# sram_bus_ctrl_flat

**sram_bus_ctrl_flat: pin map**

Pins as bars across the die edge, other pins in grey.
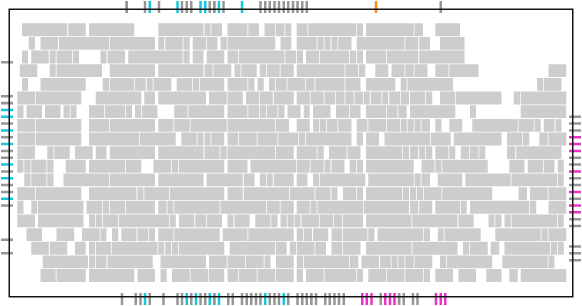

**src/rtl/sram_bus_ctrl_if.sv**
```systemverilog
// Bus bundle between a 68000-style CPU, the SRAM controller and an asynchronous SRAM.
// The controller takes the slave modport; the CPU/SRAM side takes master.
interface sram_bus_ctrl_if;
    logic [22:0] cpu_addr;
    logic        cpu_as_n;
    logic        cpu_uds_n;
    logic        cpu_lds_n;
    logic        cpu_rw;
    logic [15:0] cpu_din;
    logic [15:0] cpu_dout;
    logic        cpu_dout_oe;
    logic        cpu_dtack_n;

    logic [19:0] sram_addr;
    logic [15:0] sram_dq_out;
    logic        sram_dq_oe;
    logic [15:0] sram_dq_in;
    logic        sram_ce_n;
    logic        sram_oe_n;
    logic        sram_we_n;
    logic        sram_ub_n;
    logic        sram_lb_n;

    modport slave (
        input  cpu_addr, cpu_as_n, cpu_uds_n, cpu_lds_n, cpu_rw, cpu_din, sram_dq_in,
        output cpu_dout, cpu_dout_oe, cpu_dtack_n,
        output sram_addr, sram_dq_out, sram_dq_oe,
        output sram_ce_n, sram_oe_n, sram_we_n, sram_ub_n, sram_lb_n
    );

    modport master (
        output cpu_addr, cpu_as_n, cpu_uds_n, cpu_lds_n, cpu_rw, cpu_din, sram_dq_in,
        input  cpu_dout, cpu_dout_oe, cpu_dtack_n,
        input  sram_addr, sram_dq_out, sram_dq_oe,
        input  sram_ce_n, sram_oe_n, sram_we_n, sram_ub_n, sram_lb_n
    );
endinterface

```
**src/rtl/sram_bus_ctrl.sv**
```systemverilog
// Asynchronous 68000 bus to asynchronous SRAM bridge with a 2 MB decode window.
// Every output comes straight from a register; decisions use the synchronized address strobe.
module sram_bus_ctrl #(
    parameter logic [2:0]  BASE        = 3'b000,
    parameter int unsigned WAIT_CYCLES = 2
) (
    input logic            clk,
    input logic            rst_n,
    sram_bus_ctrl_if.slave bus
);

    typedef enum logic [2:0] {IDLE, SETUP, ACCESS, DONE, RELEASE} state_t;

    typedef struct packed {
        logic        dtack_n;
        logic        dout_oe;
        logic [15:0] dout;
        logic        ce_n;
        logic        oe_n;
        logic        we_n;
        logic        ub_n;
        logic        lb_n;
        logic        dq_oe;
        logic [19:0] addr;
        logic [15:0] dq_out;
        logic        rw;
        logic [3:0]  cnt;
    } regs_t;

    localparam regs_t RESET_REGS = '{
        dtack_n: 1'b1, dout_oe: 1'b0, dout: 16'h0000,
        ce_n: 1'b1, oe_n: 1'b1, we_n: 1'b1, ub_n: 1'b1, lb_n: 1'b1, dq_oe: 1'b0,
        addr: 20'h00000, dq_out: 16'h0000, rw: 1'b1, cnt: 4'd0
    };

    localparam logic [3:0] CNT_LOAD = 4'(WAIT_CYCLES);

    state_t     state_q, state_d;
    regs_t      r_q, r_d;
    logic [1:0] as_sync;
    logic       as_s;
    logic       hit;
    logic       req;

    // cpu_as_n is asynchronous; the other CPU inputs are stable while it is low.
    always_ff @(posedge clk or negedge rst_n) begin
        if (!rst_n) begin
            as_sync <= 2'b11;
        end else begin
            as_sync <= {as_sync[0], bus.cpu_as_n};
        end
    end

    assign as_s = as_sync[1];
    assign hit  = (bus.cpu_addr[22:20] == BASE);
    assign req  = !as_s && (!bus.cpu_uds_n || !bus.cpu_lds_n) && hit;

    // NOTE: sequential state uses non-blocking assignments so every flop samples pre-edge values.
    always_ff @(posedge clk or negedge rst_n) begin
        if (!rst_n) begin
            state_q <= IDLE;
            r_q     <= RESET_REGS;
        end else begin
            state_q <= state_d;
            r_q     <= r_d;
        end
    end

    // r_d is the value every output register takes at the next edge.
    always_comb begin
        // NOTE: defaults first, so every path assigns every bit and no latch is inferred.
        state_d = state_q;
        r_d     = r_q;

        unique case (state_q)
            IDLE: begin
                if (req) begin
                    r_d.addr   = bus.cpu_addr[19:0];
                    r_d.rw     = bus.cpu_rw;
                    r_d.ub_n   = bus.cpu_uds_n;
                    r_d.lb_n   = bus.cpu_lds_n;
                    r_d.dq_out = bus.cpu_din;
                    r_d.ce_n   = 1'b0;
                    r_d.oe_n   = !bus.cpu_rw;
                    r_d.dq_oe  = !bus.cpu_rw;
                    r_d.we_n   = 1'b1;
                    state_d    = SETUP;
                end
            end

            SETUP: begin
                if (as_s) begin
                    r_d.ce_n  = 1'b1;
                    r_d.oe_n  = 1'b1;
                    r_d.we_n  = 1'b1;
                    r_d.dq_oe = 1'b0;
                    r_d.ub_n  = 1'b1;
                    r_d.lb_n  = 1'b1;
                    state_d   = IDLE;
                end else begin
                    r_d.cnt  = CNT_LOAD;
                    r_d.we_n = r_q.rw;
                    state_d  = ACCESS;
                end
            end

            ACCESS: begin
                if (as_s) begin
                    r_d.ce_n  = 1'b1;
                    r_d.oe_n  = 1'b1;
                    r_d.we_n  = 1'b1;
                    r_d.dq_oe = 1'b0;
                    r_d.ub_n  = 1'b1;
                    r_d.lb_n  = 1'b1;
                    state_d   = IDLE;
                end else if (r_q.cnt == 4'd1) begin
                    // The SRAM output is still enabled here, so the read data is valid.
                    if (r_q.rw) begin
                        r_d.dout = bus.sram_dq_in;
                    end
                    r_d.dtack_n = 1'b0;
                    r_d.dout_oe = r_q.rw;
                    r_d.oe_n    = 1'b1;
                    r_d.we_n    = 1'b1;
                    state_d     = DONE;
                end else begin
                    r_d.cnt = r_q.cnt - 4'd1;
                end
            end

            DONE: begin
                state_d = RELEASE;
            end

            RELEASE: begin
                if (as_s) begin
                    r_d.dtack_n = 1'b1;
                    r_d.dout_oe = 1'b0;
                    r_d.ce_n    = 1'b1;
                    r_d.dq_oe   = 1'b0;
                    r_d.ub_n    = 1'b1;
                    r_d.lb_n    = 1'b1;
                    state_d     = IDLE;
                end
            end

            default: begin
                r_d     = RESET_REGS;
                state_d = IDLE;
            end
        endcase
    end

    assign bus.cpu_dout    = r_q.dout;
    assign bus.cpu_dout_oe = r_q.dout_oe;
    assign bus.cpu_dtack_n = r_q.dtack_n;
    assign bus.sram_addr   = r_q.addr;
    assign bus.sram_dq_out = r_q.dq_out;
    assign bus.sram_dq_oe  = r_q.dq_oe;
    assign bus.sram_ce_n   = r_q.ce_n;
    assign bus.sram_oe_n   = r_q.oe_n;
    assign bus.sram_we_n   = r_q.we_n;
    assign bus.sram_ub_n   = r_q.ub_n;
    assign bus.sram_lb_n   = r_q.lb_n;

endmodule

```
**src/flat_wrapper.sv**
```systemverilog
// flat-port wrapper written by rule: the top's interface ports become plain ports
module sram_bus_ctrl_flat 
#(
    parameter logic [2:0]  BASE        = 3'b000,
    parameter int unsigned WAIT_CYCLES = 2
)
  (clk, rst_n, bus_cpu_addr, bus_cpu_as_n, bus_cpu_uds_n, bus_cpu_lds_n, bus_cpu_rw, bus_cpu_din, bus_sram_dq_in, bus_cpu_dout, bus_cpu_dout_oe, bus_cpu_dtack_n, bus_sram_addr, bus_sram_dq_out, bus_sram_dq_oe, bus_sram_ce_n, bus_sram_oe_n, bus_sram_we_n, bus_sram_ub_n, bus_sram_lb_n);
  sram_bus_ctrl_if bus_i ();
  input logic clk;
  input logic rst_n;
  input wire logic [$bits(bus_i.cpu_addr)-1:0] bus_cpu_addr;
  input wire logic [$bits(bus_i.cpu_as_n)-1:0] bus_cpu_as_n;
  input wire logic [$bits(bus_i.cpu_uds_n)-1:0] bus_cpu_uds_n;
  input wire logic [$bits(bus_i.cpu_lds_n)-1:0] bus_cpu_lds_n;
  input wire logic [$bits(bus_i.cpu_rw)-1:0] bus_cpu_rw;
  input wire logic [$bits(bus_i.cpu_din)-1:0] bus_cpu_din;
  input wire logic [$bits(bus_i.sram_dq_in)-1:0] bus_sram_dq_in;
  output wire logic [$bits(bus_i.cpu_dout)-1:0] bus_cpu_dout;
  output wire logic [$bits(bus_i.cpu_dout_oe)-1:0] bus_cpu_dout_oe;
  output wire logic [$bits(bus_i.cpu_dtack_n)-1:0] bus_cpu_dtack_n;
  output wire logic [$bits(bus_i.sram_addr)-1:0] bus_sram_addr;
  output wire logic [$bits(bus_i.sram_dq_out)-1:0] bus_sram_dq_out;
  output wire logic [$bits(bus_i.sram_dq_oe)-1:0] bus_sram_dq_oe;
  output wire logic [$bits(bus_i.sram_ce_n)-1:0] bus_sram_ce_n;
  output wire logic [$bits(bus_i.sram_oe_n)-1:0] bus_sram_oe_n;
  output wire logic [$bits(bus_i.sram_we_n)-1:0] bus_sram_we_n;
  output wire logic [$bits(bus_i.sram_ub_n)-1:0] bus_sram_ub_n;
  output wire logic [$bits(bus_i.sram_lb_n)-1:0] bus_sram_lb_n;
  assign bus_i.cpu_addr = bus_cpu_addr;
  assign bus_i.cpu_as_n = bus_cpu_as_n;
  assign bus_i.cpu_uds_n = bus_cpu_uds_n;
  assign bus_i.cpu_lds_n = bus_cpu_lds_n;
  assign bus_i.cpu_rw = bus_cpu_rw;
  assign bus_i.cpu_din = bus_cpu_din;
  assign bus_i.sram_dq_in = bus_sram_dq_in;
  assign bus_cpu_dout = bus_i.cpu_dout;
  assign bus_cpu_dout_oe = bus_i.cpu_dout_oe;
  assign bus_cpu_dtack_n = bus_i.cpu_dtack_n;
  assign bus_sram_addr = bus_i.sram_addr;
  assign bus_sram_dq_out = bus_i.sram_dq_out;
  assign bus_sram_dq_oe = bus_i.sram_dq_oe;
  assign bus_sram_ce_n = bus_i.sram_ce_n;
  assign bus_sram_oe_n = bus_i.sram_oe_n;
  assign bus_sram_we_n = bus_i.sram_we_n;
  assign bus_sram_ub_n = bus_i.sram_ub_n;
  assign bus_sram_lb_n = bus_i.sram_lb_n;
  sram_bus_ctrl #(.BASE(BASE), .WAIT_CYCLES(WAIT_CYCLES)) u_core (.clk(clk), .rst_n(rst_n), .bus(bus_i));
endmodule
```
**config.mk**
```make
export PLATFORM = sky130hd
export DESIGN_NAME = sram_bus_ctrl_flat
export DESIGN_NICKNAME = d
export VERILOG_FILES = /design/src/rtl/sram_bus_ctrl_if.sv /design/src/rtl/sram_bus_ctrl.sv /design/src/flat_wrapper.sv
export SDC_FILE = /design/constraint.sdc
export NUM_CORES = 1
export LEC_CHECK = 0
export ABC_AREA = 1
export CAP_MARGIN = 5
export CORE_ASPECT_RATIO = 0.5
export CORE_MARGIN = 1
export CORE_UTILIZATION = 59
export CTS_BUF_LIST = sky130_fd_sc_hd__clkbuf_4 sky130_fd_sc_hd__clkbuf_8
export DETAILED_ROUTE_END_ITERATION = 10
export DONT_BUFFER_PORTS = 1
export PLACE_DENSITY = 0.86
export REMOVE_ABC_BUFFERS = 1
export SLEW_MARGIN = 10
export SYNTH_ARGS = -nofsm -noshare
export SYNTH_HDL_FRONTEND = slang
export SYNTH_SLANG_ARGS = --single-unit
```
**constraint.sdc**
```tcl
create_clock -name clk -period 1.3 [get_ports clk]
set_clock_uncertainty 0.05 [all_clocks]
set_input_delay 0.195 -clock clk [delete_from_list [all_inputs] [get_ports clk]]
set_output_delay 0.195 -clock clk [all_outputs]
set_load 0.02 [all_outputs]
```
# sp_ram_arbiter

--- src/rtl/sp_ram_arbiter.sv ---
// Two-requester arbiter in front of a single-port RAM.
// Round-robin between A and B when idle, optional ownership lock with a
// no-activity timeout, and one-cycle read-valid tracking per requester.
module sp_ram_arbiter #(
    parameter int add_wd  = 4,
    parameter int data_wd = 32
) (
    input  logic               clk,
    input  logic               rst,
    input  logic               a_req,
    input  logic               a_rnw,
    input  logic               a_lock,
    input  logic [add_wd-1:0]  a_add,
    input  logic [data_wd-1:0] a_wr_data,
    input  logic               b_req,
    input  logic               b_rnw,
    input  logic               b_lock,
    input  logic [add_wd-1:0]  b_add,
    input  logic [data_wd-1:0] b_wr_data,
    output logic               a_gnt,
    output logic               b_gnt,
    output logic               a_rd_valid,
    output logic               b_rd_valid,
    output logic [data_wd-1:0] rd_data,
    output logic               ram_cs,
    output logic               ram_rnw,
    output logic [add_wd-1:0]  ram_add,
    output logic [data_wd-1:0] ram_wr_data,
    input  logic [data_wd-1:0] ram_rd_data
);

    typedef enum logic [1:0] {
        IDLE  = 2'd0,
        OWN_A = 2'd1,
        OWN_B = 2'd2
    } state_t;

    state_t     state;
    logic       last_b;   // 1 = B was granted last, so A wins the next tie
    logic [3:0] tcnt;     // consecutive ownership cycles without a grant

    // Grant decision: combinational from requests and current ownership
    always_comb begin
        a_gnt = 1'b0;
        b_gnt = 1'b0;
        if (!rst) begin
            case (state)
                IDLE: begin
                    if (a_req && b_req) begin
                        a_gnt = last_b;
                        b_gnt = !last_b;
                    end else begin
                        a_gnt = a_req;
                        b_gnt = b_req;
                    end
                end
                OWN_A:   a_gnt = a_req;
                OWN_B:   b_gnt = b_req;
                default: ;
            endcase
        end
    end

    // RAM command mux: granted side's fields, or a quiet read-idle pattern
    always_comb begin
        ram_cs      = a_gnt | b_gnt;
        ram_rnw     = 1'b1;
        ram_add     = '0;
        ram_wr_data = '0;
        if (a_gnt) begin
            ram_rnw     = a_rnw;
            ram_add     = a_add;
            ram_wr_data = a_wr_data;
        end else if (b_gnt) begin
            ram_rnw     = b_rnw;
            ram_add     = b_add;
            ram_wr_data = b_wr_data;
        end
    end

    // Read data comes straight from the RAM; validity is tracked separately
    assign rd_data = ram_rd_data;

    // Ownership FSM, round-robin pointer, timeout counter and read-valid flags
    always_ff @(posedge clk) begin
        if (rst) begin
            state      <= IDLE;
            last_b     <= 1'b1;
            tcnt       <= 4'd0;
            a_rd_valid <= 1'b0;
            b_rd_valid <= 1'b0;
        end else begin
            a_rd_valid <= a_gnt & a_rnw;
            b_rd_valid <= b_gnt & b_rnw;
            if (a_gnt) begin
                last_b <= 1'b0;
                tcnt   <= 4'd0;
                state  <= a_lock ? OWN_A : IDLE;
            end else if (b_gnt) begin
                last_b <= 1'b1;
                tcnt   <= 4'd0;
                state  <= b_lock ? OWN_B : IDLE;
            end else if (state != IDLE) begin
                // The count reaches 15 on the fifteenth idle ownership
                // cycle; ownership is released at that edge.
                if (tcnt == 4'd14) begin
                    state <= IDLE;
                    tcnt  <= 4'd0;
                end else begin
                    tcnt <= tcnt + 4'd1;
                end
            end else begin
                tcnt <= 4'd0;
            end
        end
    end

endmodule

--- config.mk ---
export PLATFORM = sky130hd
export DESIGN_NAME = sp_ram_arbiter
export DESIGN_NICKNAME = d
export VERILOG_FILES = /design/src/rtl/sp_ram_arbiter.sv
export SDC_FILE = /design/constraint.sdc
export NUM_CORES = 1
export LEC_CHECK = 0
export CAP_MARGIN = 20
export CORE_MARGIN = 4
export CORE_UTILIZATION = 22
export CTS_CLUSTER_DIAMETER = 120
export DETAILED_ROUTE_END_ITERATION = 16
export GPL_TIMING_DRIVEN = 0
export PLACE_DENSITY = 0.87
export SLEW_MARGIN = 20
export SYNTH_ARGS = -nofsm -noshare
export SYNTH_HDL_FRONTEND = slang
export SYNTH_SLANG_ARGS = --single-unit
--- constraint.sdc ---
create_clock -name clk -period 2.5 [get_ports clk]
set_input_delay 0.5 -clock clk [delete_from_list [all_inputs] [get_ports clk]]
set_output_delay 0.5 -clock clk [all_outputs]
set_load 0.05 [all_outputs]
# timing_generator_flat

<file path="src/rtl/cpu6502_pkg.sv">
// ----------------------------------------------------------------------------
// cpu6502_pkg
// Shared types and constants for the 6502 timing generator slice.
//   state_e      : sequencer states (RESET_SEQ, RUN, INT_SEQ)
//   vector_sel_e : vector select encoding driven on VECTOR_SEL
//   VEC_*        : vector addresses selected by vector_sel_e
//   T_MAX        : last legal T-state of any sequence
// ----------------------------------------------------------------------------
package cpu6502_pkg;

    typedef enum logic [1:0] {
        RESET_SEQ = 2'd0,
        RUN       = 2'd1,
        INT_SEQ   = 2'd2
    } state_e;

    typedef enum logic [1:0] {
        VSEL_IRQ   = 2'd0,
        VSEL_NMI   = 2'd1,
        VSEL_RESET = 2'd2
    } vector_sel_e;

    localparam logic [15:0] VEC_NMI   = 16'hFFFA;
    localparam logic [15:0] VEC_RESET = 16'hFFFC;
    localparam logic [15:0] VEC_IRQ   = 16'hFFFE;

    localparam logic [2:0] T_MAX         = 3'd6;
    // Last INT_SEQ T-state at which a new NMI edge may still redirect the vector
    localparam logic [2:0] T_HIJACK_LAST = 3'd4;
    // INT_SEQ T-state at which a serviced NMI is retired
    localparam logic [2:0] T_NMI_CLEAR   = 3'd5;

    function automatic logic [15:0] vector_addr(input vector_sel_e sel);
        logic [15:0] addr;
        case (sel)
            VSEL_NMI:   addr = VEC_NMI;
            VSEL_RESET: addr = VEC_RESET;
            default:    addr = VEC_IRQ;
        endcase
        return addr;
    endfunction

endpackage

</file>
<file path="src/rtl/timing_generator_if.sv">
// ----------------------------------------------------------------------------
// timing_generator_if
// Core <-> timing generator signal bundle.
//   master modport : core side, drives RDY/IRQ/NMI/SO/RW/I_FLAG/T_LAST
//   slave modport  : timing generator, drives T_STATE/SYNC/IR_LOAD/FORCE_BRK/
//                    PC_INC_INH/WRITE_SUPPRESS/VECTOR_SEL/STALL/SO_SET
// ----------------------------------------------------------------------------
interface timing_generator_if;

    logic       RDY;
    logic       IRQ;
    logic       NMI;
    logic       SO;
    logic       RW;
    logic       I_FLAG;
    logic       T_LAST;

    logic [2:0] T_STATE;
    logic       SYNC;
    logic       IR_LOAD;
    logic       FORCE_BRK;
    logic       PC_INC_INH;
    logic       WRITE_SUPPRESS;
    logic [1:0] VECTOR_SEL;
    logic       STALL;
    logic       SO_SET;

    modport master (
        output RDY, IRQ, NMI, SO, RW, I_FLAG, T_LAST,
        input  T_STATE, SYNC, IR_LOAD, FORCE_BRK, PC_INC_INH,
               WRITE_SUPPRESS, VECTOR_SEL, STALL, SO_SET
    );

    modport slave (
        input  RDY, IRQ, NMI, SO, RW, I_FLAG, T_LAST,
        output T_STATE, SYNC, IR_LOAD, FORCE_BRK, PC_INC_INH,
               WRITE_SUPPRESS, VECTOR_SEL, STALL, SO_SET
    );

endinterface

</file>
<file path="src/rtl/timing_generator_neg_edge_detect.sv">
// ----------------------------------------------------------------------------
// neg_edge_detect
// One-bit falling-edge detector against a registered history bit.
//   i_clk   : rising-edge clock
//   i_rst_n : synchronous active-low reset (history reset to 1)
//   i_d     : sampled input
//   o_fall  : one-cycle pulse while history=1 and input=0
// ----------------------------------------------------------------------------
module neg_edge_detect (
    input  logic i_clk,
    input  logic i_rst_n,
    input  logic i_d,
    output logic o_fall
);

    logic r_prev;

    always_ff @(posedge i_clk) begin
        if (!i_rst_n) begin
            r_prev <= 1'b1;
        end else begin
            r_prev <= i_d;
        end
    end

    assign o_fall = r_prev & ~i_d;

endmodule

</file>
<file path="src/rtl/timing_generator.sv">
// ----------------------------------------------------------------------------
// timing_generator
// 6502-style T-state sequencer: reset sequence, instruction cycle counting,
// interrupt entry (forced BRK), NMI hijack and RDY stall handling.
//   CLK, RST_N : clock, synchronous active-low reset
//   bus        : timing_generator_if.slave (core inputs, timing outputs)
// Optional feature: define TINYMOS_SO_PIN_EN to enable the SO pin edge
// detector driving SO_SET; otherwise SO is ignored and SO_SET is 0.
// ----------------------------------------------------------------------------
module timing_generator
    import cpu6502_pkg::*;
(
    input  logic              CLK,
    input  logic              RST_N,
    timing_generator_if.slave bus
);

    state_e      r_state;
    logic [2:0]  r_t;
    logic        r_nmi_pending;
    logic        r_vec_nmi;

    logic        w_stall;
    logic        w_nmi_fall;
    logic        w_nmi_req;
    logic        w_int_pending;
    logic        w_fetch;
    vector_sel_e w_vsel;

    neg_edge_detect u_nmi_edge (
        .i_clk   (CLK),
        .i_rst_n (RST_N),
        .i_d     (bus.NMI),
        .o_fall  (w_nmi_fall)
    );

    assign w_stall       = ~bus.RDY & bus.RW;
    // A fresh edge counts as pending in the same cycle it is seen
    assign w_nmi_req     = r_nmi_pending | w_nmi_fall;
    assign w_int_pending = w_nmi_req | (~bus.IRQ & ~bus.I_FLAG);

    always_ff @(posedge CLK) begin
        if (!RST_N) begin
            r_state       <= RESET_SEQ;
            r_t           <= '0;
            r_nmi_pending <= 1'b0;
            r_vec_nmi     <= 1'b0;
        end else begin
            // Edge capture runs even while stalled; a new edge beats the retire
            if (w_nmi_fall) begin
                r_nmi_pending <= 1'b1;
            end else if (!w_stall && r_state == INT_SEQ && r_t == T_NMI_CLEAR && r_vec_nmi) begin
                r_nmi_pending <= 1'b0;
            end

            if (!w_stall) begin
                case (r_state)
                    RESET_SEQ: begin
                        if (r_t == T_MAX) begin
                            r_state <= RUN;
                            r_t     <= '0;
                        end else begin
                            r_t <= r_t + 3'd1;
                        end
                    end
                    RUN: begin
                        if (bus.T_LAST) begin
                            r_t <= '0;
                            if (w_int_pending) begin
                                r_state   <= INT_SEQ;
                                r_vec_nmi <= w_nmi_req;
                            end
                        end else if (r_t == T_MAX) begin
                            r_t <= '0;
                        end else begin
                            r_t <= r_t + 3'd1;
                        end
                    end
                    INT_SEQ: begin
                        if (r_t == T_MAX) begin
                            r_state   <= RUN;
                            r_t       <= '0;
                            r_vec_nmi <= 1'b0;
                        end else begin
                            r_t <= r_t + 3'd1;
                            if (r_t <= T_HIJACK_LAST && w_nmi_req) begin
                                r_vec_nmi <= 1'b1;
                            end
                        end
                    end
                    default: begin
                        r_state <= RESET_SEQ;
                        r_t     <= '0;
                    end
                endcase
            end
        end
    end

    // INT_SEQ/T0 is the forced-BRK opcode fetch, so it is a SYNC cycle too
    assign w_fetch = (r_t == 3'd0) && (r_state == RUN || r_state == INT_SEQ);

    always_comb begin
        w_vsel = VSEL_IRQ;
        case (r_state)
            RESET_SEQ: w_vsel = VSEL_RESET;
            INT_SEQ:   w_vsel = r_vec_nmi ? VSEL_NMI : VSEL_IRQ;
            default:   w_vsel = VSEL_IRQ;
        endcase
    end

    assign bus.T_STATE        = r_t;
    assign bus.STALL          = w_stall;
    assign bus.SYNC           = w_fetch & ~w_stall;
    assign bus.IR_LOAD        = w_fetch & ~w_stall;
    assign bus.FORCE_BRK      = (r_state == INT_SEQ) && (r_t == 3'd0);
    assign bus.PC_INC_INH     = (r_state == INT_SEQ) && (r_t == 3'd0);
    assign bus.WRITE_SUPPRESS = (r_state == RESET_SEQ);
    assign bus.VECTOR_SEL     = w_vsel;

`ifdef TINYMOS_SO_PIN_EN
    logic w_so_fall;
    logic r_so_set;

    neg_edge_detect u_so_edge (
        .i_clk   (CLK),
        .i_rst_n (RST_N),
        .i_d     (bus.SO),
        .o_fall  (w_so_fall)
    );

    always_ff @(posedge CLK) begin
        if (!RST_N) begin
            r_so_set <= 1'b0;
        end else begin
            r_so_set <= w_so_fall;
        end
    end

    assign bus.SO_SET = r_so_set;
`else
    logic w_unused_so;
    assign w_unused_so = bus.SO;
    assign bus.SO_SET  = 1'b0;
`endif

endmodule

</file>
<file path="src/flat_wrapper.sv">
// flat-port wrapper written by rule: the top's interface ports become plain ports
module timing_generator_flat import cpu6502_pkg::*;
  (CLK, RST_N, bus_RDY, bus_IRQ, bus_NMI, bus_SO, bus_RW, bus_I_FLAG, bus_T_LAST, bus_T_STATE, bus_SYNC, bus_IR_LOAD, bus_FORCE_BRK, bus_PC_INC_INH, bus_WRITE_SUPPRESS, bus_VECTOR_SEL, bus_STALL, bus_SO_SET);
  timing_generator_if bus_i ();
  input  logic CLK;
  input  logic RST_N;
  input wire logic [$bits(bus_i.RDY)-1:0] bus_RDY;
  input wire logic [$bits(bus_i.IRQ)-1:0] bus_IRQ;
  input wire logic [$bits(bus_i.NMI)-1:0] bus_NMI;
  input wire logic [$bits(bus_i.SO)-1:0] bus_SO;
  input wire logic [$bits(bus_i.RW)-1:0] bus_RW;
  input wire logic [$bits(bus_i.I_FLAG)-1:0] bus_I_FLAG;
  input wire logic [$bits(bus_i.T_LAST)-1:0] bus_T_LAST;
  output wire logic [$bits(bus_i.T_STATE)-1:0] bus_T_STATE;
  output wire logic [$bits(bus_i.SYNC)-1:0] bus_SYNC;
  output wire logic [$bits(bus_i.IR_LOAD)-1:0] bus_IR_LOAD;
  output wire logic [$bits(bus_i.FORCE_BRK)-1:0] bus_FORCE_BRK;
  output wire logic [$bits(bus_i.PC_INC_INH)-1:0] bus_PC_INC_INH;
  output wire logic [$bits(bus_i.WRITE_SUPPRESS)-1:0] bus_WRITE_SUPPRESS;
  output wire logic [$bits(bus_i.VECTOR_SEL)-1:0] bus_VECTOR_SEL;
  output wire logic [$bits(bus_i.STALL)-1:0] bus_STALL;
  output wire logic [$bits(bus_i.SO_SET)-1:0] bus_SO_SET;
  assign bus_i.RDY = bus_RDY;
  assign bus_i.IRQ = bus_IRQ;
  assign bus_i.NMI = bus_NMI;
  assign bus_i.SO = bus_SO;
  assign bus_i.RW = bus_RW;
  assign bus_i.I_FLAG = bus_I_FLAG;
  assign bus_i.T_LAST = bus_T_LAST;
  assign bus_T_STATE = bus_i.T_STATE;
  assign bus_SYNC = bus_i.SYNC;
  assign bus_IR_LOAD = bus_i.IR_LOAD;
  assign bus_FORCE_BRK = bus_i.FORCE_BRK;
  assign bus_PC_INC_INH = bus_i.PC_INC_INH;
  assign bus_WRITE_SUPPRESS = bus_i.WRITE_SUPPRESS;
  assign bus_VECTOR_SEL = bus_i.VECTOR_SEL;
  assign bus_STALL = bus_i.STALL;
  assign bus_SO_SET = bus_i.SO_SET;
  timing_generator u_core (.CLK(CLK), .RST_N(RST_N), .bus(bus_i));
endmodule
</file>
<file path="config.mk">
export PLATFORM = sky130hd
export DESIGN_NAME = timing_generator_flat
export DESIGN_NICKNAME = d
export VERILOG_FILES = /design/src/rtl/cpu6502_pkg.sv /design/src/rtl/timing_generator_if.sv /design/src/rtl/timing_generator_neg_edge_detect.sv /design/src/rtl/timing_generator.sv /design/src/flat_wrapper.sv
export SDC_FILE = /design/constraint.sdc
export NUM_CORES = 1
export LEC_CHECK = 0
export ABC_CLOCK_PERIOD_IN_PS = 3000
export CAP_MARGIN = 20
export CORE_UTILIZATION = 35
export DETAILED_ROUTE_END_ITERATION = 6
export PLACE_DENSITY = 0.74
export SYNTH_ARGS = -nofsm -noshare
export SYNTH_HDL_FRONTEND = slang
export SYNTH_SLANG_ARGS = --single-unit
</file>
<file path="constraint.sdc">
create_clock -name CLK -period 3 [get_ports CLK]
set_input_delay 0.45 -clock CLK [delete_from_list [all_inputs] [get_ports CLK]]
set_output_delay 0.45 -clock CLK [all_outputs]
set_load 0.05 [all_outputs]
</file>
# mem_bus_arbiter

**config.mk**
```make
export PLATFORM = sky130hd
export DESIGN_NAME = mem_bus_arbiter
export DESIGN_NICKNAME = d
export VERILOG_FILES = /design/src/rtl/mem_bus_arbiter.sv
export SDC_FILE = /design/constraint.sdc
export NUM_CORES = 1
export LEC_CHECK = 0
export ABC_AREA = 0
export CORE_AREA = 2 2 75 77
export CTS_CLUSTER_SIZE = 10
export DETAILED_ROUTE_END_ITERATION = 8
export DIE_AREA = 0 0 77 79
export PLACE_DENSITY = 0.85
export SETUP_SLACK_MARGIN = 0.05
export SYNTH_ARGS = -nofsm -noshare
export SYNTH_HDL_FRONTEND = slang
export SYNTH_SLANG_ARGS = --single-unit
```
**constraint.sdc**
```tcl
create_clock -name Clock -period 1.3 [get_ports Clock]
set_input_delay 0.325 -clock Clock [delete_from_list [all_inputs] [get_ports Clock]]
set_output_delay 0.325 -clock Clock [all_outputs]
set_load 0.01 [all_outputs]
```
**src/rtl/mem_bus_arbiter.sv**
```systemverilog
// rtl/mem_bus_arbiter.sv - round-robin arbiter sharing RAM, LED register and switches between two masters
module mem_bus_arbiter #(
  parameter int DATA_W = 9,
  parameter int ADDR_W = 9,
  parameter int RAM_AW = 7
) (
  input  logic              Clock,
  input  logic              Resetn,
  input  logic              req0,
  input  logic              req1,
  input  logic              we0,
  input  logic              we1,
  input  logic [ADDR_W-1:0] addr0,
  input  logic [ADDR_W-1:0] addr1,
  input  logic [DATA_W-1:0] wdata0,
  input  logic [DATA_W-1:0] wdata1,
  output logic              ack0,
  output logic              ack1,
  output logic [DATA_W-1:0] rdata,
  output logic [RAM_AW-1:0] ram_address,
  output logic [DATA_W-1:0] ram_data,
  output logic              ram_wren,
  input  logic [DATA_W-1:0] ram_q,
  input  logic [DATA_W-1:0] sw_in,
  output logic [DATA_W-1:0] led_q
);

  typedef enum logic [1:0] {IDLE, ACCESS, RD_WAIT} state_t;

  state_t              state_q, state_d;
  logic                prio_q, prio_d;
  logic                owner_q, owner_d;
  logic                we_q, we_d;
  logic [ADDR_W-1:0]   addr_q, addr_d;
  logic [DATA_W-1:0]   wdata_q, wdata_d;
  logic [DATA_W-1:0]   led_d;
  logic [1:0]          region;
  logic                grant1;
  logic                ack;

  assign region = addr_q[ADDR_W-1:ADDR_W-2];

  always_ff @(posedge Clock) begin
    if (!Resetn) begin
      state_q <= IDLE;
      prio_q  <= 1'b0;
      owner_q <= 1'b0;
      we_q    <= 1'b0;
      addr_q  <= '0;
      wdata_q <= '0;
      led_q   <= '0;
    end else begin
      state_q <= state_d;
      prio_q  <= prio_d;
      owner_q <= owner_d;
      we_q    <= we_d;
      addr_q  <= addr_d;
      wdata_q <= wdata_d;
      led_q   <= led_d;
    end
  end

  // prio_q names the port that wins a tie; after every ack it flips to the port not served.
  always_comb begin
    state_d = state_q;
    prio_d  = prio_q;
    owner_d = owner_q;
    we_d    = we_q;
    addr_d  = addr_q;
    wdata_d = wdata_q;
    led_d   = led_q;
    grant1  = req1 & (~req0 | prio_q);
    case (state_q)
      IDLE: begin
        if (req0 | req1) begin
          owner_d = grant1;
          we_d    = grant1 ? we1 : we0;
          addr_d  = grant1 ? addr1 : addr0;
          wdata_d = grant1 ? wdata1 : wdata0;
          state_d = ACCESS;
        end
      end
      ACCESS: begin
        if (we_q) begin
          if (region == 2'b01) led_d = wdata_q;
          prio_d  = ~owner_q;
          state_d = IDLE;
        end else begin
          state_d = RD_WAIT;
        end
      end
      RD_WAIT: begin
        prio_d  = ~owner_q;
        state_d = IDLE;
      end
      default: state_d = IDLE;
    endcase
  end

  // Outputs are suppressed while Resetn is low so an abandoned access never shows an ack.
  always_comb begin
    ack         = 1'b0;
    rdata       = '0;
    ram_address = '0;
    ram_data    = '0;
    ram_wren    = 1'b0;
    if (Resetn) begin
      case (state_q)
        ACCESS: begin
          ram_address = addr_q[RAM_AW-1:0];
          ram_data    = we_q ? wdata_q : '0;
          ram_wren    = we_q && (region == 2'b00);
          ack         = we_q;
        end
        RD_WAIT: begin
          ram_address = addr_q[RAM_AW-1:0];
          ack         = 1'b1;
          case (region)
            2'b00:   rdata = ram_q;
            2'b01:   rdata = led_q;
            default: rdata = sw_in;
          endcase
        end
        default: ;
      endcase
    end
    ack0 = ack & ~owner_q;
    ack1 = ack & owner_q;
  end

endmodule

```
**sram_bus_ctrl_flat: routing congestion**

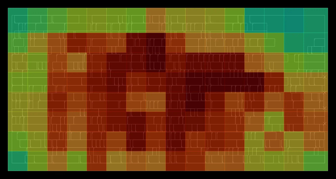
global router's overall resource usage: 35.65%
Avg WL per Cell: 24.50 um
GRT met2 Usage: 62.38%

Notes on 'pin map' of sram_bus_ctrl_flat above:
Key: orange = `bus_sram_we_n` [pins 1, direction output, edge top]; cyan = `bus_sram_addr` [pins 20, direction output, edge 7 left, 7 bottom, 6 top]; magenta = `bus_sram_dq_in` [pins 16, direction input, edge 9 bottom, 7 right]
Die Wd: 111.9 um
Buffers on Ports: 0
die height: 56.97 um

==> notes.md, sram_bus_ctrl_flat <==
impl run done, here's what came out: status finished with violations, failing checks DRC, hold timing, setup timing, R2R setup slack -0.46 ns, Final Worst Setup Slack -0.4612 ns, logic area 1505 um2, Crit path arrival time slightly below 2 ns, post-synthesis adder-cell area fraction less than 1%, grt ovf 0, via count 3366, yosys aoi share approximately 13%, antenna-violating nets left 0, most frequent cells in the layout nand2_1, dfrtp_1, dlygate4sd3_1, hold_ws -0.5341 ns, drc violations 4, Clock Sinks approximately 70, Commonest Layout Cell nand2_1, Post-Synthesis Cells ~400, final-report hold violation count 70, # setup viols final 67, Peak VDD IR approximately 1.9 mV, initial antenna violation count 0
[sram_bus_ctrl_flat: kinds of logic after synthesis]
kind of cell / after synthesis
AOI/OAI and AO/OA: 67
xor gates and xnor gates: 1
adders and majority gates: 2
buffers and inverters: 84
DFF: 70
and+or+nand+nor: 177
[sram_bus_ctrl_flat: layer usage]
metal / track usage [%] / up-vias / wire, um
li1: - / 1335 / -
met4: 22.48 / 0 / 1047
met2: 62.38 / 331 / 6011
met3: 10.31 / 124 / 1424
met5: 0 / - / 0
met1: 39.53 / 1576 / 4552
**sp_ram_arbiter: routed metal, one colour a layer**

Only two layers are drawn.
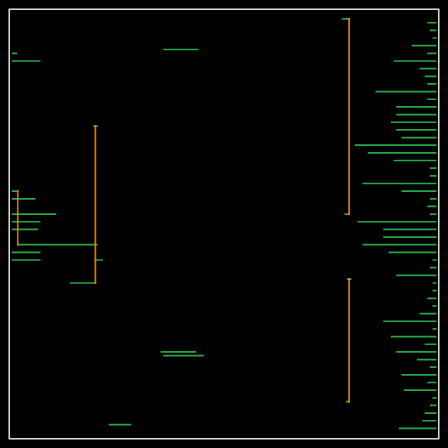
Key: orange = M4 [wire length 93.8 um]; green = M3 [wire length 328 um]

==> notes.md, sp_ram_arbiter <==
impl run done, here's what came out: status completed, global router's overall resource usage 19.60%, top cell category buffers, register share after synthesis between 10% and 20%, Net Sw Frac 45.09%, critical path capture point type output pin, wirelength, routed around 6 mm, NetSw 0.0004531 W, EDFF count, synth 0, Syn Area/Cell roughly 8.6 um2, PwrDens slightly below 400 nW/um2, grt ovf 0, most frequent cell after synthesis a22o_1, initial antenna violation count 0, largest net degree at the start of global routing 11, reg-to-reg startpoint tcnt[0]
-- sp_ram_arbiter: metrics by stage --
stage          area (um2)  worst slack (ns)  hold slack (ns)  util, %  cells
2_1_floorplan        1018            0.1306           0.4482        -    118
3_3_place_gp         2605           -0.7257           0.4697    59.01    322
3_5_place_dp         2605           -0.6876           0.4807    59.01    322
4_1_cts              2660          0.007931           0.4787    60.26    332
5_1_grt              2597           0.01756           0.5152    58.84    332
6_report             2597           0.08934           0.4750    58.84    332
**timing_generator_flat: placed cells, one colour a class**

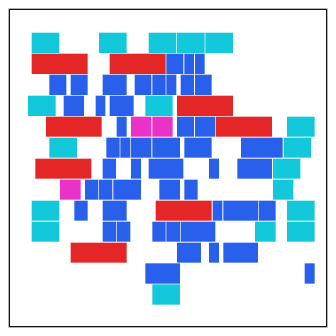
Key: magenta = clock-net drivers [cells 3, share of their area 3.3%]; cyan = remaining buffers and delay cells [cells 18, share of their area 25%]; blue = remaining logic cells [cells 48, share of their area 48%]; red = registers [cells 8, share of their area 23%]

==> notes.md, timing_generator_flat <==
impl run done, here's what came out: vias in the first global route between 300 and 400, critical path capture point type output pin, max incr delay on CP 0.81 ns, diode count 0, Avg WL per Cell between 10 and 15 um, die area 1679 um2, crit-path cells clkdlybuf4s50_1, nand2b_1, inv_1, clkdlybuf4s50_1, yosys aoi share between 20 and 25%, tally of filler cells in the layout 140, Stages on worst setup path 4, CP most frequent cell clkdlybuf4s50_1, Setup Fix Bufs, Post-CTS 0, status completed, global router's overall resource usage approximately 15%, flop count 8, drc violations 0, Syn Area/Cell between 8 and 9 um2, Post-Synthesis Cells between 60 and 70, dpl hpwl 791.3 um, hold path depth 2, initial antenna violation count 0, chip area in the Yosys report between 500 and 600 um2, max reg flops 3, Finished Layout Cells 92, grt ovf 0
## timing_generator_flat: metal layers
metal  routed length [um]  part of all wire, %  GRT usage [%]  vias to the layer above
met3                   61                  6.1          4.891                        0
met2                  422                   42          21.09                       16
met4                    0                    0          5.000                        0
met5                    0                    0              0                        -
li1                     -                    -              -                      248
met1                  522                   52          20.79                      211
## timing_generator_flat: synthesized netlist by cell type (all sizes together) (2+ instances only)
library cell,count,share of area (%)
inv,5,3.5
dfxtp,8,30
o211ai,2,3.8
nand2b,3,4.0
buf,7,10
o21ai,6,5.6
nand2,5,3.5
nor4,2,2.4
ha,4,9.4
a21oi,4,3.8
**mem_bus_arbiter: routed metal, one colour a layer**

Only two layers are drawn.
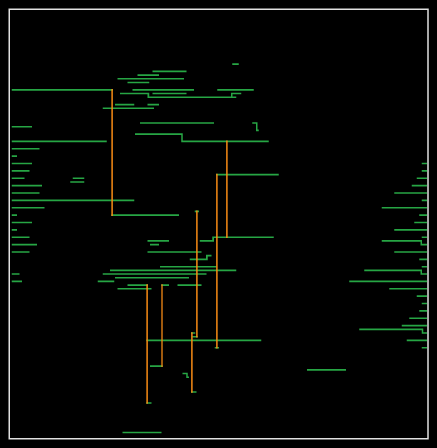
Key: orange = M4 [wire length 144 um]; green = M3 [wire length 529 um]

==> notes.md, mem_bus_arbiter <==
impl run done, here's what came out: buffer share of cell area 37.61%, fin. max-slew vios 0, Critical Path Fanout Max 5, CTS root buffer clkbuf_8, post-synthesis cell area between 1500 and 2000 um2, grt ovf 0, top cell type's share of synthesized area approximately 36%, slowest stage cell, crit path dfxtp_4, top cells, area dfxtp_1, a21oi_1, o21ai_0, a31oi_1, and3_1, Static Leakage between 1.5 and 2 nW, wirelength, routed between 8 and 9 mm, gate family responsible for the most delay along the worst path flip-flops, CTS Buf Count 5, final-report hold violation count 0, vias in the first global route 2331, chip area in the Yosys report ~1800 um2, RSZ-0062 raised after global routing yes, Final Worst Setup Slack -0.4735 ns, failing checks setup timing, R2R setup slack 0.01 ns, Buffers on Ports 96, antenna-violating nets left 0, first-pass GRT wire length roughly 11 mm, Post-Syn Nets between 300 and 400, status finished with violations, # setup viols final 28, critical path capture point type output pin, Hold Crit Class reg -> reg, Syn Area/Cell approximately 7.6 um2
==> mem_bus_arbiter: cell families (layout without fill, tap and decap cells) <==
kind of cell / count (synthesis) / in the layout / synth area share, %
simple gates: 66 / 68 / 19.87
compound gates: 103 / 104 / 30.72
buf+inv: 25 / 162 / 6.740
mux: 9 / 9 / 5.004
flops: 32 / 32 / 35.58
fa+ha+maj: 3 / 3 / 2.085
==> mem_bus_arbiter: where the power goes <==
part	internal [W]	switching [W]	total, W
clock	0.000483	0.000383	0.000867
combinational	0.000730	0.000643	0.00137
sequential	0.00108	0.0000849	0.00117

==> gallery <==
Pin map.
Pins as bars across the die edge, other pins in grey.
shot_01.png
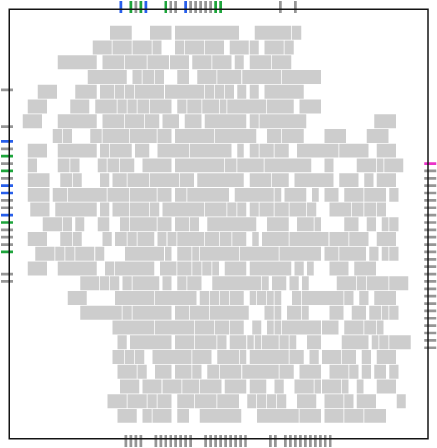
shot_02.png
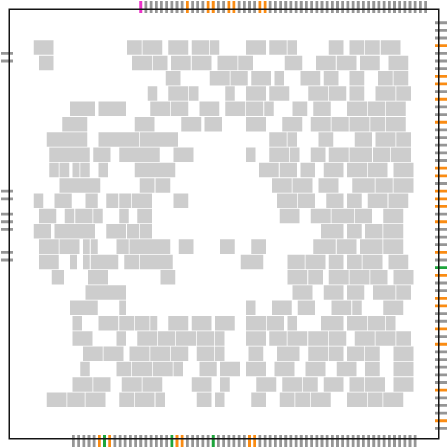
shot_03.png
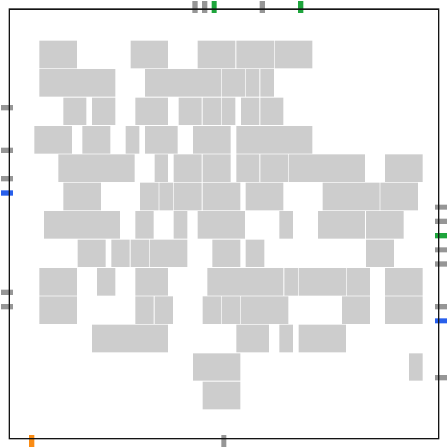
sp_ram_arbiter -> shot_02.png
timing_generator_flat -> shot_03.png
mem_bus_arbiter -> shot_01.png
The one with the fewest pins is shot_03.png.


# mux_arbiter

**mux_arbiter: placed cells, one colour a class**

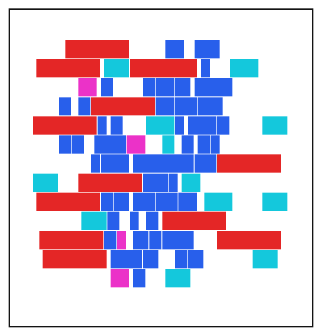

$ cat config.mk
export PLATFORM = sky130hd
export DESIGN_NAME = mux_arbiter
export DESIGN_NICKNAME = d
export VERILOG_FILES = /design/src/rtl/mux_arbiter_pkg.sv /design/src/rtl/mux_arbiter_cnt.sv /design/src/rtl/mux_arbiter.sv
export SDC_FILE = /design/constraint.sdc
export NUM_CORES = 1
export LEC_CHECK = 0
export CAP_MARGIN = 40
export CORE_AREA = 3 3 40 42
export CTS_CLUSTER_SIZE = 14
export DETAILED_ROUTE_END_ITERATION = 8
export DIE_AREA = 0 0 43 45
export GPL_ROUTABILITY_DRIVEN = 1
export GPL_TIMING_DRIVEN = 0
export PLACE_DENSITY = 0.79
export SLEW_MARGIN = 15
export SYNTH_ARGS = -nofsm -noshare
export SYNTH_HDL_FRONTEND = slang
export SYNTH_SLANG_ARGS = --single-unit
$ cat constraint.sdc
create_clock -name clk -period 3.82 [get_ports clk]
set_clock_uncertainty 0.1 [all_clocks]
set_input_delay 0.955 -clock clk [delete_from_list [all_inputs] [get_ports clk]]
set_output_delay 0.955 -clock clk [all_outputs]
set_load 0.05 [all_outputs]
$ cat src/rtl/mux_arbiter_pkg.sv
// mux_arbiter_pkg
//   Shared definitions for the 2:1 mux arbiter: FSM state encoding, owner
//   identifiers, select constants and the shared counter width helper.
//   Build option: MUX_ARBITER_DEADTIME_EN (consumed by mux_arbiter).
package mux_arbiter_pkg;

  typedef enum logic [1:0] {
    IDLE  = 2'b00,
    GUARD = 2'b01,
    OWN_A = 2'b10,
    OWN_B = 2'b11
  } state_e;

  typedef enum logic {
    OWNER_A = 1'b0,
    OWNER_B = 1'b1
  } owner_e;

  localparam logic SEL_A = 1'b0;
  localparam logic SEL_B = 1'b1;

  // One counter serves both the guard and hold timing, so it is sized for
  // whichever of the two needs more bits.
  function automatic int unsigned cnt_width(input int unsigned dead,
                                            input int unsigned hold);
    int unsigned wd;
    int unsigned wh;
    wd = $clog2(dead) + 1;
    wh = $clog2(hold) + 1;
    return (wd > wh) ? wd : wh;
  endfunction

endpackage

$ cat src/rtl/mux_arbiter_cnt.sv
// mux_arbiter_cnt
//   Loadable saturating up/down counter. Load has priority; counting up stops
//   at limit_i, counting down stops at zero, so the count never wraps.
//   Ports:
//     clk, rst_n     clock, asynchronous active-low reset (count -> 0)
//     load_i         load load_val_i this cycle
//     load_val_i     value to load
//     up_i, down_i   increment / decrement request (mutually exclusive)
//     limit_i        terminal value for counting up
//     cnt_o          current count
module mux_arbiter_cnt #(
  parameter int unsigned WIDTH = 4
) (
  input  logic             clk,
  input  logic             rst_n,
  input  logic             load_i,
  input  logic [WIDTH-1:0] load_val_i,
  input  logic             up_i,
  input  logic             down_i,
  input  logic [WIDTH-1:0] limit_i,
  output logic [WIDTH-1:0] cnt_o
);

  logic [WIDTH-1:0] cnt_q;
  logic [WIDTH-1:0] cnt_d;

  always_comb begin
    cnt_d = cnt_q;
    if (load_i) begin
      cnt_d = load_val_i;
    end else if (up_i && (cnt_q < limit_i)) begin
      cnt_d = cnt_q + 1'b1;
    end else if (down_i && (cnt_q != '0)) begin
      cnt_d = cnt_q - 1'b1;
    end
  end

  always_ff @(posedge clk or negedge rst_n) begin
    if (!rst_n) begin
      cnt_q <= '0;
    end else begin
      cnt_q <= cnt_d;
    end
  end

  assign cnt_o = cnt_q;

endmodule

$ cat src/rtl/mux_arbiter.sv
// mux_arbiter
//   Round-robin arbiter for an external enabled 2:1 mux shared by requesters
//   A and B. With MUX_ARBITER_DEADTIME_EN defined, every new grant is
//   preceded by DEAD_CYCLES break-before-make cycles (e=0, s=target); without
//   it, grants and handoffs take effect on the same edge. An owner holding
//   the mux while the other side waits is released after MAX_HOLD cycles.
//   All outputs are registered.
//   Ports:
//     clk, rst_n     clock, asynchronous active-low reset
//     req_a, req_b   requests from A and B
//     s              mux select (0 = A, 1 = B)
//     e              mux enable
//     gnt_a, gnt_b   ownership indications
//     busy           FSM not idle
module mux_arbiter
  import mux_arbiter_pkg::*;
#(
  parameter int unsigned DEAD_CYCLES = 2,
  parameter int unsigned MAX_HOLD    = 8
) (
  input  logic clk,
  input  logic rst_n,
  input  logic req_a,
  input  logic req_b,
  output logic s,
  output logic e,
  output logic gnt_a,
  output logic gnt_b,
  output logic busy
);

  localparam int unsigned CNT_W = cnt_width(DEAD_CYCLES, MAX_HOLD);
  localparam logic [CNT_W-1:0] HOLD_LAST = CNT_W'(MAX_HOLD - 1);
`ifdef MUX_ARBITER_DEADTIME_EN
  localparam logic [CNT_W-1:0] GUARD_LOAD = CNT_W'(DEAD_CYCLES - 1);
`endif

  state_e state_q, state_d;
  owner_e last_q,  last_d;
`ifdef MUX_ARBITER_DEADTIME_EN
  owner_e tgt_q,   tgt_d;
  logic   go_guard;
  logic   tgt_req, tgt_oth_req;
`endif
  logic s_q, s_d;
  logic e_q, e_d;
  logic gnt_a_q, gnt_a_d;
  logic gnt_b_q, gnt_b_d;
  logic busy_q, busy_d;

  logic             cnt_load;
  logic [CNT_W-1:0] cnt_load_val;
  logic             cnt_up;
  logic             cnt_down;
  logic [CNT_W-1:0] cnt;

  owner_e pick;
  owner_e own_x;
  owner_e go_who;
  logic   go_own;
  logic   req_own, req_oth;

  mux_arbiter_cnt #(
    .WIDTH(CNT_W)
  ) u_cnt (
    .clk       (clk),
    .rst_n     (rst_n),
    .load_i    (cnt_load),
    .load_val_i(cnt_load_val),
    .up_i      (cnt_up),
    .down_i    (cnt_down),
    .limit_i   (HOLD_LAST),
    .cnt_o     (cnt)
  );

  // State register, including the registered outputs.
  always_ff @(posedge clk or negedge rst_n) begin
    if (!rst_n) begin
      state_q <= IDLE;
      last_q  <= OWNER_B;
`ifdef MUX_ARBITER_DEADTIME_EN
      tgt_q   <= OWNER_A;
`endif
      s_q     <= SEL_A;
      e_q     <= 1'b0;
      gnt_a_q <= 1'b0;
      gnt_b_q <= 1'b0;
      busy_q  <= 1'b0;
    end else begin
      state_q <= state_d;
      last_q  <= last_d;
`ifdef MUX_ARBITER_DEADTIME_EN
      tgt_q   <= tgt_d;
`endif
      s_q     <= s_d;
      e_q     <= e_d;
      gnt_a_q <= gnt_a_d;
      gnt_b_q <= gnt_b_d;
      busy_q  <= busy_d;
    end
  end

  // Next-state logic. Each case arm only decides where to go (go_own /
  // go_guard + go_who); the common entry actions (select, counter load) are
  // applied once after the case.
  always_comb begin
    state_d      = state_q;
    last_d       = last_q;
    s_d          = s_q;
    cnt_load     = 1'b0;
    cnt_load_val = '0;
    cnt_up       = 1'b0;
    cnt_down     = 1'b0;
    go_own       = 1'b0;
    go_who       = OWNER_A;
`ifdef MUX_ARBITER_DEADTIME_EN
    tgt_d        = tgt_q;
    go_guard     = 1'b0;
    tgt_req      = (tgt_q == OWNER_B) ? req_b : req_a;
    tgt_oth_req  = (tgt_q == OWNER_B) ? req_a : req_b;
`endif

    // Tie goes to whoever was not served last.
    if (req_a && req_b) begin
      pick = (last_q == OWNER_B) ? OWNER_A : OWNER_B;
    end else begin
      pick = req_a ? OWNER_A : OWNER_B;
    end

    own_x   = (state_q == OWN_B) ? OWNER_B : OWNER_A;
    req_own = (state_q == OWN_B) ? req_b : req_a;
    req_oth = (state_q == OWN_B) ? req_a : req_b;

    case (state_q)
      IDLE: begin
        if (req_a || req_b) begin
          go_who = pick;
`ifdef MUX_ARBITER_DEADTIME_EN
          go_guard = 1'b1;
`else
          go_own = 1'b1;
`endif
        end
      end
`ifdef MUX_ARBITER_DEADTIME_EN
      GUARD: begin
        if (cnt == '0) begin
          if (tgt_req) begin
            go_own = 1'b1;
            go_who = tgt_q;
          end else if (tgt_oth_req) begin
            go_guard = 1'b1;
            go_who   = (tgt_q == OWNER_B) ? OWNER_A : OWNER_B;
          end else begin
            state_d = IDLE;
          end
        end else begin
          cnt_down = 1'b1;
        end
      end
`endif
      OWN_A, OWN_B: begin
        if (!req_own || (req_oth && (cnt == HOLD_LAST))) begin
          last_d = own_x;
          if (req_oth) begin
            go_who = (own_x == OWNER_B) ? OWNER_A : OWNER_B;
`ifdef MUX_ARBITER_DEADTIME_EN
            go_guard = 1'b1;
`else
            go_own = 1'b1;
`endif
          end else begin
            state_d = IDLE;
          end
        end else if (req_oth) begin
          cnt_up = 1'b1;
        end
      end
      default: begin
        state_d = IDLE;
      end
    endcase

    if (go_own) begin
      state_d      = (go_who == OWNER_B) ? OWN_B : OWN_A;
      cnt_load     = 1'b1;
      cnt_load_val = '0;
`ifndef MUX_ARBITER_DEADTIME_EN
      s_d          = (go_who == OWNER_B) ? SEL_B : SEL_A;
`endif
    end
`ifdef MUX_ARBITER_DEADTIME_EN
    if (go_guard) begin
      state_d      = GUARD;
      tgt_d        = go_who;
      s_d          = (go_who == OWNER_B) ? SEL_B : SEL_A;
      cnt_load     = 1'b1;
      cnt_load_val = GUARD_LOAD;
    end
`endif
  end

  // Outputs are decoded from the next state so they register in step with it.
  always_comb begin
    e_d     = (state_d == OWN_A) || (state_d == OWN_B);
    gnt_a_d = (state_d == OWN_A);
    gnt_b_d = (state_d == OWN_B);
    busy_d  = (state_d != IDLE);
  end

  assign s     = s_q;
  assign e     = e_q;
  assign gnt_a = gnt_a_q;
  assign gnt_b = gnt_b_q;
  assign busy  = busy_q;

endmodule
# trapezoid_raster_stream

===== config.mk =====
export PLATFORM = sky130hd
export DESIGN_NAME = trapezoid_raster_stream
export DESIGN_NICKNAME = d
export VERILOG_FILES = /design/src/rtl/trapezoid_raster_stream.sv
export SDC_FILE = /design/constraint.sdc
export NUM_CORES = 1
export LEC_CHECK = 0
export CAP_MARGIN = 25
export CORE_ASPECT_RATIO = 1.4
export CORE_UTILIZATION = 45
export CTS_CLUSTER_SIZE = 16
export DETAILED_ROUTE_END_ITERATION = 7
export PLACE_DENSITY = 0.72
export SLEW_MARGIN = 20
export SYNTH_ARGS = -nofsm -noshare
export SYNTH_HDL_FRONTEND = slang
export SYNTH_SLANG_ARGS = --single-unit

===== constraint.sdc =====
create_clock -name clk -period 4.9 [get_ports clk]
set_clock_uncertainty 0.2 [all_clocks]
set_input_delay 0.98 -clock clk [delete_from_list [all_inputs] [get_ports clk]]
set_output_delay 0.98 -clock clk [all_outputs]
set_load 0.02 [all_outputs]

===== src/rtl/trapezoid_raster_stream.sv =====
// Scan-converts one flat-top/flat-bottom trapezoid into a raster-ordered pixel stream.
// Optional per-row end-of-line flag is enabled by defining TRAP_ROW_EOL_EN.
module trapezoid_raster_stream #(
  parameter int W    = 8,
  parameter int FRAC = 10
) (
  input  logic         clk,
  input  logic         reset_n,
  input  logic         nt,
  input  logic [W-1:0] xi,
  input  logic [W-1:0] yi,
  output logic         busy,
  output logic         po,
  output logic [W-1:0] xo,
  output logic [W-1:0] yo,
  input  logic         ready,
  output logic         done
`ifdef TRAP_ROW_EOL_EN
  ,
  output logic         eol
`endif
);

  localparam int DIV_CYC = W + FRAC + 1;
  localparam int AW      = W + FRAC + 2;
  localparam int CW      = $clog2(DIV_CYC + 1);

  localparam logic [2:0] S_IDLE     = 3'd0;
  localparam logic [2:0] S_LOAD     = 3'd1;
  localparam logic [2:0] S_DIV      = 3'd2;
  localparam logic [2:0] S_ROW_INIT = 3'd3;
  localparam logic [2:0] S_EMIT     = 3'd4;
  localparam logic [2:0] S_ROW_STEP = 3'd5;
  localparam logic [2:0] S_DONE     = 3'd6;

  logic [2:0]          state_q, state_d;
  logic [1:0]          ld_cnt_q, ld_cnt_d;
  logic [W-1:0]        xlt_q, xlt_d, yt_q, yt_d, xrt_q, xrt_d;
  logic [W-1:0]        xlb_q, xlb_d, xrb_q, xrb_d, yb_q, yb_d;
  logic [W-1:0]        x_q, x_d, xe_q, xe_d, y_q, y_d;
  logic [CW-1:0]       div_cnt_q, div_cnt_d;
  logic [W-1:0]        den_q, den_d;
  logic [W-1:0]        rem_l_q, rem_l_d, rem_r_q, rem_r_d;
  logic [DIV_CYC-1:0]  quo_l_q, quo_l_d, quo_r_q, quo_r_d;
  logic                neg_l_q, neg_l_d, neg_r_q, neg_r_d;
  logic signed [AW-1:0] xl_q, xl_d, xr_q, xr_d;

  // Divider datapath, edge slopes and row span, all from registered state.
  logic [W:0]           diff_l, diff_r, mag_l, mag_r;
  logic [W:0]           sh_l, sh_r;
  logic                 ge_l, ge_r;
  logic signed [AW-1:0] dxl, dxr, xs_full, xe_full;

  always_comb begin
    diff_l = {1'b0, xlb_q} - {1'b0, xlt_q};
    diff_r = {1'b0, xrb_q} - {1'b0, xrt_q};
    mag_l  = diff_l[W] ? (~diff_l + 1'b1) : diff_l;
    mag_r  = diff_r[W] ? (~diff_r + 1'b1) : diff_r;
    sh_l   = {rem_l_q, quo_l_q[DIV_CYC-1]};
    sh_r   = {rem_r_q, quo_r_q[DIV_CYC-1]};
    ge_l   = (sh_l >= {1'b0, den_q});
    ge_r   = (sh_r >= {1'b0, den_q});
    dxl    = $signed({1'b0, quo_l_q});
    dxr    = $signed({1'b0, quo_r_q});
    if (neg_l_q) dxl = -dxl;
    if (neg_r_q) dxr = -dxr;
    xs_full = (xl_q + $signed({{(AW-FRAC){1'b0}}, {FRAC{1'b1}}})) >>> FRAC;
    xe_full = xr_q >>> FRAC;
  end

  always_comb begin
    state_d   = state_q;
    ld_cnt_d  = ld_cnt_q;
    xlt_d     = xlt_q;
    yt_d      = yt_q;
    xrt_d     = xrt_q;
    xlb_d     = xlb_q;
    xrb_d     = xrb_q;
    yb_d      = yb_q;
    x_d       = x_q;
    xe_d      = xe_q;
    y_d       = y_q;
    div_cnt_d = div_cnt_q;
    den_d     = den_q;
    rem_l_d   = rem_l_q;
    rem_r_d   = rem_r_q;
    quo_l_d   = quo_l_q;
    quo_r_d   = quo_r_q;
    neg_l_d   = neg_l_q;
    neg_r_d   = neg_r_q;
    xl_d      = xl_q;
    xr_d      = xr_q;
    case (state_q)
      S_IDLE: begin
        if (nt) begin
          xlt_d    = xi;
          yt_d     = yi;
          ld_cnt_d = 2'd0;
          state_d  = S_LOAD;
        end
      end
      S_LOAD: begin
        ld_cnt_d = ld_cnt_q + 2'd1;
        case (ld_cnt_q)
          2'd0:    xrt_d = xi;
          2'd1:    xlb_d = xi;
          default: begin
            xrb_d     = xi;
            yb_d      = yi;
            y_d       = yt_q;
            xl_d      = $signed({2'b00, xlt_q, {FRAC{1'b0}}});
            xr_d      = $signed({2'b00, xrt_q, {FRAC{1'b0}}});
            div_cnt_d = '0;
            state_d   = (yi < yt_q) ? S_DONE : S_DIV;
          end
        endcase
      end
      S_DIV: begin
        // Count 0 is operand setup; counts 1..DIV_CYC are the restoring iterations.
        if (div_cnt_q == '0) begin
          if (yb_q == yt_q) begin
            state_d = S_ROW_INIT;
          end else begin
            den_d     = yb_q - yt_q;
            rem_l_d   = '0;
            rem_r_d   = '0;
            neg_l_d   = diff_l[W];
            neg_r_d   = diff_r[W];
            quo_l_d   = {1'b0, mag_l[W-1:0], {FRAC{1'b0}}};
            quo_r_d   = {1'b0, mag_r[W-1:0], {FRAC{1'b0}}};
            div_cnt_d = CW'(1);
          end
        end else begin
          rem_l_d = ge_l ? (sh_l[W-1:0] - den_q) : sh_l[W-1:0];
          rem_r_d = ge_r ? (sh_r[W-1:0] - den_q) : sh_r[W-1:0];
          quo_l_d = {quo_l_q[DIV_CYC-2:0], ge_l};
          quo_r_d = {quo_r_q[DIV_CYC-2:0], ge_r};
          if (div_cnt_q == CW'(DIV_CYC)) state_d = S_ROW_INIT;
          else div_cnt_d = div_cnt_q + CW'(1);
        end
      end
      S_ROW_INIT: begin
        if (xs_full > xe_full) begin
          state_d = S_ROW_STEP;
        end else begin
          x_d     = xs_full[W-1:0];
          xe_d    = xe_full[W-1:0];
          state_d = S_EMIT;
        end
      end
      S_EMIT: begin
        if (ready) begin
          if (x_q == xe_q) state_d = S_ROW_STEP;
          else x_d = x_q + W'(1);
        end
      end
      S_ROW_STEP: begin
        if (y_q == yb_q) begin
          state_d = S_DONE;
        end else begin
          y_d     = y_q + W'(1);
          state_d = S_ROW_INIT;
          // The bottom row snaps to the exact vertices so slope truncation never drifts.
          if (y_q + W'(1) == yb_q) begin
            xl_d = $signed({2'b00, xlb_q, {FRAC{1'b0}}});
            xr_d = $signed({2'b00, xrb_q, {FRAC{1'b0}}});
          end else begin
            xl_d = xl_q + dxl;
            xr_d = xr_q + dxr;
          end
        end
      end
      S_DONE:  state_d = S_IDLE;
      default: state_d = S_IDLE;
    endcase
  end

  always_ff @(posedge clk or negedge reset_n) begin
    if (!reset_n) begin
      state_q   <= S_IDLE;
      ld_cnt_q  <= '0;
      xlt_q     <= '0;
      yt_q      <= '0;
      xrt_q     <= '0;
      xlb_q     <= '0;
      xrb_q     <= '0;
      yb_q      <= '0;
      x_q       <= '0;
      xe_q      <= '0;
      y_q       <= '0;
      div_cnt_q <= '0;
      den_q     <= '0;
      rem_l_q   <= '0;
      rem_r_q   <= '0;
      quo_l_q   <= '0;
      quo_r_q   <= '0;
      neg_l_q   <= 1'b0;
      neg_r_q   <= 1'b0;
      xl_q      <= '0;
      xr_q      <= '0;
    end else begin
      state_q   <= state_d;
      ld_cnt_q  <= ld_cnt_d;
      xlt_q     <= xlt_d;
      yt_q      <= yt_d;
      xrt_q     <= xrt_d;
      xlb_q     <= xlb_d;
      xrb_q     <= xrb_d;
      yb_q      <= yb_d;
      x_q       <= x_d;
      xe_q      <= xe_d;
      y_q       <= y_d;
      div_cnt_q <= div_cnt_d;
      den_q     <= den_d;
      rem_l_q   <= rem_l_d;
      rem_r_q   <= rem_r_d;
      quo_l_q   <= quo_l_d;
      quo_r_q   <= quo_r_d;
      neg_l_q   <= neg_l_d;
      neg_r_q   <= neg_r_d;
      xl_q      <= xl_d;
      xr_q      <= xr_d;
    end
  end

  // Handshake: a pixel transfers on a rising edge where po && ready; po, xo, yo hold until then.
  assign po   = (state_q == S_EMIT);
  assign busy = (state_q == S_DIV) || (state_q == S_ROW_INIT) ||
                (state_q == S_EMIT) || (state_q == S_ROW_STEP);
  assign done = (state_q == S_DONE);
  assign xo   = x_q;
  assign yo   = y_q;
`ifdef TRAP_ROW_EOL_EN
  assign eol  = po && (x_q == xe_q);
`endif

endmodule

# hilo_muldiv_sequencer

<file path="src/rtl/hilo_muldiv_sequencer.sv">
// HI/LO multiply/divide sequencer: MUL_LATENCY-cycle multiply class, 34-cycle restoring divide.
// Optional macro DIV_EARLY_OUT_EN: divides with |divisor| > |dividend| finish in 2 busy cycles.
module hilo_muldiv_sequencer #(
  parameter int MUL_LATENCY = 4,
  parameter int DIV_BITS    = 32
) (
  input  logic        i_clk,
  input  logic        i_rst,
  input  logic        i_start,
  input  logic [2:0]  i_op,
  input  logic [31:0] i_op_a,
  input  logic [31:0] i_op_b,
  input  logic [63:0] i_hilo_in,
  input  logic        i_read_hilo,
  input  logic        i_cancel,
  output logic        o_busy,
  output logic        o_stall_req,
  output logic        o_hilo_write,
  output logic [31:0] o_hi_out,
  output logic [31:0] o_lo_out
);

  typedef enum logic [2:0] {S_IDLE, S_MUL, S_DIV, S_DIV_FIX, S_DONE} state_t;

  localparam logic [2:0] OP_MULTU = 3'd1;
  localparam logic [2:0] OP_DIV   = 3'd2;
  localparam logic [2:0] OP_DIVU  = 3'd3;
  localparam logic [2:0] OP_MADD  = 3'd4;
  localparam logic [2:0] OP_MSUB  = 3'd5;

  state_t      r_state;
  logic [2:0]  r_op;
  logic [31:0] r_a;
  logic [31:0] r_b;
  logic [63:0] r_hilo;
  logic [5:0]  r_cnt;
  logic [31:0] r_quo;
  logic [31:0] r_rem;
  logic [31:0] r_dvs;
  logic        r_q_neg;
  logic        r_r_neg;
  logic [31:0] r_hi;
  logic [31:0] r_lo;

  logic        w_accept;
  logic        w_is_div;
  logic        w_sdiv;
  logic [31:0] w_a_mag;
  logic [31:0] w_b_mag;
  logic        w_early;
  logic        w_mul_signed;
  logic [63:0] w_a_ext;
  logic [63:0] w_b_ext;
  logic [63:0] w_prod;
  logic [63:0] w_mul_res;
  logic [32:0] w_partial;
  logic [32:0] w_diff;
  logic        w_q_bit;
  logic [31:0] w_rem_next;
  logic [31:0] w_quo_fix;
  logic [31:0] w_rem_fix;

  assign o_busy       = (r_state != S_IDLE);
  assign o_stall_req  = o_busy & (i_start | i_read_hilo);
  assign o_hilo_write = (r_state == S_DONE) & ~i_cancel;
  assign o_hi_out     = r_hi;
  assign o_lo_out     = r_lo;

  assign w_accept = i_start & ~i_cancel & (r_state == S_IDLE) & (i_op <= OP_MSUB);
  assign w_is_div = (i_op == OP_DIV) | (i_op == OP_DIVU);
  assign w_sdiv   = (i_op == OP_DIV);
  assign w_a_mag  = (w_sdiv & i_op_a[31]) ? (32'd0 - i_op_a) : i_op_a;
  assign w_b_mag  = (w_sdiv & i_op_b[31]) ? (32'd0 - i_op_b) : i_op_b;

`ifdef DIV_EARLY_OUT_EN
  assign w_early = (w_b_mag != 32'd0) & (w_b_mag > w_a_mag);
`else
  assign w_early = 1'b0;
`endif

  // Sign/zero extension to 64 bits makes the truncated product correct for both signednesses.
  assign w_mul_signed = (r_op != OP_MULTU);
  assign w_a_ext      = {{32{w_mul_signed & r_a[31]}}, r_a};
  assign w_b_ext      = {{32{w_mul_signed & r_b[31]}}, r_b};
  assign w_prod       = w_a_ext * w_b_ext;

  always_comb begin
    w_mul_res = w_prod;
    if (r_op == OP_MADD) w_mul_res = r_hilo + w_prod;
    else if (r_op == OP_MSUB) w_mul_res = r_hilo - w_prod;
  end

  // One restoring step: the dividend shifts out of r_quo MSB-first while quotient bits shift in.
  assign w_partial  = {r_rem, r_quo[31]};
  assign w_diff     = w_partial - {1'b0, r_dvs};
  assign w_q_bit    = ~w_diff[32];
  assign w_rem_next = w_q_bit ? w_diff[31:0] : w_partial[31:0];

  assign w_quo_fix = r_q_neg ? (32'd0 - r_quo) : r_quo;
  assign w_rem_fix = r_r_neg ? (32'd0 - r_rem) : r_rem;

  always_ff @(posedge i_clk) begin
    if (i_rst) begin
      r_state <= S_IDLE;
      r_op    <= '0;
      r_a     <= '0;
      r_b     <= '0;
      r_hilo  <= '0;
      r_cnt   <= '0;
      r_quo   <= '0;
      r_rem   <= '0;
      r_dvs   <= '0;
      r_q_neg <= 1'b0;
      r_r_neg <= 1'b0;
      r_hi    <= '0;
      r_lo    <= '0;
    end else begin
      case (r_state)
        S_IDLE: begin
          if (w_accept) begin
            r_op   <= i_op;
            r_a    <= i_op_a;
            r_b    <= i_op_b;
            r_hilo <= i_hilo_in;
            if (w_is_div) begin
              r_dvs   <= w_b_mag;
              r_q_neg <= w_sdiv & (i_op_a[31] ^ i_op_b[31]);
              r_r_neg <= w_sdiv & i_op_a[31];
              r_cnt   <= 6'(DIV_BITS - 1);
              if (w_early) begin
                r_quo   <= '0;
                r_rem   <= w_a_mag;
                r_state <= S_DIV_FIX;
              end else begin
                r_quo   <= w_a_mag;
                r_rem   <= '0;
                r_state <= S_DIV;
              end
            end else begin
              r_cnt   <= 6'(MUL_LATENCY - 2);
              r_state <= S_MUL;
            end
          end
        end
        S_MUL: begin
          if (i_cancel) begin
            r_state <= S_IDLE;
          end else if (r_cnt == 6'd0) begin
            r_hi    <= w_mul_res[63:32];
            r_lo    <= w_mul_res[31:0];
            r_state <= S_DONE;
          end else begin
            r_cnt <= r_cnt - 6'd1;
          end
        end
        S_DIV: begin
          if (i_cancel) begin
            r_state <= S_IDLE;
          end else begin
            r_rem <= w_rem_next;
            r_quo <= {r_quo[30:0], w_q_bit};
            if (r_cnt == 6'd0) r_state <= S_DIV_FIX;
            else r_cnt <= r_cnt - 6'd1;
          end
        end
        S_DIV_FIX: begin
          if (i_cancel) begin
            r_state <= S_IDLE;
          end else begin
            if (r_dvs == 32'd0) begin
              r_hi <= r_a;
              r_lo <= 32'hFFFF_FFFF;
            end else begin
              r_hi <= w_rem_fix;
              r_lo <= w_quo_fix;
            end
            r_state <= S_DONE;
          end
        end
        S_DONE:  r_state <= S_IDLE;
        default: r_state <= S_IDLE;
      endcase
    end
  end

endmodule

</file>
<file path="config.mk">
export PLATFORM = sky130hd
export DESIGN_NAME = hilo_muldiv_sequencer
export DESIGN_NICKNAME = d
export VERILOG_FILES = /design/src/rtl/hilo_muldiv_sequencer.sv
export SDC_FILE = /design/constraint.sdc
export NUM_CORES = 2
export LEC_CHECK = 0
export CAP_MARGIN = 0
export CELL_PAD_IN_SITES_DETAIL_PLACEMENT = 1
export CELL_PAD_IN_SITES_GLOBAL_PLACEMENT = 2
export CORE_ASPECT_RATIO = 0.8
export CORE_MARGIN = 1
export CORE_UTILIZATION = 43
export CTS_CLUSTER_SIZE = 40
export DETAILED_ROUTE_END_ITERATION = 7
export PLACE_DENSITY = 0.94
export RECOVER_POWER = 50
export SYNTH_ARGS = -nofsm -noshare
export SYNTH_HDL_FRONTEND = slang
export SYNTH_SLANG_ARGS = --single-unit
</file>
<file path="constraint.sdc">
create_clock -name i_clk -period 24.1 [get_ports i_clk]
set_input_delay 4.82 -clock i_clk [delete_from_list [all_inputs] [get_ports i_clk]]
set_output_delay 4.82 -clock i_clk [all_outputs]
set_load 0.05 [all_outputs]
</file>
# keypad_scan_ctrl

===== config.mk =====
export PLATFORM = sky130hd
export DESIGN_NAME = keypad_scan_ctrl
export DESIGN_NICKNAME = d
export VERILOG_FILES = /design/src/rtl/keypad_scan_ctrl.sv
export SDC_FILE = /design/constraint.sdc
export NUM_CORES = 1
export LEC_CHECK = 0
export ABC_AREA = 1
export CAP_MARGIN = 10
export CORE_MARGIN = 2
export CORE_UTILIZATION = 60
export DETAILED_ROUTE_END_ITERATION = 16
export GPL_ROUTABILITY_DRIVEN = 0
export PLACE_DENSITY_LB_ADDON = 0.1
export SETUP_SLACK_MARGIN = 0.2
export SLEW_MARGIN = 10
export SYNTH_ARGS = -nofsm -noshare
export SYNTH_HDL_FRONTEND = slang
export SYNTH_SLANG_ARGS = --single-unit

===== constraint.sdc =====
create_clock -name clk_i -period 7.65 [get_ports clk_i]
set_input_delay 1.9125 -clock clk_i [delete_from_list [all_inputs] [get_ports clk_i]]
set_output_delay 1.9125 -clock clk_i [all_outputs]
set_load 0.005 [all_outputs]

===== src/rtl/keypad_scan_ctrl.sv =====
// Row-scan sequencer and press/release debouncer for a 4x4 hex keypad.
// Each debounced press is offered once to the consumer over a valid/ready handshake.
module keypad_scan_ctrl #(
  parameter int SCAN_CYCLES     = 24000,
  parameter int DEBOUNCE_CYCLES = 480000
) (
  input  logic       clk_i,
  input  logic       reset_i,
  input  logic [3:0] col_i,
  input  logic       key_ready_i,
  output logic [3:0] row_o,
  output logic       key_valid_o,
  output logic [3:0] key_code_o,
  output logic       key_held_o,
  output logic       overrun_o
);

  localparam int SW = (SCAN_CYCLES > 1) ? $clog2(SCAN_CYCLES) : 1;
  localparam int DW = (DEBOUNCE_CYCLES > 1) ? $clog2(DEBOUNCE_CYCLES) : 1;
  localparam logic [SW-1:0] SCAN_LAST = SW'(SCAN_CYCLES - 1);
  localparam logic [DW-1:0] DB_LAST   = DW'(DEBOUNCE_CYCLES - 1);

  typedef enum logic [1:0] {SCAN, DB_PRESS, HELD, DB_RELEASE} state_e;

  state_e        state_q, state_d;
  logic [1:0]    row_q, row_d;
  logic [1:0]    col_q, col_d;
  logic [SW-1:0] scan_cnt_q, scan_cnt_d;
  logic [DW-1:0] db_cnt_q, db_cnt_d;
  logic          valid_q, valid_d;
  logic [3:0]    code_q, code_d;
  logic          held_q, held_d;
  logic          overrun_q, overrun_d;

  logic          one_low;
  logic [1:0]    low_idx;
  logic          col_bit;

  function automatic logic [3:0] key_map(input logic [1:0] r, input logic [1:0] c);
    logic [3:0] k;
    case ({r, c})
      4'h0: k = 4'h1;  4'h1: k = 4'h2;  4'h2: k = 4'h3;  4'h3: k = 4'hA;
      4'h4: k = 4'h4;  4'h5: k = 4'h5;  4'h6: k = 4'h6;  4'h7: k = 4'hB;
      4'h8: k = 4'h7;  4'h9: k = 4'h8;  4'hA: k = 4'h9;  4'hB: k = 4'hC;
      4'hC: k = 4'hE;  4'hD: k = 4'h0;  4'hE: k = 4'hF;  default: k = 4'hD;
    endcase
    return k;
  endfunction

  // Multiple low columns on one row are ghosting/ambiguous and are skipped.
  assign one_low = ($countones(~col_i) == 1);

  always_comb begin
    low_idx = 2'd0;
    for (int j = 3; j >= 0; j--) begin
      if (!col_i[j]) low_idx = 2'(j);
    end
  end

  // Only the captured column is watched once a key is being debounced.
  assign col_bit = col_i[col_q];

  always_comb begin
    state_d    = state_q;
    row_d      = row_q;
    col_d      = col_q;
    scan_cnt_d = scan_cnt_q;
    db_cnt_d   = db_cnt_q;
    valid_d    = valid_q;
    code_d     = code_q;
    held_d     = held_q;
    overrun_d  = 1'b0;

    if (valid_q && key_ready_i) valid_d = 1'b0;

    case (state_q)
      SCAN: begin
        if (scan_cnt_q == SCAN_LAST) begin
          scan_cnt_d = '0;
          if (one_low) begin
            col_d    = low_idx;
            db_cnt_d = '0;
            state_d  = DB_PRESS;
          end else begin
            row_d = row_q + 2'd1;
          end
        end else begin
          scan_cnt_d = scan_cnt_q + 1'b1;
        end
      end

      DB_PRESS: begin
        if (col_bit) begin
          db_cnt_d = '0;
          row_d    = row_q + 2'd1;
          state_d  = SCAN;
        end else if (db_cnt_q == DB_LAST) begin
          state_d = HELD;
          held_d  = 1'b1;
          // A key accepted on this same edge frees the slot for the new one.
          if (!valid_q || key_ready_i) begin
            code_d  = key_map(row_q, col_q);
            valid_d = 1'b1;
          end else begin
            overrun_d = 1'b1;
          end
        end else begin
          db_cnt_d = db_cnt_q + 1'b1;
        end
      end

      HELD: begin
        if (col_bit) begin
          db_cnt_d = '0;
          state_d  = DB_RELEASE;
        end
      end

      DB_RELEASE: begin
        if (!col_bit) begin
          state_d = HELD;
        end else if (db_cnt_q == DB_LAST) begin
          held_d   = 1'b0;
          db_cnt_d = '0;
          row_d    = row_q + 2'd1;
          state_d  = SCAN;
        end else begin
          db_cnt_d = db_cnt_q + 1'b1;
        end
      end

      default: state_d = SCAN;
    endcase
  end

  always_ff @(posedge clk_i) begin
    if (reset_i) begin
      state_q    <= SCAN;
      row_q      <= 2'd0;
      col_q      <= 2'd0;
      scan_cnt_q <= '0;
      db_cnt_q   <= '0;
      valid_q    <= 1'b0;
      code_q     <= 4'h0;
      held_q     <= 1'b0;
      overrun_q  <= 1'b0;
    end else begin
      state_q    <= state_d;
      row_q      <= row_d;
      col_q      <= col_d;
      scan_cnt_q <= scan_cnt_d;
      db_cnt_q   <= db_cnt_d;
      valid_q    <= valid_d;
      code_q     <= code_d;
      held_q     <= held_d;
      overrun_q  <= overrun_d;
    end
  end

  assign row_o       = ~(4'b0001 << row_q);
  assign key_valid_o = valid_q;
  assign key_code_o  = code_q;
  assign key_held_o  = held_q;
  assign overrun_o   = overrun_q;

endmodule



==> layout pictures side by side <==
Placed cells, one colour a class.
image #1
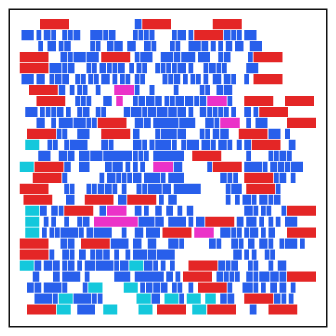
image #2
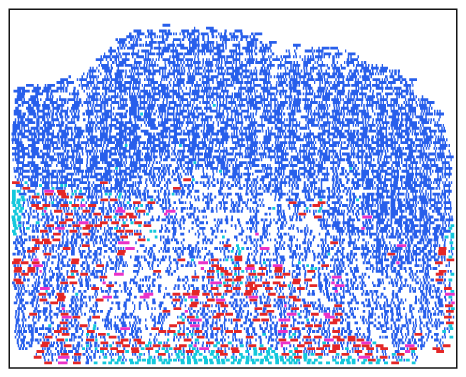
image #3
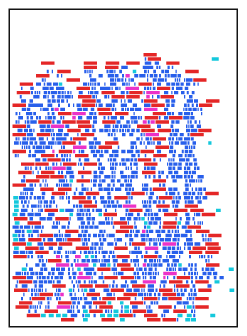
| from | picture |
|---|---|
| trapezoid_raster_stream | image #3 |
| hilo_muldiv_sequencer | image #2 |
| keypad_scan_ctrl | image #1 |

Key to image #1:
Key: blue = remaining logic cells [cells 430, share of their area 65%]; magenta = clock drivers and dummy loads [cells 8, share of their area 3.3%]; cyan = remaining buffers and delay cells [cells 18, share of their area 5.0%]; red = registers [cells 47, share of their area 27%]

**keypad_scan_ctrl: pin map**

Pins as bars across the die edge, other pins in grey.
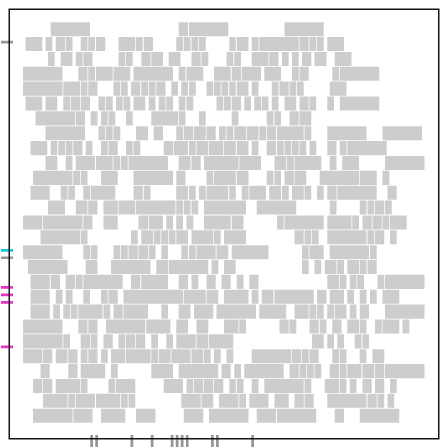
Key: cyan = `key_held_o` [pins 1, direction output, edge left]; magenta = `key_code_o` [pins 4, direction output, edge left]
All pins by edge: 11 bottom, 7 left.
die height: 78.31 um
Die Wd: 78.31 um
Buffers on Ports: 17

**keypad_scan_ctrl: routed metal, one colour a layer**

Only two layers are drawn.
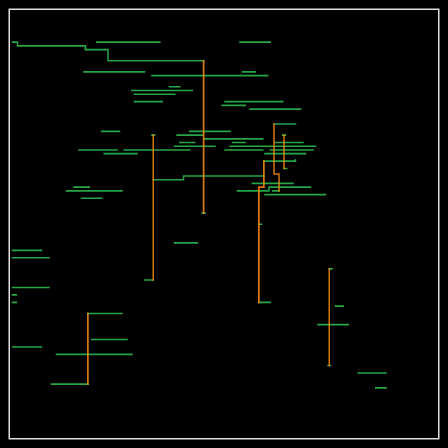
Key: orange = M4 [wire length 131 um]; green = M3 [wire length 407 um]

==> notes.md, keypad_scan_ctrl <==
impl run done, here's what came out: wirelength, routed around 7.4 mm, diode count 0, FMAX ~220 MHz, Clock Skew ~0.0092 ns, CP Launch Type input port, Inverters approximately 55, via count 3170, die area 6132 um2, CTS root buffer clkbuf_8, chip area in the Yosys report between 3000 and 4000 um2, Internal 0.0003629 W, synthesis-to-layout area growth 9.328%, tally of filler cells in the layout approximately 500, top cells by count, synth nand2_1, nor2_1, dfxtp_1, worst reg2reg endpoint db_cnt_q[12], Clock power frac 41.1%, fp util roughly three fifths, max incr delay on CP between 0.5 and 0.6 ns, NetSw around 0.00011 W, Worst R2R Path Depth 10, Main logic family simple AND/OR/NAND/NOR gates, placed cells roughly 570, status completed, Post-synth regs around 47, I/O Pins 18
## keypad_scan_ctrl: layer usage
layer  track usage [%]  vias to the layer above  part of all wire [%]
li1                  -                     1622                     -
met1             35.46                     1429                    49
met3             3.908                       17                   5.5
met5                 0                        -                     0
met2             41.29                      102                    44
met4             8.947                        0                   1.8
## keypad_scan_ctrl: worst max-delay path: cells and delay by family
family	cells	cell delay, ns
adder cells (fa/ha/maj)	3	0.99
AND-OR/OR-AND	1	0.23
buffers and inverters	2	0.54
AND/OR/NAND/NOR	7	1.14
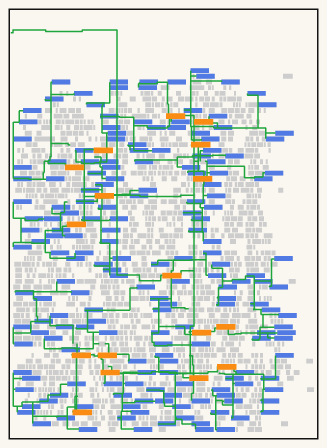
**Above:** trapezoid_raster_stream (clock distribution).
Key: orange = clock-net drivers [count 17]; green = clock wires [length 2560 um]; blue = flip-flops [count 186]
There are 18 routed clock nets.
Clock power frac: 12.0%
Clk. pwr: 0.00132 W
worst-skew pair later-pin latency: 0.45 ns

==> notes.md, trapezoid_raster_stream <==
impl run done, here's what came out: status finished with violations, failing checks DRC, critical path capture point type register, worst path bufs/invs 0, top cells, area dfrtp_1, ha_1, o21ai_0, xnor2_1, nand2_1, Tool Warnings 28, post-cts resize count 0, via/cell ratio around 5.9, drc violations 1, critical path startpoint xl_q[3], largest net degree at the start of global routing 95, Clk pin slew, worst setup/hold paths 0.07 ns, GRT met2 Usage between 40% and 50%, Synth Flop Type dfrtp_1, Basic Gates by Area ~15%
==> trapezoid_raster_stream: worst min-delay path by stage <==
stage / startpoint / end / slack [ns]
after floorplan: den_q[3] / den_q[3] / 0.25
after global placement: den_q[7] / den_q[7] / 0.27
after detailed placement: den_q[7] / den_q[7] / 0.27
after CTS: den_q[7] / den_q[7] / 0.28
after global routing: den_q[6] / den_q[6] / 0.31
final: den_q[7] / den_q[7] / 0.28
==> trapezoid_raster_stream: flip-flops by register name, summed over array words and instances, names as in the netlist, 19 cells and up <==
name / cells
quo_l_q: 19
quo_r_q: 19
xr_q: 20
xl_q: 20
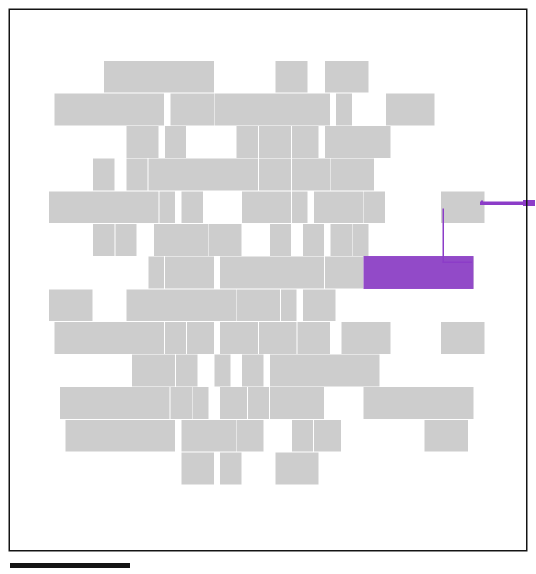
**Above:** mux_arbiter (nets reached from selected ports).
Scale bar: 10 um.
Key: purple = `gnt_a` [bits 1, direction output, end cells 1, buffers 1, wire 10.3 um]
Buffers on Ports: 7
I/O Pins: 9

About 'placed cells, one colour a class' of mux_arbiter:
Key: red = registers [cells 12, share of their area 39%]; cyan = remaining buffers and delay cells [cells 12, share of their area 15%]; blue = remaining logic cells [cells 47, share of their area 43%]; magenta = clock drivers and dummy loads [cells 4, share of their area 3.4%]

==> notes.md, mux_arbiter <==
impl run done, here's what came out: most frequent cell after synthesis dfrtp_1, via/cell ratio a little under 6, CP Launch Type register, Clock power frac approximately a quarter, # setup viols final 0, GPL Wtd Cong between 0.7 and 0.8, Commonest Layout Cell dfrtp_1, critical path capture point type output pin, Tool Warnings 26, Main logic family AND-OR/OR-AND gates, first-pass GRT wire length around 2.3 mm, post-synthesis adder-cell area fraction under 10%, global router's overall resource usage between 10% and 20%, sequential share of cell area 37.72%, maxcap violations 0, Worst-Margin Slew 0.5808 ns, Hold Crit Class reg -> reg, yosys aoi share between 20% and 30%, share of cells above drive strength 1 a little under a quarter, EDFF count, synth 0, Post-synth regs 12, status completed
mux_arbiter: routing by layer:
| metal | up-vias | global-route usage, % | share of wire, % |
|---|---|---|---|
| met4 | 0 | 12.65 | 3.8 |
| met1 | 253 | 20.15 | 46 |
| met2 | 12 | 26.05 | 46 |
| met3 | 6 | 3.586 | 4.1 |
| met5 | - | 0 | 0 |
| li1 | 258 | - | - |
mux_arbiter: sequential cells by signal, indices dropped and copies added, names as in the netlist:
register and count:
gnt_b 1, last_q 1, state_q 2, u_cnt.cnt_o 4, e 1, s 1, busy 1, gnt_a 1
**hilo_muldiv_sequencer: pin map**

Pins as bars across the die edge, other pins in grey.
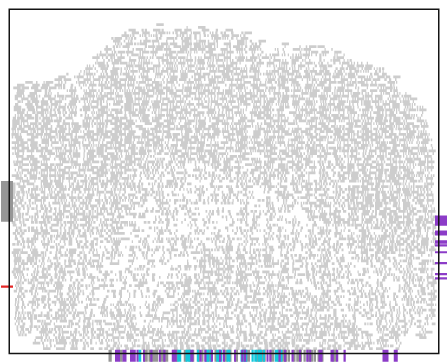
Key: red = `i_clk` [pins 1, direction input, edge left]; cyan = `i_op_a` [pins 32, direction input, edge bottom]; purple = `i_hilo_in` [pins 64, direction input, edge 47 bottom, 17 right]
All pins by edge: 156 bottom, 30 left, 17 right.

==> notes.md, hilo_muldiv_sequencer <==
impl run done, here's what came out: status finished with violations, failing checks DRC, capacitance limit, slew limit, FMAX around 69 MHz, fin. max-slew vios between 300 and 400, Synth Flop Type dfxtp_1, I/O Pins 203, Clock Sinks ~300, antenna-violating nets left 0, worst reg2reg endpoint o_hi_out[28], maxcap violations 6, gate family responsible for the most delay along the worst path adder cells, die height between 300 and 400 um, Final Instance Area 65930 um2, Clock power frac 28.4%, share of cells above drive strength 1 between 3 and 4%, die area 143900 um2, Internal 0.001211 W, Net Sw Frac a little under half, max incr delay on CP 0.84 ns, Die Wd 423.9 um, drc violations 10, yosys aoi share a little over an eighth, layer with the highest usage met2
## hilo_muldiv_sequencer: layout make-up
type,count,area (um2),share of cell area (%)
Timing Repair Buffer,307,2789,4.230
Inverter,1261,4733,7.179
Antenna cell,3,7.507,0.01139
Tap cell,1875,2346,3.558
Clock inverter,21,310.3,0.4707
Clock buffer,42,963.4,1.461
Sequential cell,302,6060,9.191
Multi-Input combinational cell,5463,48720,73.90

# countdown_timer

**countdown_timer: pin map**

Pins as bars across the die edge, other pins in grey.
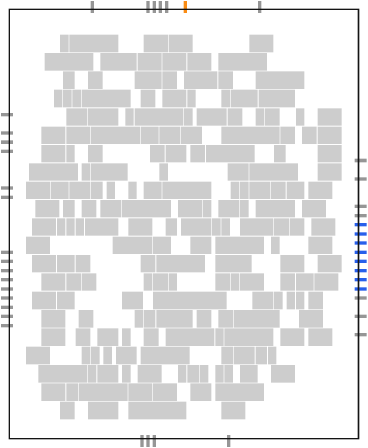

File: src/rtl/timer_pkg.sv
// Shared FSM encodings, BCD limits and the load-saturation helper for countdown_timer.
package timer_pkg;

  typedef enum logic [1:0] {
    ST_IDLE  = 2'd0,
    ST_RUN   = 2'd1,
    ST_PAUSE = 2'd2,
    ST_DONE  = 2'd3
  } state_t;

  localparam logic [3:0] MAX_TENS    = 4'd5;
  localparam logic [3:0] MAX_UNITS   = 4'd9;
  localparam logic [7:0] MAX_MIN_SEC = 8'h59;

  // Any malformed minute/second field (units > 9 or tens > 5) clamps to 59.
  function automatic logic [7:0] bcd_sat(input logic [7:0] v);
    if (v[7:4] > MAX_TENS || v[3:0] > MAX_UNITS) return MAX_MIN_SEC;
    return v;
  endfunction

endpackage

File: src/rtl/countdown_timer_bcd_digit_dn.sv
// Single BCD digit down-counter: parallel load, enable, wrap value and borrow out.
module bcd_digit_dn #(
  parameter logic [3:0] WRAP = 4'd9
) (
  input  logic       clk_100M,
  input  logic       rst,
  input  logic       load,
  input  logic [3:0] load_val,
  input  logic       en,
  output logic [3:0] q,
  output logic       zero,
  output logic       borrow
);

  assign zero   = (q == 4'd0);
  assign borrow = en && zero;

  always_ff @(posedge clk_100M) begin
    if (rst)       q <= 4'd0;
    else if (load) q <= load_val;
    else if (en)   q <= zero ? WRAP : q - 4'd1;
  end

endmodule

File: src/rtl/countdown_timer.sv
// MM:SS BCD countdown timer: clk_1s edge detect, control FSM, digit cascade, optional alarm.
// Build option: define TIMER_ALARM_EN to build the ALARM_SEC-tick alarm counter.
module countdown_timer
  import timer_pkg::*;
#(
  parameter int ALARM_SEC = 5
) (
  input  logic       clk_100M,
  input  logic       rst,
  input  logic       clk_1s,
  input  logic       load,
  input  logic       start,
  input  logic       pause,
  input  logic [7:0] set_min,
  input  logic [7:0] set_sec,
  output logic [7:0] min_bcd,
  output logic [7:0] sec_bcd,
  output logic       running,
  output logic       done,
  output logic       alarm
);

  localparam int NUM_DIG = 4;

  if (ALARM_SEC < 1 || ALARM_SEC > 15) begin : g_bad_alarm_sec
    $error("countdown_timer: ALARM_SEC must be 1..15");
  end

  state_t state, state_nxt;
  logic   clk_1s_d, tick;
  logic   load_ok, dec, cnt_zero, cnt_one, done_set;

  logic [NUM_DIG-1:0][3:0] dig, ld_val;
  logic [NUM_DIG-1:0]      dig_zero, dig_borrow;
  logic [NUM_DIG:0]        en;

  // clk_1s is data sampled in this domain; its rising edge is the 1 Hz tick.
  always_ff @(posedge clk_100M) begin
    if (rst) clk_1s_d <= 1'b0;
    else     clk_1s_d <= clk_1s;
  end
  assign tick = clk_1s && !clk_1s_d;

  assign load_ok  = load && (state != ST_RUN);
  assign cnt_zero = &dig_zero;
  assign cnt_one  = &dig_zero[3:1] && (dig[0] == 4'd1);
  assign dec      = (state == ST_RUN) && tick && !pause && !cnt_zero;
  assign done_set = dec && cnt_one;

  // Digit order: [0] sec units, [1] sec tens, [2] min units, [3] min tens.
  assign ld_val = {bcd_sat(set_min), bcd_sat(set_sec)};
  assign en[0]  = dec;

  for (genvar i = 0; i < NUM_DIG; i++) begin : g_dig
    bcd_digit_dn #(
      .WRAP((i % 2) ? MAX_TENS : MAX_UNITS)
    ) u_dig (
      .clk_100M (clk_100M),
      .rst      (rst),
      .load     (load_ok),
      .load_val (ld_val[i]),
      .en       (en[i]),
      .q        (dig[i]),
      .zero     (dig_zero[i]),
      .borrow   (dig_borrow[i])
    );
    assign en[i+1] = dig_borrow[i];
  end

  assign sec_bcd = {dig[1], dig[0]};
  assign min_bcd = {dig[3], dig[2]};

  always_ff @(posedge clk_100M) begin
    if (rst) state <= ST_IDLE;
    else     state <= state_nxt;
  end

  // Priority: load > pause > start; load is not accepted while running.
  always_comb begin
    state_nxt = state;
    case (state)
      ST_IDLE, ST_PAUSE: begin
        if (load)                       state_nxt = ST_IDLE;
        else if (pause)                 state_nxt = state;
        else if (start && !cnt_zero)    state_nxt = ST_RUN;
      end
      ST_RUN: begin
        if (pause)         state_nxt = ST_PAUSE;
        else if (done_set) state_nxt = ST_DONE;
      end
      ST_DONE: begin
        if (load) state_nxt = ST_IDLE;
      end
      default: state_nxt = ST_IDLE;
    endcase
  end

  assign running = (state == ST_RUN);

  always_ff @(posedge clk_100M) begin
    if (rst) done <= 1'b0;
    else     done <= done_set;
  end

  // A borrow out of the minute-tens digit would mean wrapping below 00:00.
  always_ff @(posedge clk_100M) begin
    if (!rst) assert (!en[NUM_DIG]);
  end

`ifdef TIMER_ALARM_EN
  logic [3:0] alarm_cnt;
  logic       alarm_q;

  always_ff @(posedge clk_100M) begin
    if (rst || load_ok) begin
      alarm_q   <= 1'b0;
      alarm_cnt <= 4'd0;
    end else if (done_set) begin
      alarm_q   <= 1'b1;
      alarm_cnt <= 4'(ALARM_SEC);
    end else if (alarm_q && tick) begin
      if (alarm_cnt == 4'd1) begin
        alarm_q   <= 1'b0;
        alarm_cnt <= 4'd0;
      end else begin
        alarm_cnt <= alarm_cnt - 4'd1;
      end
    end
  end
  assign alarm = alarm_q;
`else
  assign alarm = 1'b0;
`endif

endmodule

File: config.mk
export PLATFORM = sky130hd
export DESIGN_NAME = countdown_timer
export DESIGN_NICKNAME = d
export VERILOG_FILES = /design/src/rtl/timer_pkg.sv /design/src/rtl/countdown_timer_bcd_digit_dn.sv /design/src/rtl/countdown_timer.sv
export SDC_FILE = /design/constraint.sdc
export NUM_CORES = 1
export LEC_CHECK = 0
export ABC_CLOCK_PERIOD_IN_PS = 4100
export CAP_MARGIN = 15
export CORE_ASPECT_RATIO = 1.25
export CORE_MARGIN = 2
export CORE_UTILIZATION = 45
export DETAILED_ROUTE_END_ITERATION = 12
export GPL_TIMING_DRIVEN = 0
export PLACE_DENSITY = 0.78
export REMOVE_ABC_BUFFERS = 1
export SYNTH_ARGS = -nofsm -noshare
export SYNTH_HDL_FRONTEND = slang
export SYNTH_HIERARCHICAL = 1
export SYNTH_SLANG_ARGS = --single-unit
File: constraint.sdc
create_clock -name clk_100M -period 4.1 [get_ports clk_100M]
set_clock_uncertainty 0.05 [all_clocks]
set_input_delay 0.615 -clock clk_100M [delete_from_list [all_inputs] [get_ports clk_100M]]
set_output_delay 0.615 -clock clk_100M [all_outputs]
set_load 0.005 [all_outputs]
# rf_wb_arbiter

**src/rtl/rf_wb_arbiter.sv**
```systemverilog
// rf_wb_arbiter
//   Shares the single register-file write port between NUM_REQ write-back
//   requesters. Arbitration is round-robin, or lowest-index-first when the
//   WB_FIXED_PRIO_EN macro is defined. The winning write reaches the register
//   file one cycle later on registered outputs. A per-register pending-write
//   counter lets issue logic stall on read-after-write hazards.
//
// Ports
//   clk, reset             rising-edge clock, async active-high reset
//   req_valid/req_ready    per-requester handshake (ready = granted this cycle)
//   req_addr/req_data      packed per-requester destination and data
//   rf_we/rf_waddr/rf_wdata registered register-file write port
//   issue_valid/issue_addr issuing instruction's destination register
//   issue_ready            pending counter of issue_addr has room
//   chk_addr1/2, chk_busy1/2 hazard queries (register has a pending write)
//
// Build option
//   WB_FIXED_PRIO_EN       fixed priority, requester 0 highest, no pointer
module rf_wb_arbiter #(
  parameter int NUM_REQ = 3,
  parameter int DATA_W  = 32,
  parameter int ADDR_W  = 5,
  parameter int CNT_W   = 2
) (
  input  logic                      clk,
  input  logic                      reset,
  input  logic [NUM_REQ-1:0]        req_valid,
  output logic [NUM_REQ-1:0]        req_ready,
  input  logic [NUM_REQ*ADDR_W-1:0] req_addr,
  input  logic [NUM_REQ*DATA_W-1:0] req_data,
  output logic                      rf_we,
  output logic [ADDR_W-1:0]         rf_waddr,
  output logic [DATA_W-1:0]         rf_wdata,
  input  logic                      issue_valid,
  input  logic [ADDR_W-1:0]         issue_addr,
  output logic                      issue_ready,
  input  logic [ADDR_W-1:0]         chk_addr1,
  input  logic [ADDR_W-1:0]         chk_addr2,
  output logic                      chk_busy1,
  output logic                      chk_busy2
);

  localparam int NUM_REG = 1 << ADDR_W;
  localparam logic [CNT_W-1:0] CNT_MAX = '1;

  logic [NUM_REQ-1:0] w_grant;
  logic               w_xfer;
  logic [ADDR_W-1:0]  w_gnt_addr;
  logic [DATA_W-1:0]  w_gnt_data;

`ifdef WB_FIXED_PRIO_EN
  // Lowest set bit of req_valid wins.
  assign w_grant = req_valid & (~req_valid + NUM_REQ'(1));
`else
  localparam int PTR_W = $clog2(NUM_REQ);

  logic [PTR_W-1:0]     r_ptr;
  logic [PTR_W-1:0]     w_gnt_idx;
  logic [2*NUM_REQ-1:0] w_dbl_req;
  logic [2*NUM_REQ-1:0] w_dbl_gnt;
  logic [NUM_REQ-1:0]   w_rot_req;
  logic [NUM_REQ-1:0]   w_rot_gnt;

  // Rotate requests so r_ptr sits at bit 0, take the lowest set bit, then
  // rotate the one-hot grant back into requester numbering.
  always_comb begin
    w_dbl_req = {req_valid, req_valid} >> r_ptr;
    w_rot_req = w_dbl_req[NUM_REQ-1:0];
    w_rot_gnt = w_rot_req & (~w_rot_req + NUM_REQ'(1));
    w_dbl_gnt = {w_rot_gnt, w_rot_gnt} << r_ptr;
    w_grant   = w_dbl_gnt[2*NUM_REQ-1:NUM_REQ];
  end

  always_comb begin
    w_gnt_idx = '0;
    for (int i = 0; i < NUM_REQ; i++) begin
      if (w_grant[i]) w_gnt_idx = PTR_W'(i);
    end
  end

  always_ff @(posedge clk or posedge reset) begin
    if (reset) begin
      r_ptr <= '0;
    end else if (w_xfer) begin
      r_ptr <= (w_gnt_idx == PTR_W'(NUM_REQ - 1)) ? '0 : w_gnt_idx + PTR_W'(1);
    end
  end
`endif

  always_comb begin
    w_gnt_addr = '0;
    w_gnt_data = '0;
    for (int i = 0; i < NUM_REQ; i++) begin
      if (w_grant[i]) begin
        w_gnt_addr = req_addr[i*ADDR_W +: ADDR_W];
        w_gnt_data = req_data[i*DATA_W +: DATA_W];
      end
    end
  end

  assign req_ready = w_grant;
  assign w_xfer    = |(req_valid & w_grant);

  logic              r_we;
  logic [ADDR_W-1:0] r_waddr;
  logic [DATA_W-1:0] r_wdata;

  // Writes to x0 still complete the handshake but never reach the file.
  always_ff @(posedge clk or posedge reset) begin
    if (reset) begin
      r_we    <= 1'b0;
      r_waddr <= '0;
      r_wdata <= '0;
    end else begin
      r_we <= w_xfer && (w_gnt_addr != '0);
      if (w_xfer) begin
        r_waddr <= w_gnt_addr;
        r_wdata <= w_gnt_data;
      end
    end
  end

  assign rf_we    = r_we;
  assign rf_waddr = r_waddr;
  assign rf_wdata = r_wdata;

  logic [CNT_W-1:0]   r_cnt [NUM_REG];
  logic [NUM_REG-1:0] w_inc_vec;
  logic [NUM_REG-1:0] w_dec_vec;
  logic               w_dec_hit;
  logic               w_inc;

  // A commit landing on the same register this cycle frees a slot, so a
  // full counter can still accept the issue.
  assign w_dec_hit   = r_we && (r_waddr == issue_addr);
  assign issue_ready = !((r_cnt[issue_addr] == CNT_MAX) && !w_dec_hit);
  assign w_inc       = issue_valid && issue_ready && (issue_addr != '0);

  always_comb begin
    w_inc_vec = '0;
    w_dec_vec = '0;
    if (w_inc) w_inc_vec[issue_addr] = 1'b1;
    if (r_we)  w_dec_vec[r_waddr]    = 1'b1;
  end

  always_ff @(posedge clk or posedge reset) begin
    if (reset) begin
      for (int r = 0; r < NUM_REG; r++) r_cnt[r] <= '0;
    end else begin
      for (int r = 0; r < NUM_REG; r++) begin
        case ({w_inc_vec[r], w_dec_vec[r]})
          2'b10:   r_cnt[r] <= r_cnt[r] + CNT_W'(1);
          2'b01:   if (r_cnt[r] != '0) r_cnt[r] <= r_cnt[r] - CNT_W'(1);
          default: ;
        endcase
      end
    end
  end

  assign chk_busy1 = (chk_addr1 != '0) && (r_cnt[chk_addr1] != '0);
  assign chk_busy2 = (chk_addr2 != '0) && (r_cnt[chk_addr2] != '0);

  // Committing a register with nothing pending is an upstream protocol error.
  a_commit_pending: assert property (@(posedge clk) disable iff (reset)
    r_we |-> (r_cnt[r_waddr] != '0));

endmodule

```
**config.mk**
```make
export PLATFORM = sky130hd
export DESIGN_NAME = rf_wb_arbiter
export DESIGN_NICKNAME = d
export VERILOG_FILES = /design/src/rtl/rf_wb_arbiter.sv
export SDC_FILE = /design/constraint.sdc
export NUM_CORES = 1
export LEC_CHECK = 0
export ABC_AREA = 0
export CELL_PAD_IN_SITES_DETAIL_PLACEMENT = 0
export CELL_PAD_IN_SITES_GLOBAL_PLACEMENT = 1
export CORE_MARGIN = 3
export CORE_UTILIZATION = 38
export CTS_CLUSTER_SIZE = 30
export DETAILED_ROUTE_END_ITERATION = 10
export GPL_TIMING_DRIVEN = 0
export PLACE_DENSITY = 0.91
export SLEW_MARGIN = 20
export SYNTH_ARGS = -nofsm -noshare
export SYNTH_HDL_FRONTEND = slang
export SYNTH_SLANG_ARGS = --single-unit
```
**constraint.sdc**
```tcl
create_clock -name clk -period 4.8 [get_ports clk]
set_clock_uncertainty 0.1 [all_clocks]
set_input_delay 0.96 -clock clk [delete_from_list [all_inputs] [get_ports clk]]
set_output_delay 0.96 -clock clk [all_outputs]
set_load 0.01 [all_outputs]
```
# sap_fetch_unit

$ cat src/rtl/sap_pkg.sv
// Shared definitions for the SAP fetch front end: FSM state encoding and
// default datapath widths.
package sap_pkg;

  localparam int SAP_ADDR_W   = 4;
  localparam int SAP_DATA_W   = 8;
  localparam int SAP_OPCODE_W = 4;

  typedef enum logic [1:0] {
    ADDR = 2'd0,
    REQ  = 2'd1,
    HOLD = 2'd2,
    HALT = 2'd3
  } fetch_state_t;

endpackage

$ cat src/rtl/sap_pc.sv
// Program counter: synchronous clear, load (takes priority) and increment.
// The increment wraps modulo 2^ADDR_W.
module sap_pc #(
  parameter int                ADDR_W    = 4,
  parameter logic [ADDR_W-1:0] RESET_VAL = '0
) (
  input  logic              clk,
  input  logic              clr_i,
  input  logic              inc_i,
  input  logic              load_i,
  input  logic [ADDR_W-1:0] load_val_i,
  output logic [ADDR_W-1:0] pc_o
);

  logic [ADDR_W-1:0] pc_q, pc_d;

  // Next PC: a jump load beats the post-request increment.
  always_comb begin
    pc_d = pc_q;
    if (load_i)
      pc_d = load_val_i;
    else if (inc_i)
      pc_d = pc_q + ADDR_W'(1);
  end

  // PC register with synchronous clear.
  always_ff @(posedge clk) begin
    if (clr_i)
      pc_q <= RESET_VAL;
    else
      pc_q <= pc_d;
  end

  assign pc_o = pc_q;

endmodule

$ cat src/rtl/sap_fetch_unit.sv
// SAP instruction-fetch front end: PC, MAR and IR around a request/valid
// memory handshake, presenting opcode/operand to the sequencer via
// valid/ready. The sequencer may jump or halt on the accept cycle.
module sap_fetch_unit
  import sap_pkg::*;
#(
  parameter int                ADDR_W   = SAP_ADDR_W,
  parameter int                DATA_W   = SAP_DATA_W,
  parameter int                OPCODE_W = SAP_OPCODE_W,
  parameter logic [ADDR_W-1:0] RESET_PC = '0
) (
  input  logic                       clk,
  input  logic                       clr,
  output logic                       mem_req,
  output logic [ADDR_W-1:0]          mem_addr,
  input  logic [DATA_W-1:0]          mem_rdata,
  input  logic                       mem_rvalid,
  output logic                       instr_valid,
  input  logic                       instr_ready,
  output logic [OPCODE_W-1:0]        opcode,
  output logic [DATA_W-OPCODE_W-1:0] operand,
  input  logic                       jump_en,
  input  logic [ADDR_W-1:0]          jump_addr,
  input  logic                       halt,
  output logic [ADDR_W-1:0]          pc_value,
  output logic                       halted
);

  fetch_state_t      state_q, state_d;
  logic [ADDR_W-1:0] mar_q, mar_d;
  logic [DATA_W-1:0] ir_q, ir_d;
  // Set for exactly the first REQ cycle so the PC bumps once per fetch,
  // no matter how many cycles the memory keeps us waiting.
  logic              first_q, first_d;
  logic              pc_inc, pc_load;
  logic [ADDR_W-1:0] pc;

  sap_pc #(
    .ADDR_W    (ADDR_W),
    .RESET_VAL (RESET_PC)
  ) u_pc (
    .clk        (clk),
    .clr_i      (clr),
    .inc_i      (pc_inc),
    .load_i     (pc_load),
    .load_val_i (jump_addr),
    .pc_o       (pc)
  );

  // Next-state, datapath-next and handshake outputs of the fetch FSM.
  always_comb begin
    state_d     = state_q;
    mar_d       = mar_q;
    ir_d        = ir_q;
    first_d     = 1'b0;
    pc_inc      = 1'b0;
    pc_load     = 1'b0;
    mem_req     = 1'b0;
    instr_valid = 1'b0;
    halted      = 1'b0;
    unique case (state_q)
      ADDR: begin
        mar_d   = pc;
        first_d = 1'b1;
        state_d = REQ;
      end
      REQ: begin
        mem_req = 1'b1;
        pc_inc  = first_q;
        // Response only counts here; stray rvalid elsewhere never touches IR.
        if (mem_rvalid) begin
          ir_d    = mem_rdata;
          state_d = HOLD;
        end
      end
      HOLD: begin
        instr_valid = 1'b1;
        // jump/halt are only meaningful on the accept cycle.
        if (instr_ready) begin
          if (halt) begin
            state_d = HALT;
          end else begin
            pc_load = jump_en;
            state_d = ADDR;
          end
        end
      end
      HALT: begin
        halted = 1'b1;
      end
      default: state_d = ADDR;
    endcase
  end

  // State, MAR, IR and first-cycle flag; clr abandons any outstanding read.
  always_ff @(posedge clk) begin
    if (clr) begin
      state_q <= ADDR;
      mar_q   <= '0;
      ir_q    <= '0;
      first_q <= 1'b0;
    end else begin
      state_q <= state_d;
      mar_q   <= mar_d;
      ir_q    <= ir_d;
      first_q <= first_d;
    end
  end

  assign mem_addr = mar_q;
  assign opcode   = ir_q[DATA_W-1 -: OPCODE_W];
  assign operand  = ir_q[DATA_W-OPCODE_W-1:0];
  assign pc_value = pc;

endmodule

$ cat config.mk
export PLATFORM = sky130hd
export DESIGN_NAME = sap_fetch_unit
export DESIGN_NICKNAME = d
export VERILOG_FILES = /design/src/rtl/sap_pkg.sv /design/src/rtl/sap_pc.sv /design/src/rtl/sap_fetch_unit.sv
export SDC_FILE = /design/constraint.sdc
export NUM_CORES = 1
export LEC_CHECK = 0
export CAP_MARGIN = 20
export CORE_MARGIN = 2
export CORE_UTILIZATION = 37
export CTS_CLUSTER_DIAMETER = 120
export DETAILED_ROUTE_END_ITERATION = 10
export PLACE_DENSITY = 0.85
export SLEW_MARGIN = 20
export SYNTH_ARGS = -nofsm -noshare
export SYNTH_HDL_FRONTEND = slang
export SYNTH_SLANG_ARGS = --single-unit
$ cat constraint.sdc
create_clock -name clk -period 1.38 [get_ports clk]
set_input_delay 0.276 -clock clk [delete_from_list [all_inputs] [get_ports clk]]
set_output_delay 0.276 -clock clk [all_outputs]
set_load 0.05 [all_outputs]
**rf_wb_arbiter: pin map**

Pins as bars across the die edge, other pins in grey.
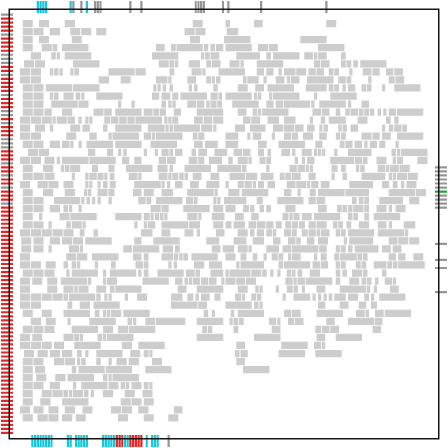
Key: cyan = `rf_wdata` [pins 32, direction output, edge 26 bottom, 6 top]; green = `issue_ready` [pins 1, direction output, edge right]; red = `req_data` [pins 96, direction input, edge 88 left, 8 bottom]
All pins by edge: 105 left, 35 bottom, 21 top, 15 right.

==> notes.md, rf_wb_arbiter <==
impl run done, here's what came out: status completed, Hold Crit Endpoint rf_wdata[0], drt pass-1 iters 6, Net Sw Frac approximately two fifths, final setup TNS 0 ns, most frequent cells in the layout clkdlybuf4s50_1, nor2_1, dfrtp_1, row count around 50, logic share of the area between 40% and 50%, distinct lib cells around 63, Post-Synthesis Cells 809, clock buffer depth 2, final-report hold violation count 0, I/O Pins between 150 and 200, Max H-tree Level 3, Worst EP required between 3 and 4 ns, initial antenna violation count 0, CTS root buffer clkbuf_16, P_comb approximately 0.0012 W
[rf_wb_arbiter: state kept, by name (all words and copies together) (netlist names)]
name	cells
r_cnt	64
rf_waddr	5
rf_wdata	32
r_ptr	2
rf_we	1
[rf_wb_arbiter: logic make-up after synthesis]
family / after synthesis
AND/OR/NAND/NOR: 299
XOR/XNOR: 34
AND-OR/OR-AND: 258
buffers and inverters: 56
flip-flops: 104
multiplexers: 58
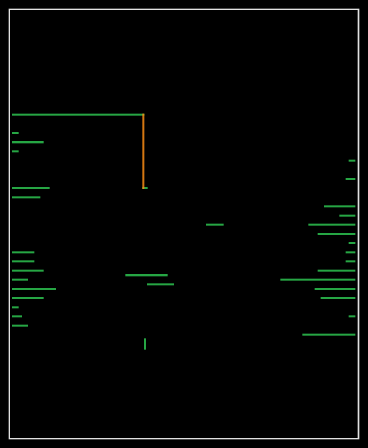
**Above:** countdown_timer (routed metal, one colour a layer).
Only two layers are drawn.
Key: orange = M4 [wire length 10.9 um]; green = M3 [wire length 133 um]

**countdown_timer: cells coloured by instance**

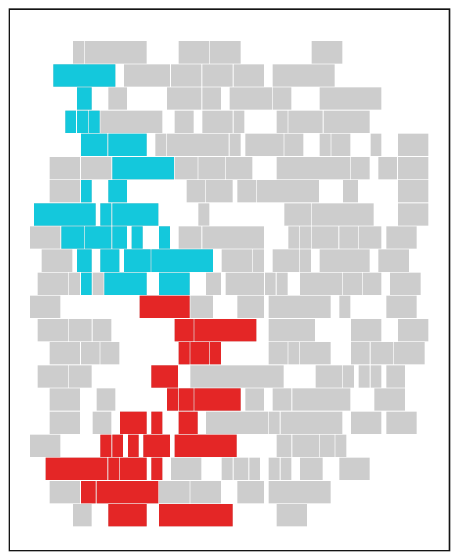
Key: cyan = `g_dig[3].u_dig` [cells 25]; red = `g_dig[2].u_dig` [cells 26]
Another 141 cells are not coloured.

About 'pin map' of countdown_timer:
Key: blue = `set_sec` [pins 8, direction input, edge right]; orange = `pause` [pins 1, direction input, edge top]
All pins by edge: 15 left, 15 right, 7 top, 4 bottom.
Die Wd: 51.56 um
die height: 63.46 um

==> notes.md, countdown_timer <==
impl run done, here's what came out: status completed, Internal about 0.00037 W, Slew headroom about two fifths, die area ~3300 um2, Peak VDD IR around 0.20 mV, fp util 47.48%, Hold Crit Endpoint state[0], placed cells approximately 220, Worst EP required ~4.3 ns, grt ovf 0, drt pass-1 iters 4, clk_buf instances 3, diode count 0, largest net degree at the start of global routing 22, Pwr Total 0.0005060 W, max incr delay on CP roughly 0.46 ns, final-report hold violation count 0, Iter 0 DRT Violations 29, global router's overall resource usage 19.03%, Avg WL per Cell 13.17 um, critical setup path kind in -> reg, Setup Fix Bufs, Post-CTS 0, worst path bufs/invs 1, flop count 20, logic area ~840 um2, fin crit share 95.08%, top cell category multi-input combinational cells, RSZ-0062 raised after global routing no
==> countdown_timer: metrics by stage <==
step,cell area [um2],hold slack (ns)
finish,1804,0.5153
CTS,1780,0.5254
global route,1804,0.5668
detailed placement,1715,0.4989
global placement,1698,0.4722
floorplan,1265,0.4406
==> countdown_timer: sequential cells by signal, summed over array words and instances (netlist names) <==
register and flops:
g_dig.u_dig/q 16, state 2, clk_1s_d 1, done 1
==> countdown_timer: worst register-to-register path: cells and delay by family (launching register included) <==
family	cells	cell delay, ns
flip-flops	1	0.54
AND/OR/NAND/NOR	10	2.64
AND-OR/OR-AND	2	0.54
**sap_fetch_unit: routed metal, one colour a layer**

Only two layers are drawn.
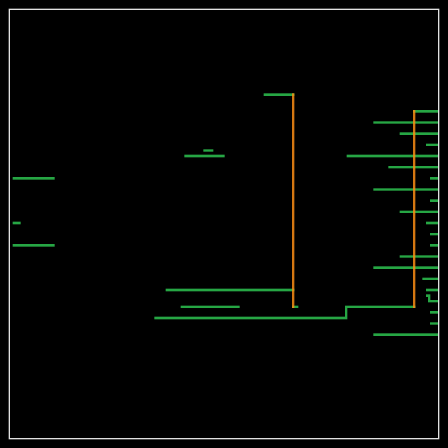
Key: green = M3 [wire length 149 um]; orange = M4 [wire length 49.6 um]

==> notes.md, sap_fetch_unit <==
impl run done, here's what came out: die height 52.13 um, drt pass-1 iters 4, area post-placement 1539 um2, top cell category buffers, critical path capture point type output pin, status finished with violations, Post-Synthesis Cells roughly 97, flip-flop and latch area roughly 400 um2, # setup viols final 2, CTS Buf Count 3, via count 866, global router's overall resource usage between 10% and 20%, Slew headroom a little over 80%, die area approximately 2700 um2, Final Worst Setup Slack -0.03069 ns, failing checks setup timing, Final Util between 70 and 80%, share of cells above drive strength 1 ~35%, R2R setup slack 0 ns, GPL Wtd Cong between 0.6 and 0.7, Clk pin slew, worst setup/hold paths 0.11 ns, vias in the first global route approximately 860, CTS Hold Bufs 0, Clock Skew just over 0.005 ns, Main logic family simple AND/OR/NAND/NOR gates
[sap_fetch_unit: kinds of logic after synthesis]
kind of cell | Yosys count
xor+xnor | 2
buf+inv | 9
compound gates | 17
flops | 19
fa+ha+maj | 7
simple gates | 38
mux | 5
[sap_fetch_unit: metal layers]
metal	up-vias	GRT usage [%]	share of wire [%]
met5	-	0	0
met4	0	7.692	2.0
met3	5	2.874	6.2
met2	33	32.28	50
met1	409	20.25	42
li1	419	-	-
[sap_fetch_unit: where the power goes]
part           switching [W]  internal (W)  leakage (nW)
combinational       0.000644      0.000638         0.456
clock               0.000179      0.000108        0.0177
sequential          0.000128      0.000645         0.157

==> gallery <==
Clock distribution.
panel A
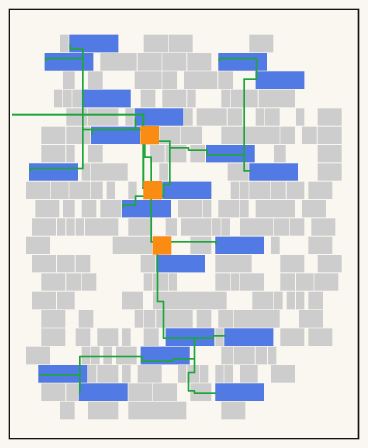
panel B
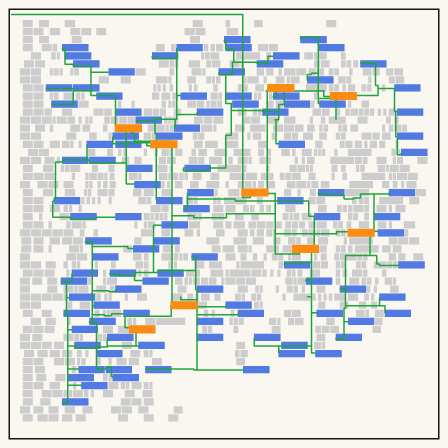
panel C
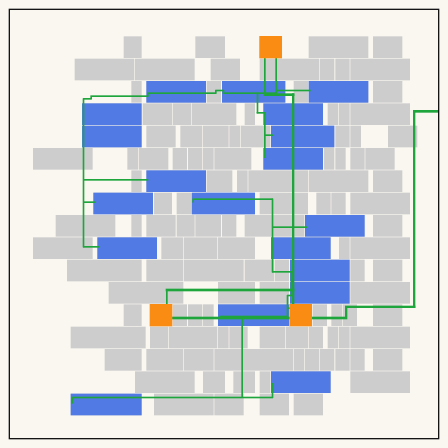
Panel B comes from rf_wb_arbiter.
Panel C comes from sap_fetch_unit.
Panel A comes from countdown_timer.

Key to panel B:
Key: green = clock wires [length 1570 um]; blue = flip-flops [count 104]; orange = clock-net drivers [count 9]
Position of the flops: all over the die.



==> screenshots <==
Clock distribution.
Plate I
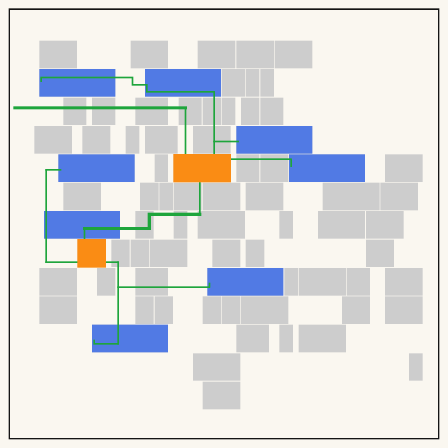
Plate II
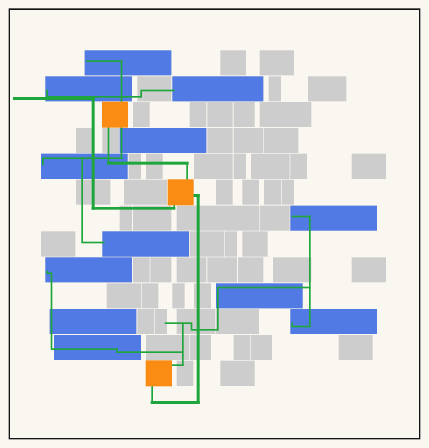
Plate III
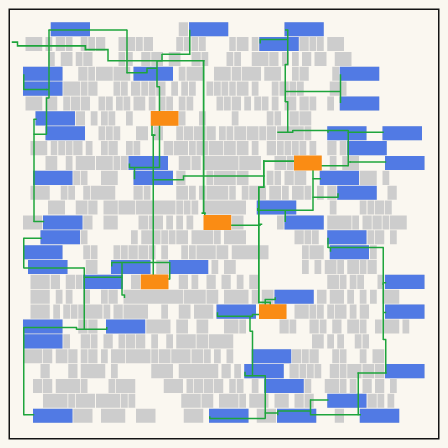
Plate IV
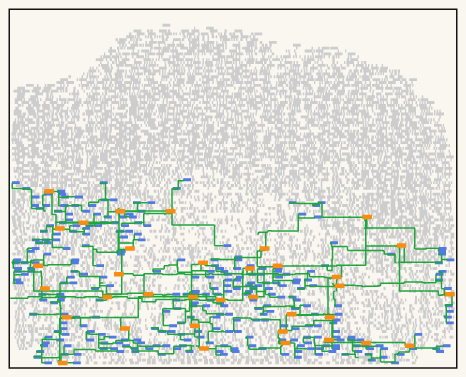
Plate V
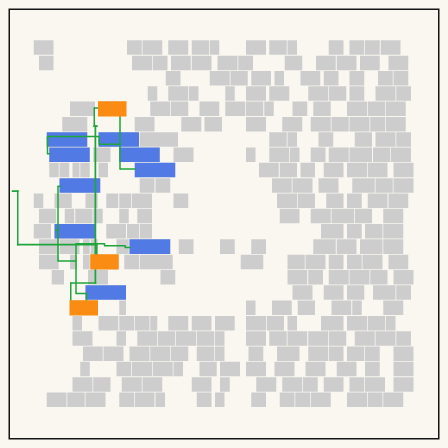
Plate VI
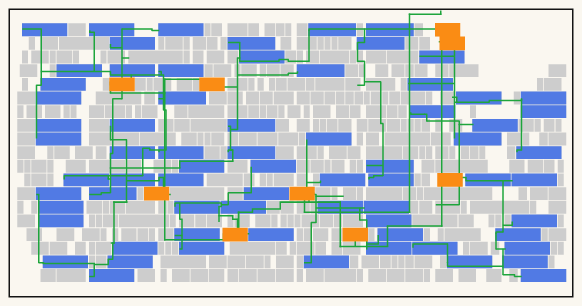
Plate III is keypad_scan_ctrl.
Plate II is mux_arbiter.
Plate IV is hilo_muldiv_sequencer.
Plate I is timing_generator_flat.
Plate V is sp_ram_arbiter.
Plate VI is sram_bus_ctrl_flat.


## Gallery

Routing congestion.
picture 1
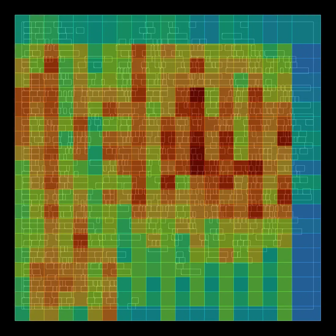
picture 2
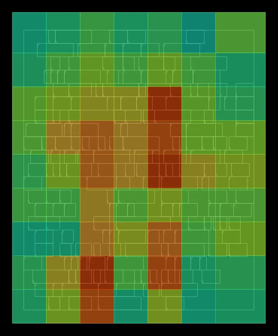
picture 3
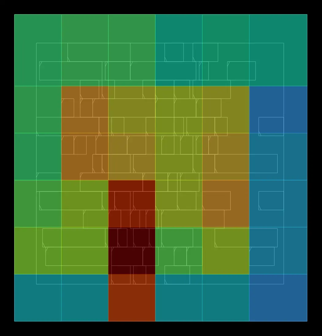
picture 4
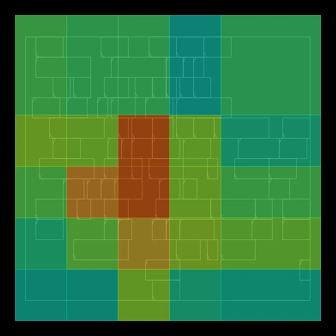
picture 5
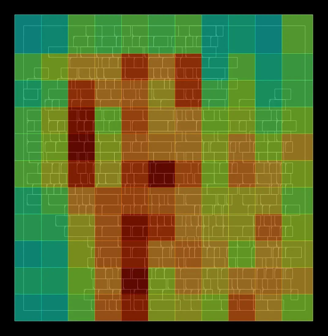
picture 6
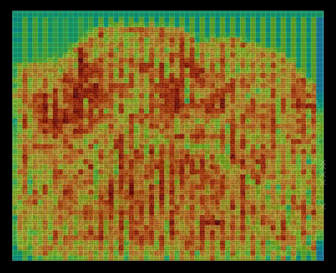
- highest track usage: picture 6
- least wire per cell: picture 4
For rf_wb_arbiter, see picture 1.
For hilo_muldiv_sequencer, see picture 6.
For timing_generator_flat, see picture 4.
For mem_bus_arbiter, see picture 5.
For mux_arbiter, see picture 3.
For countdown_timer, see picture 2.

Power figures rest on the tool's default switching activity, not on a simulated workload.
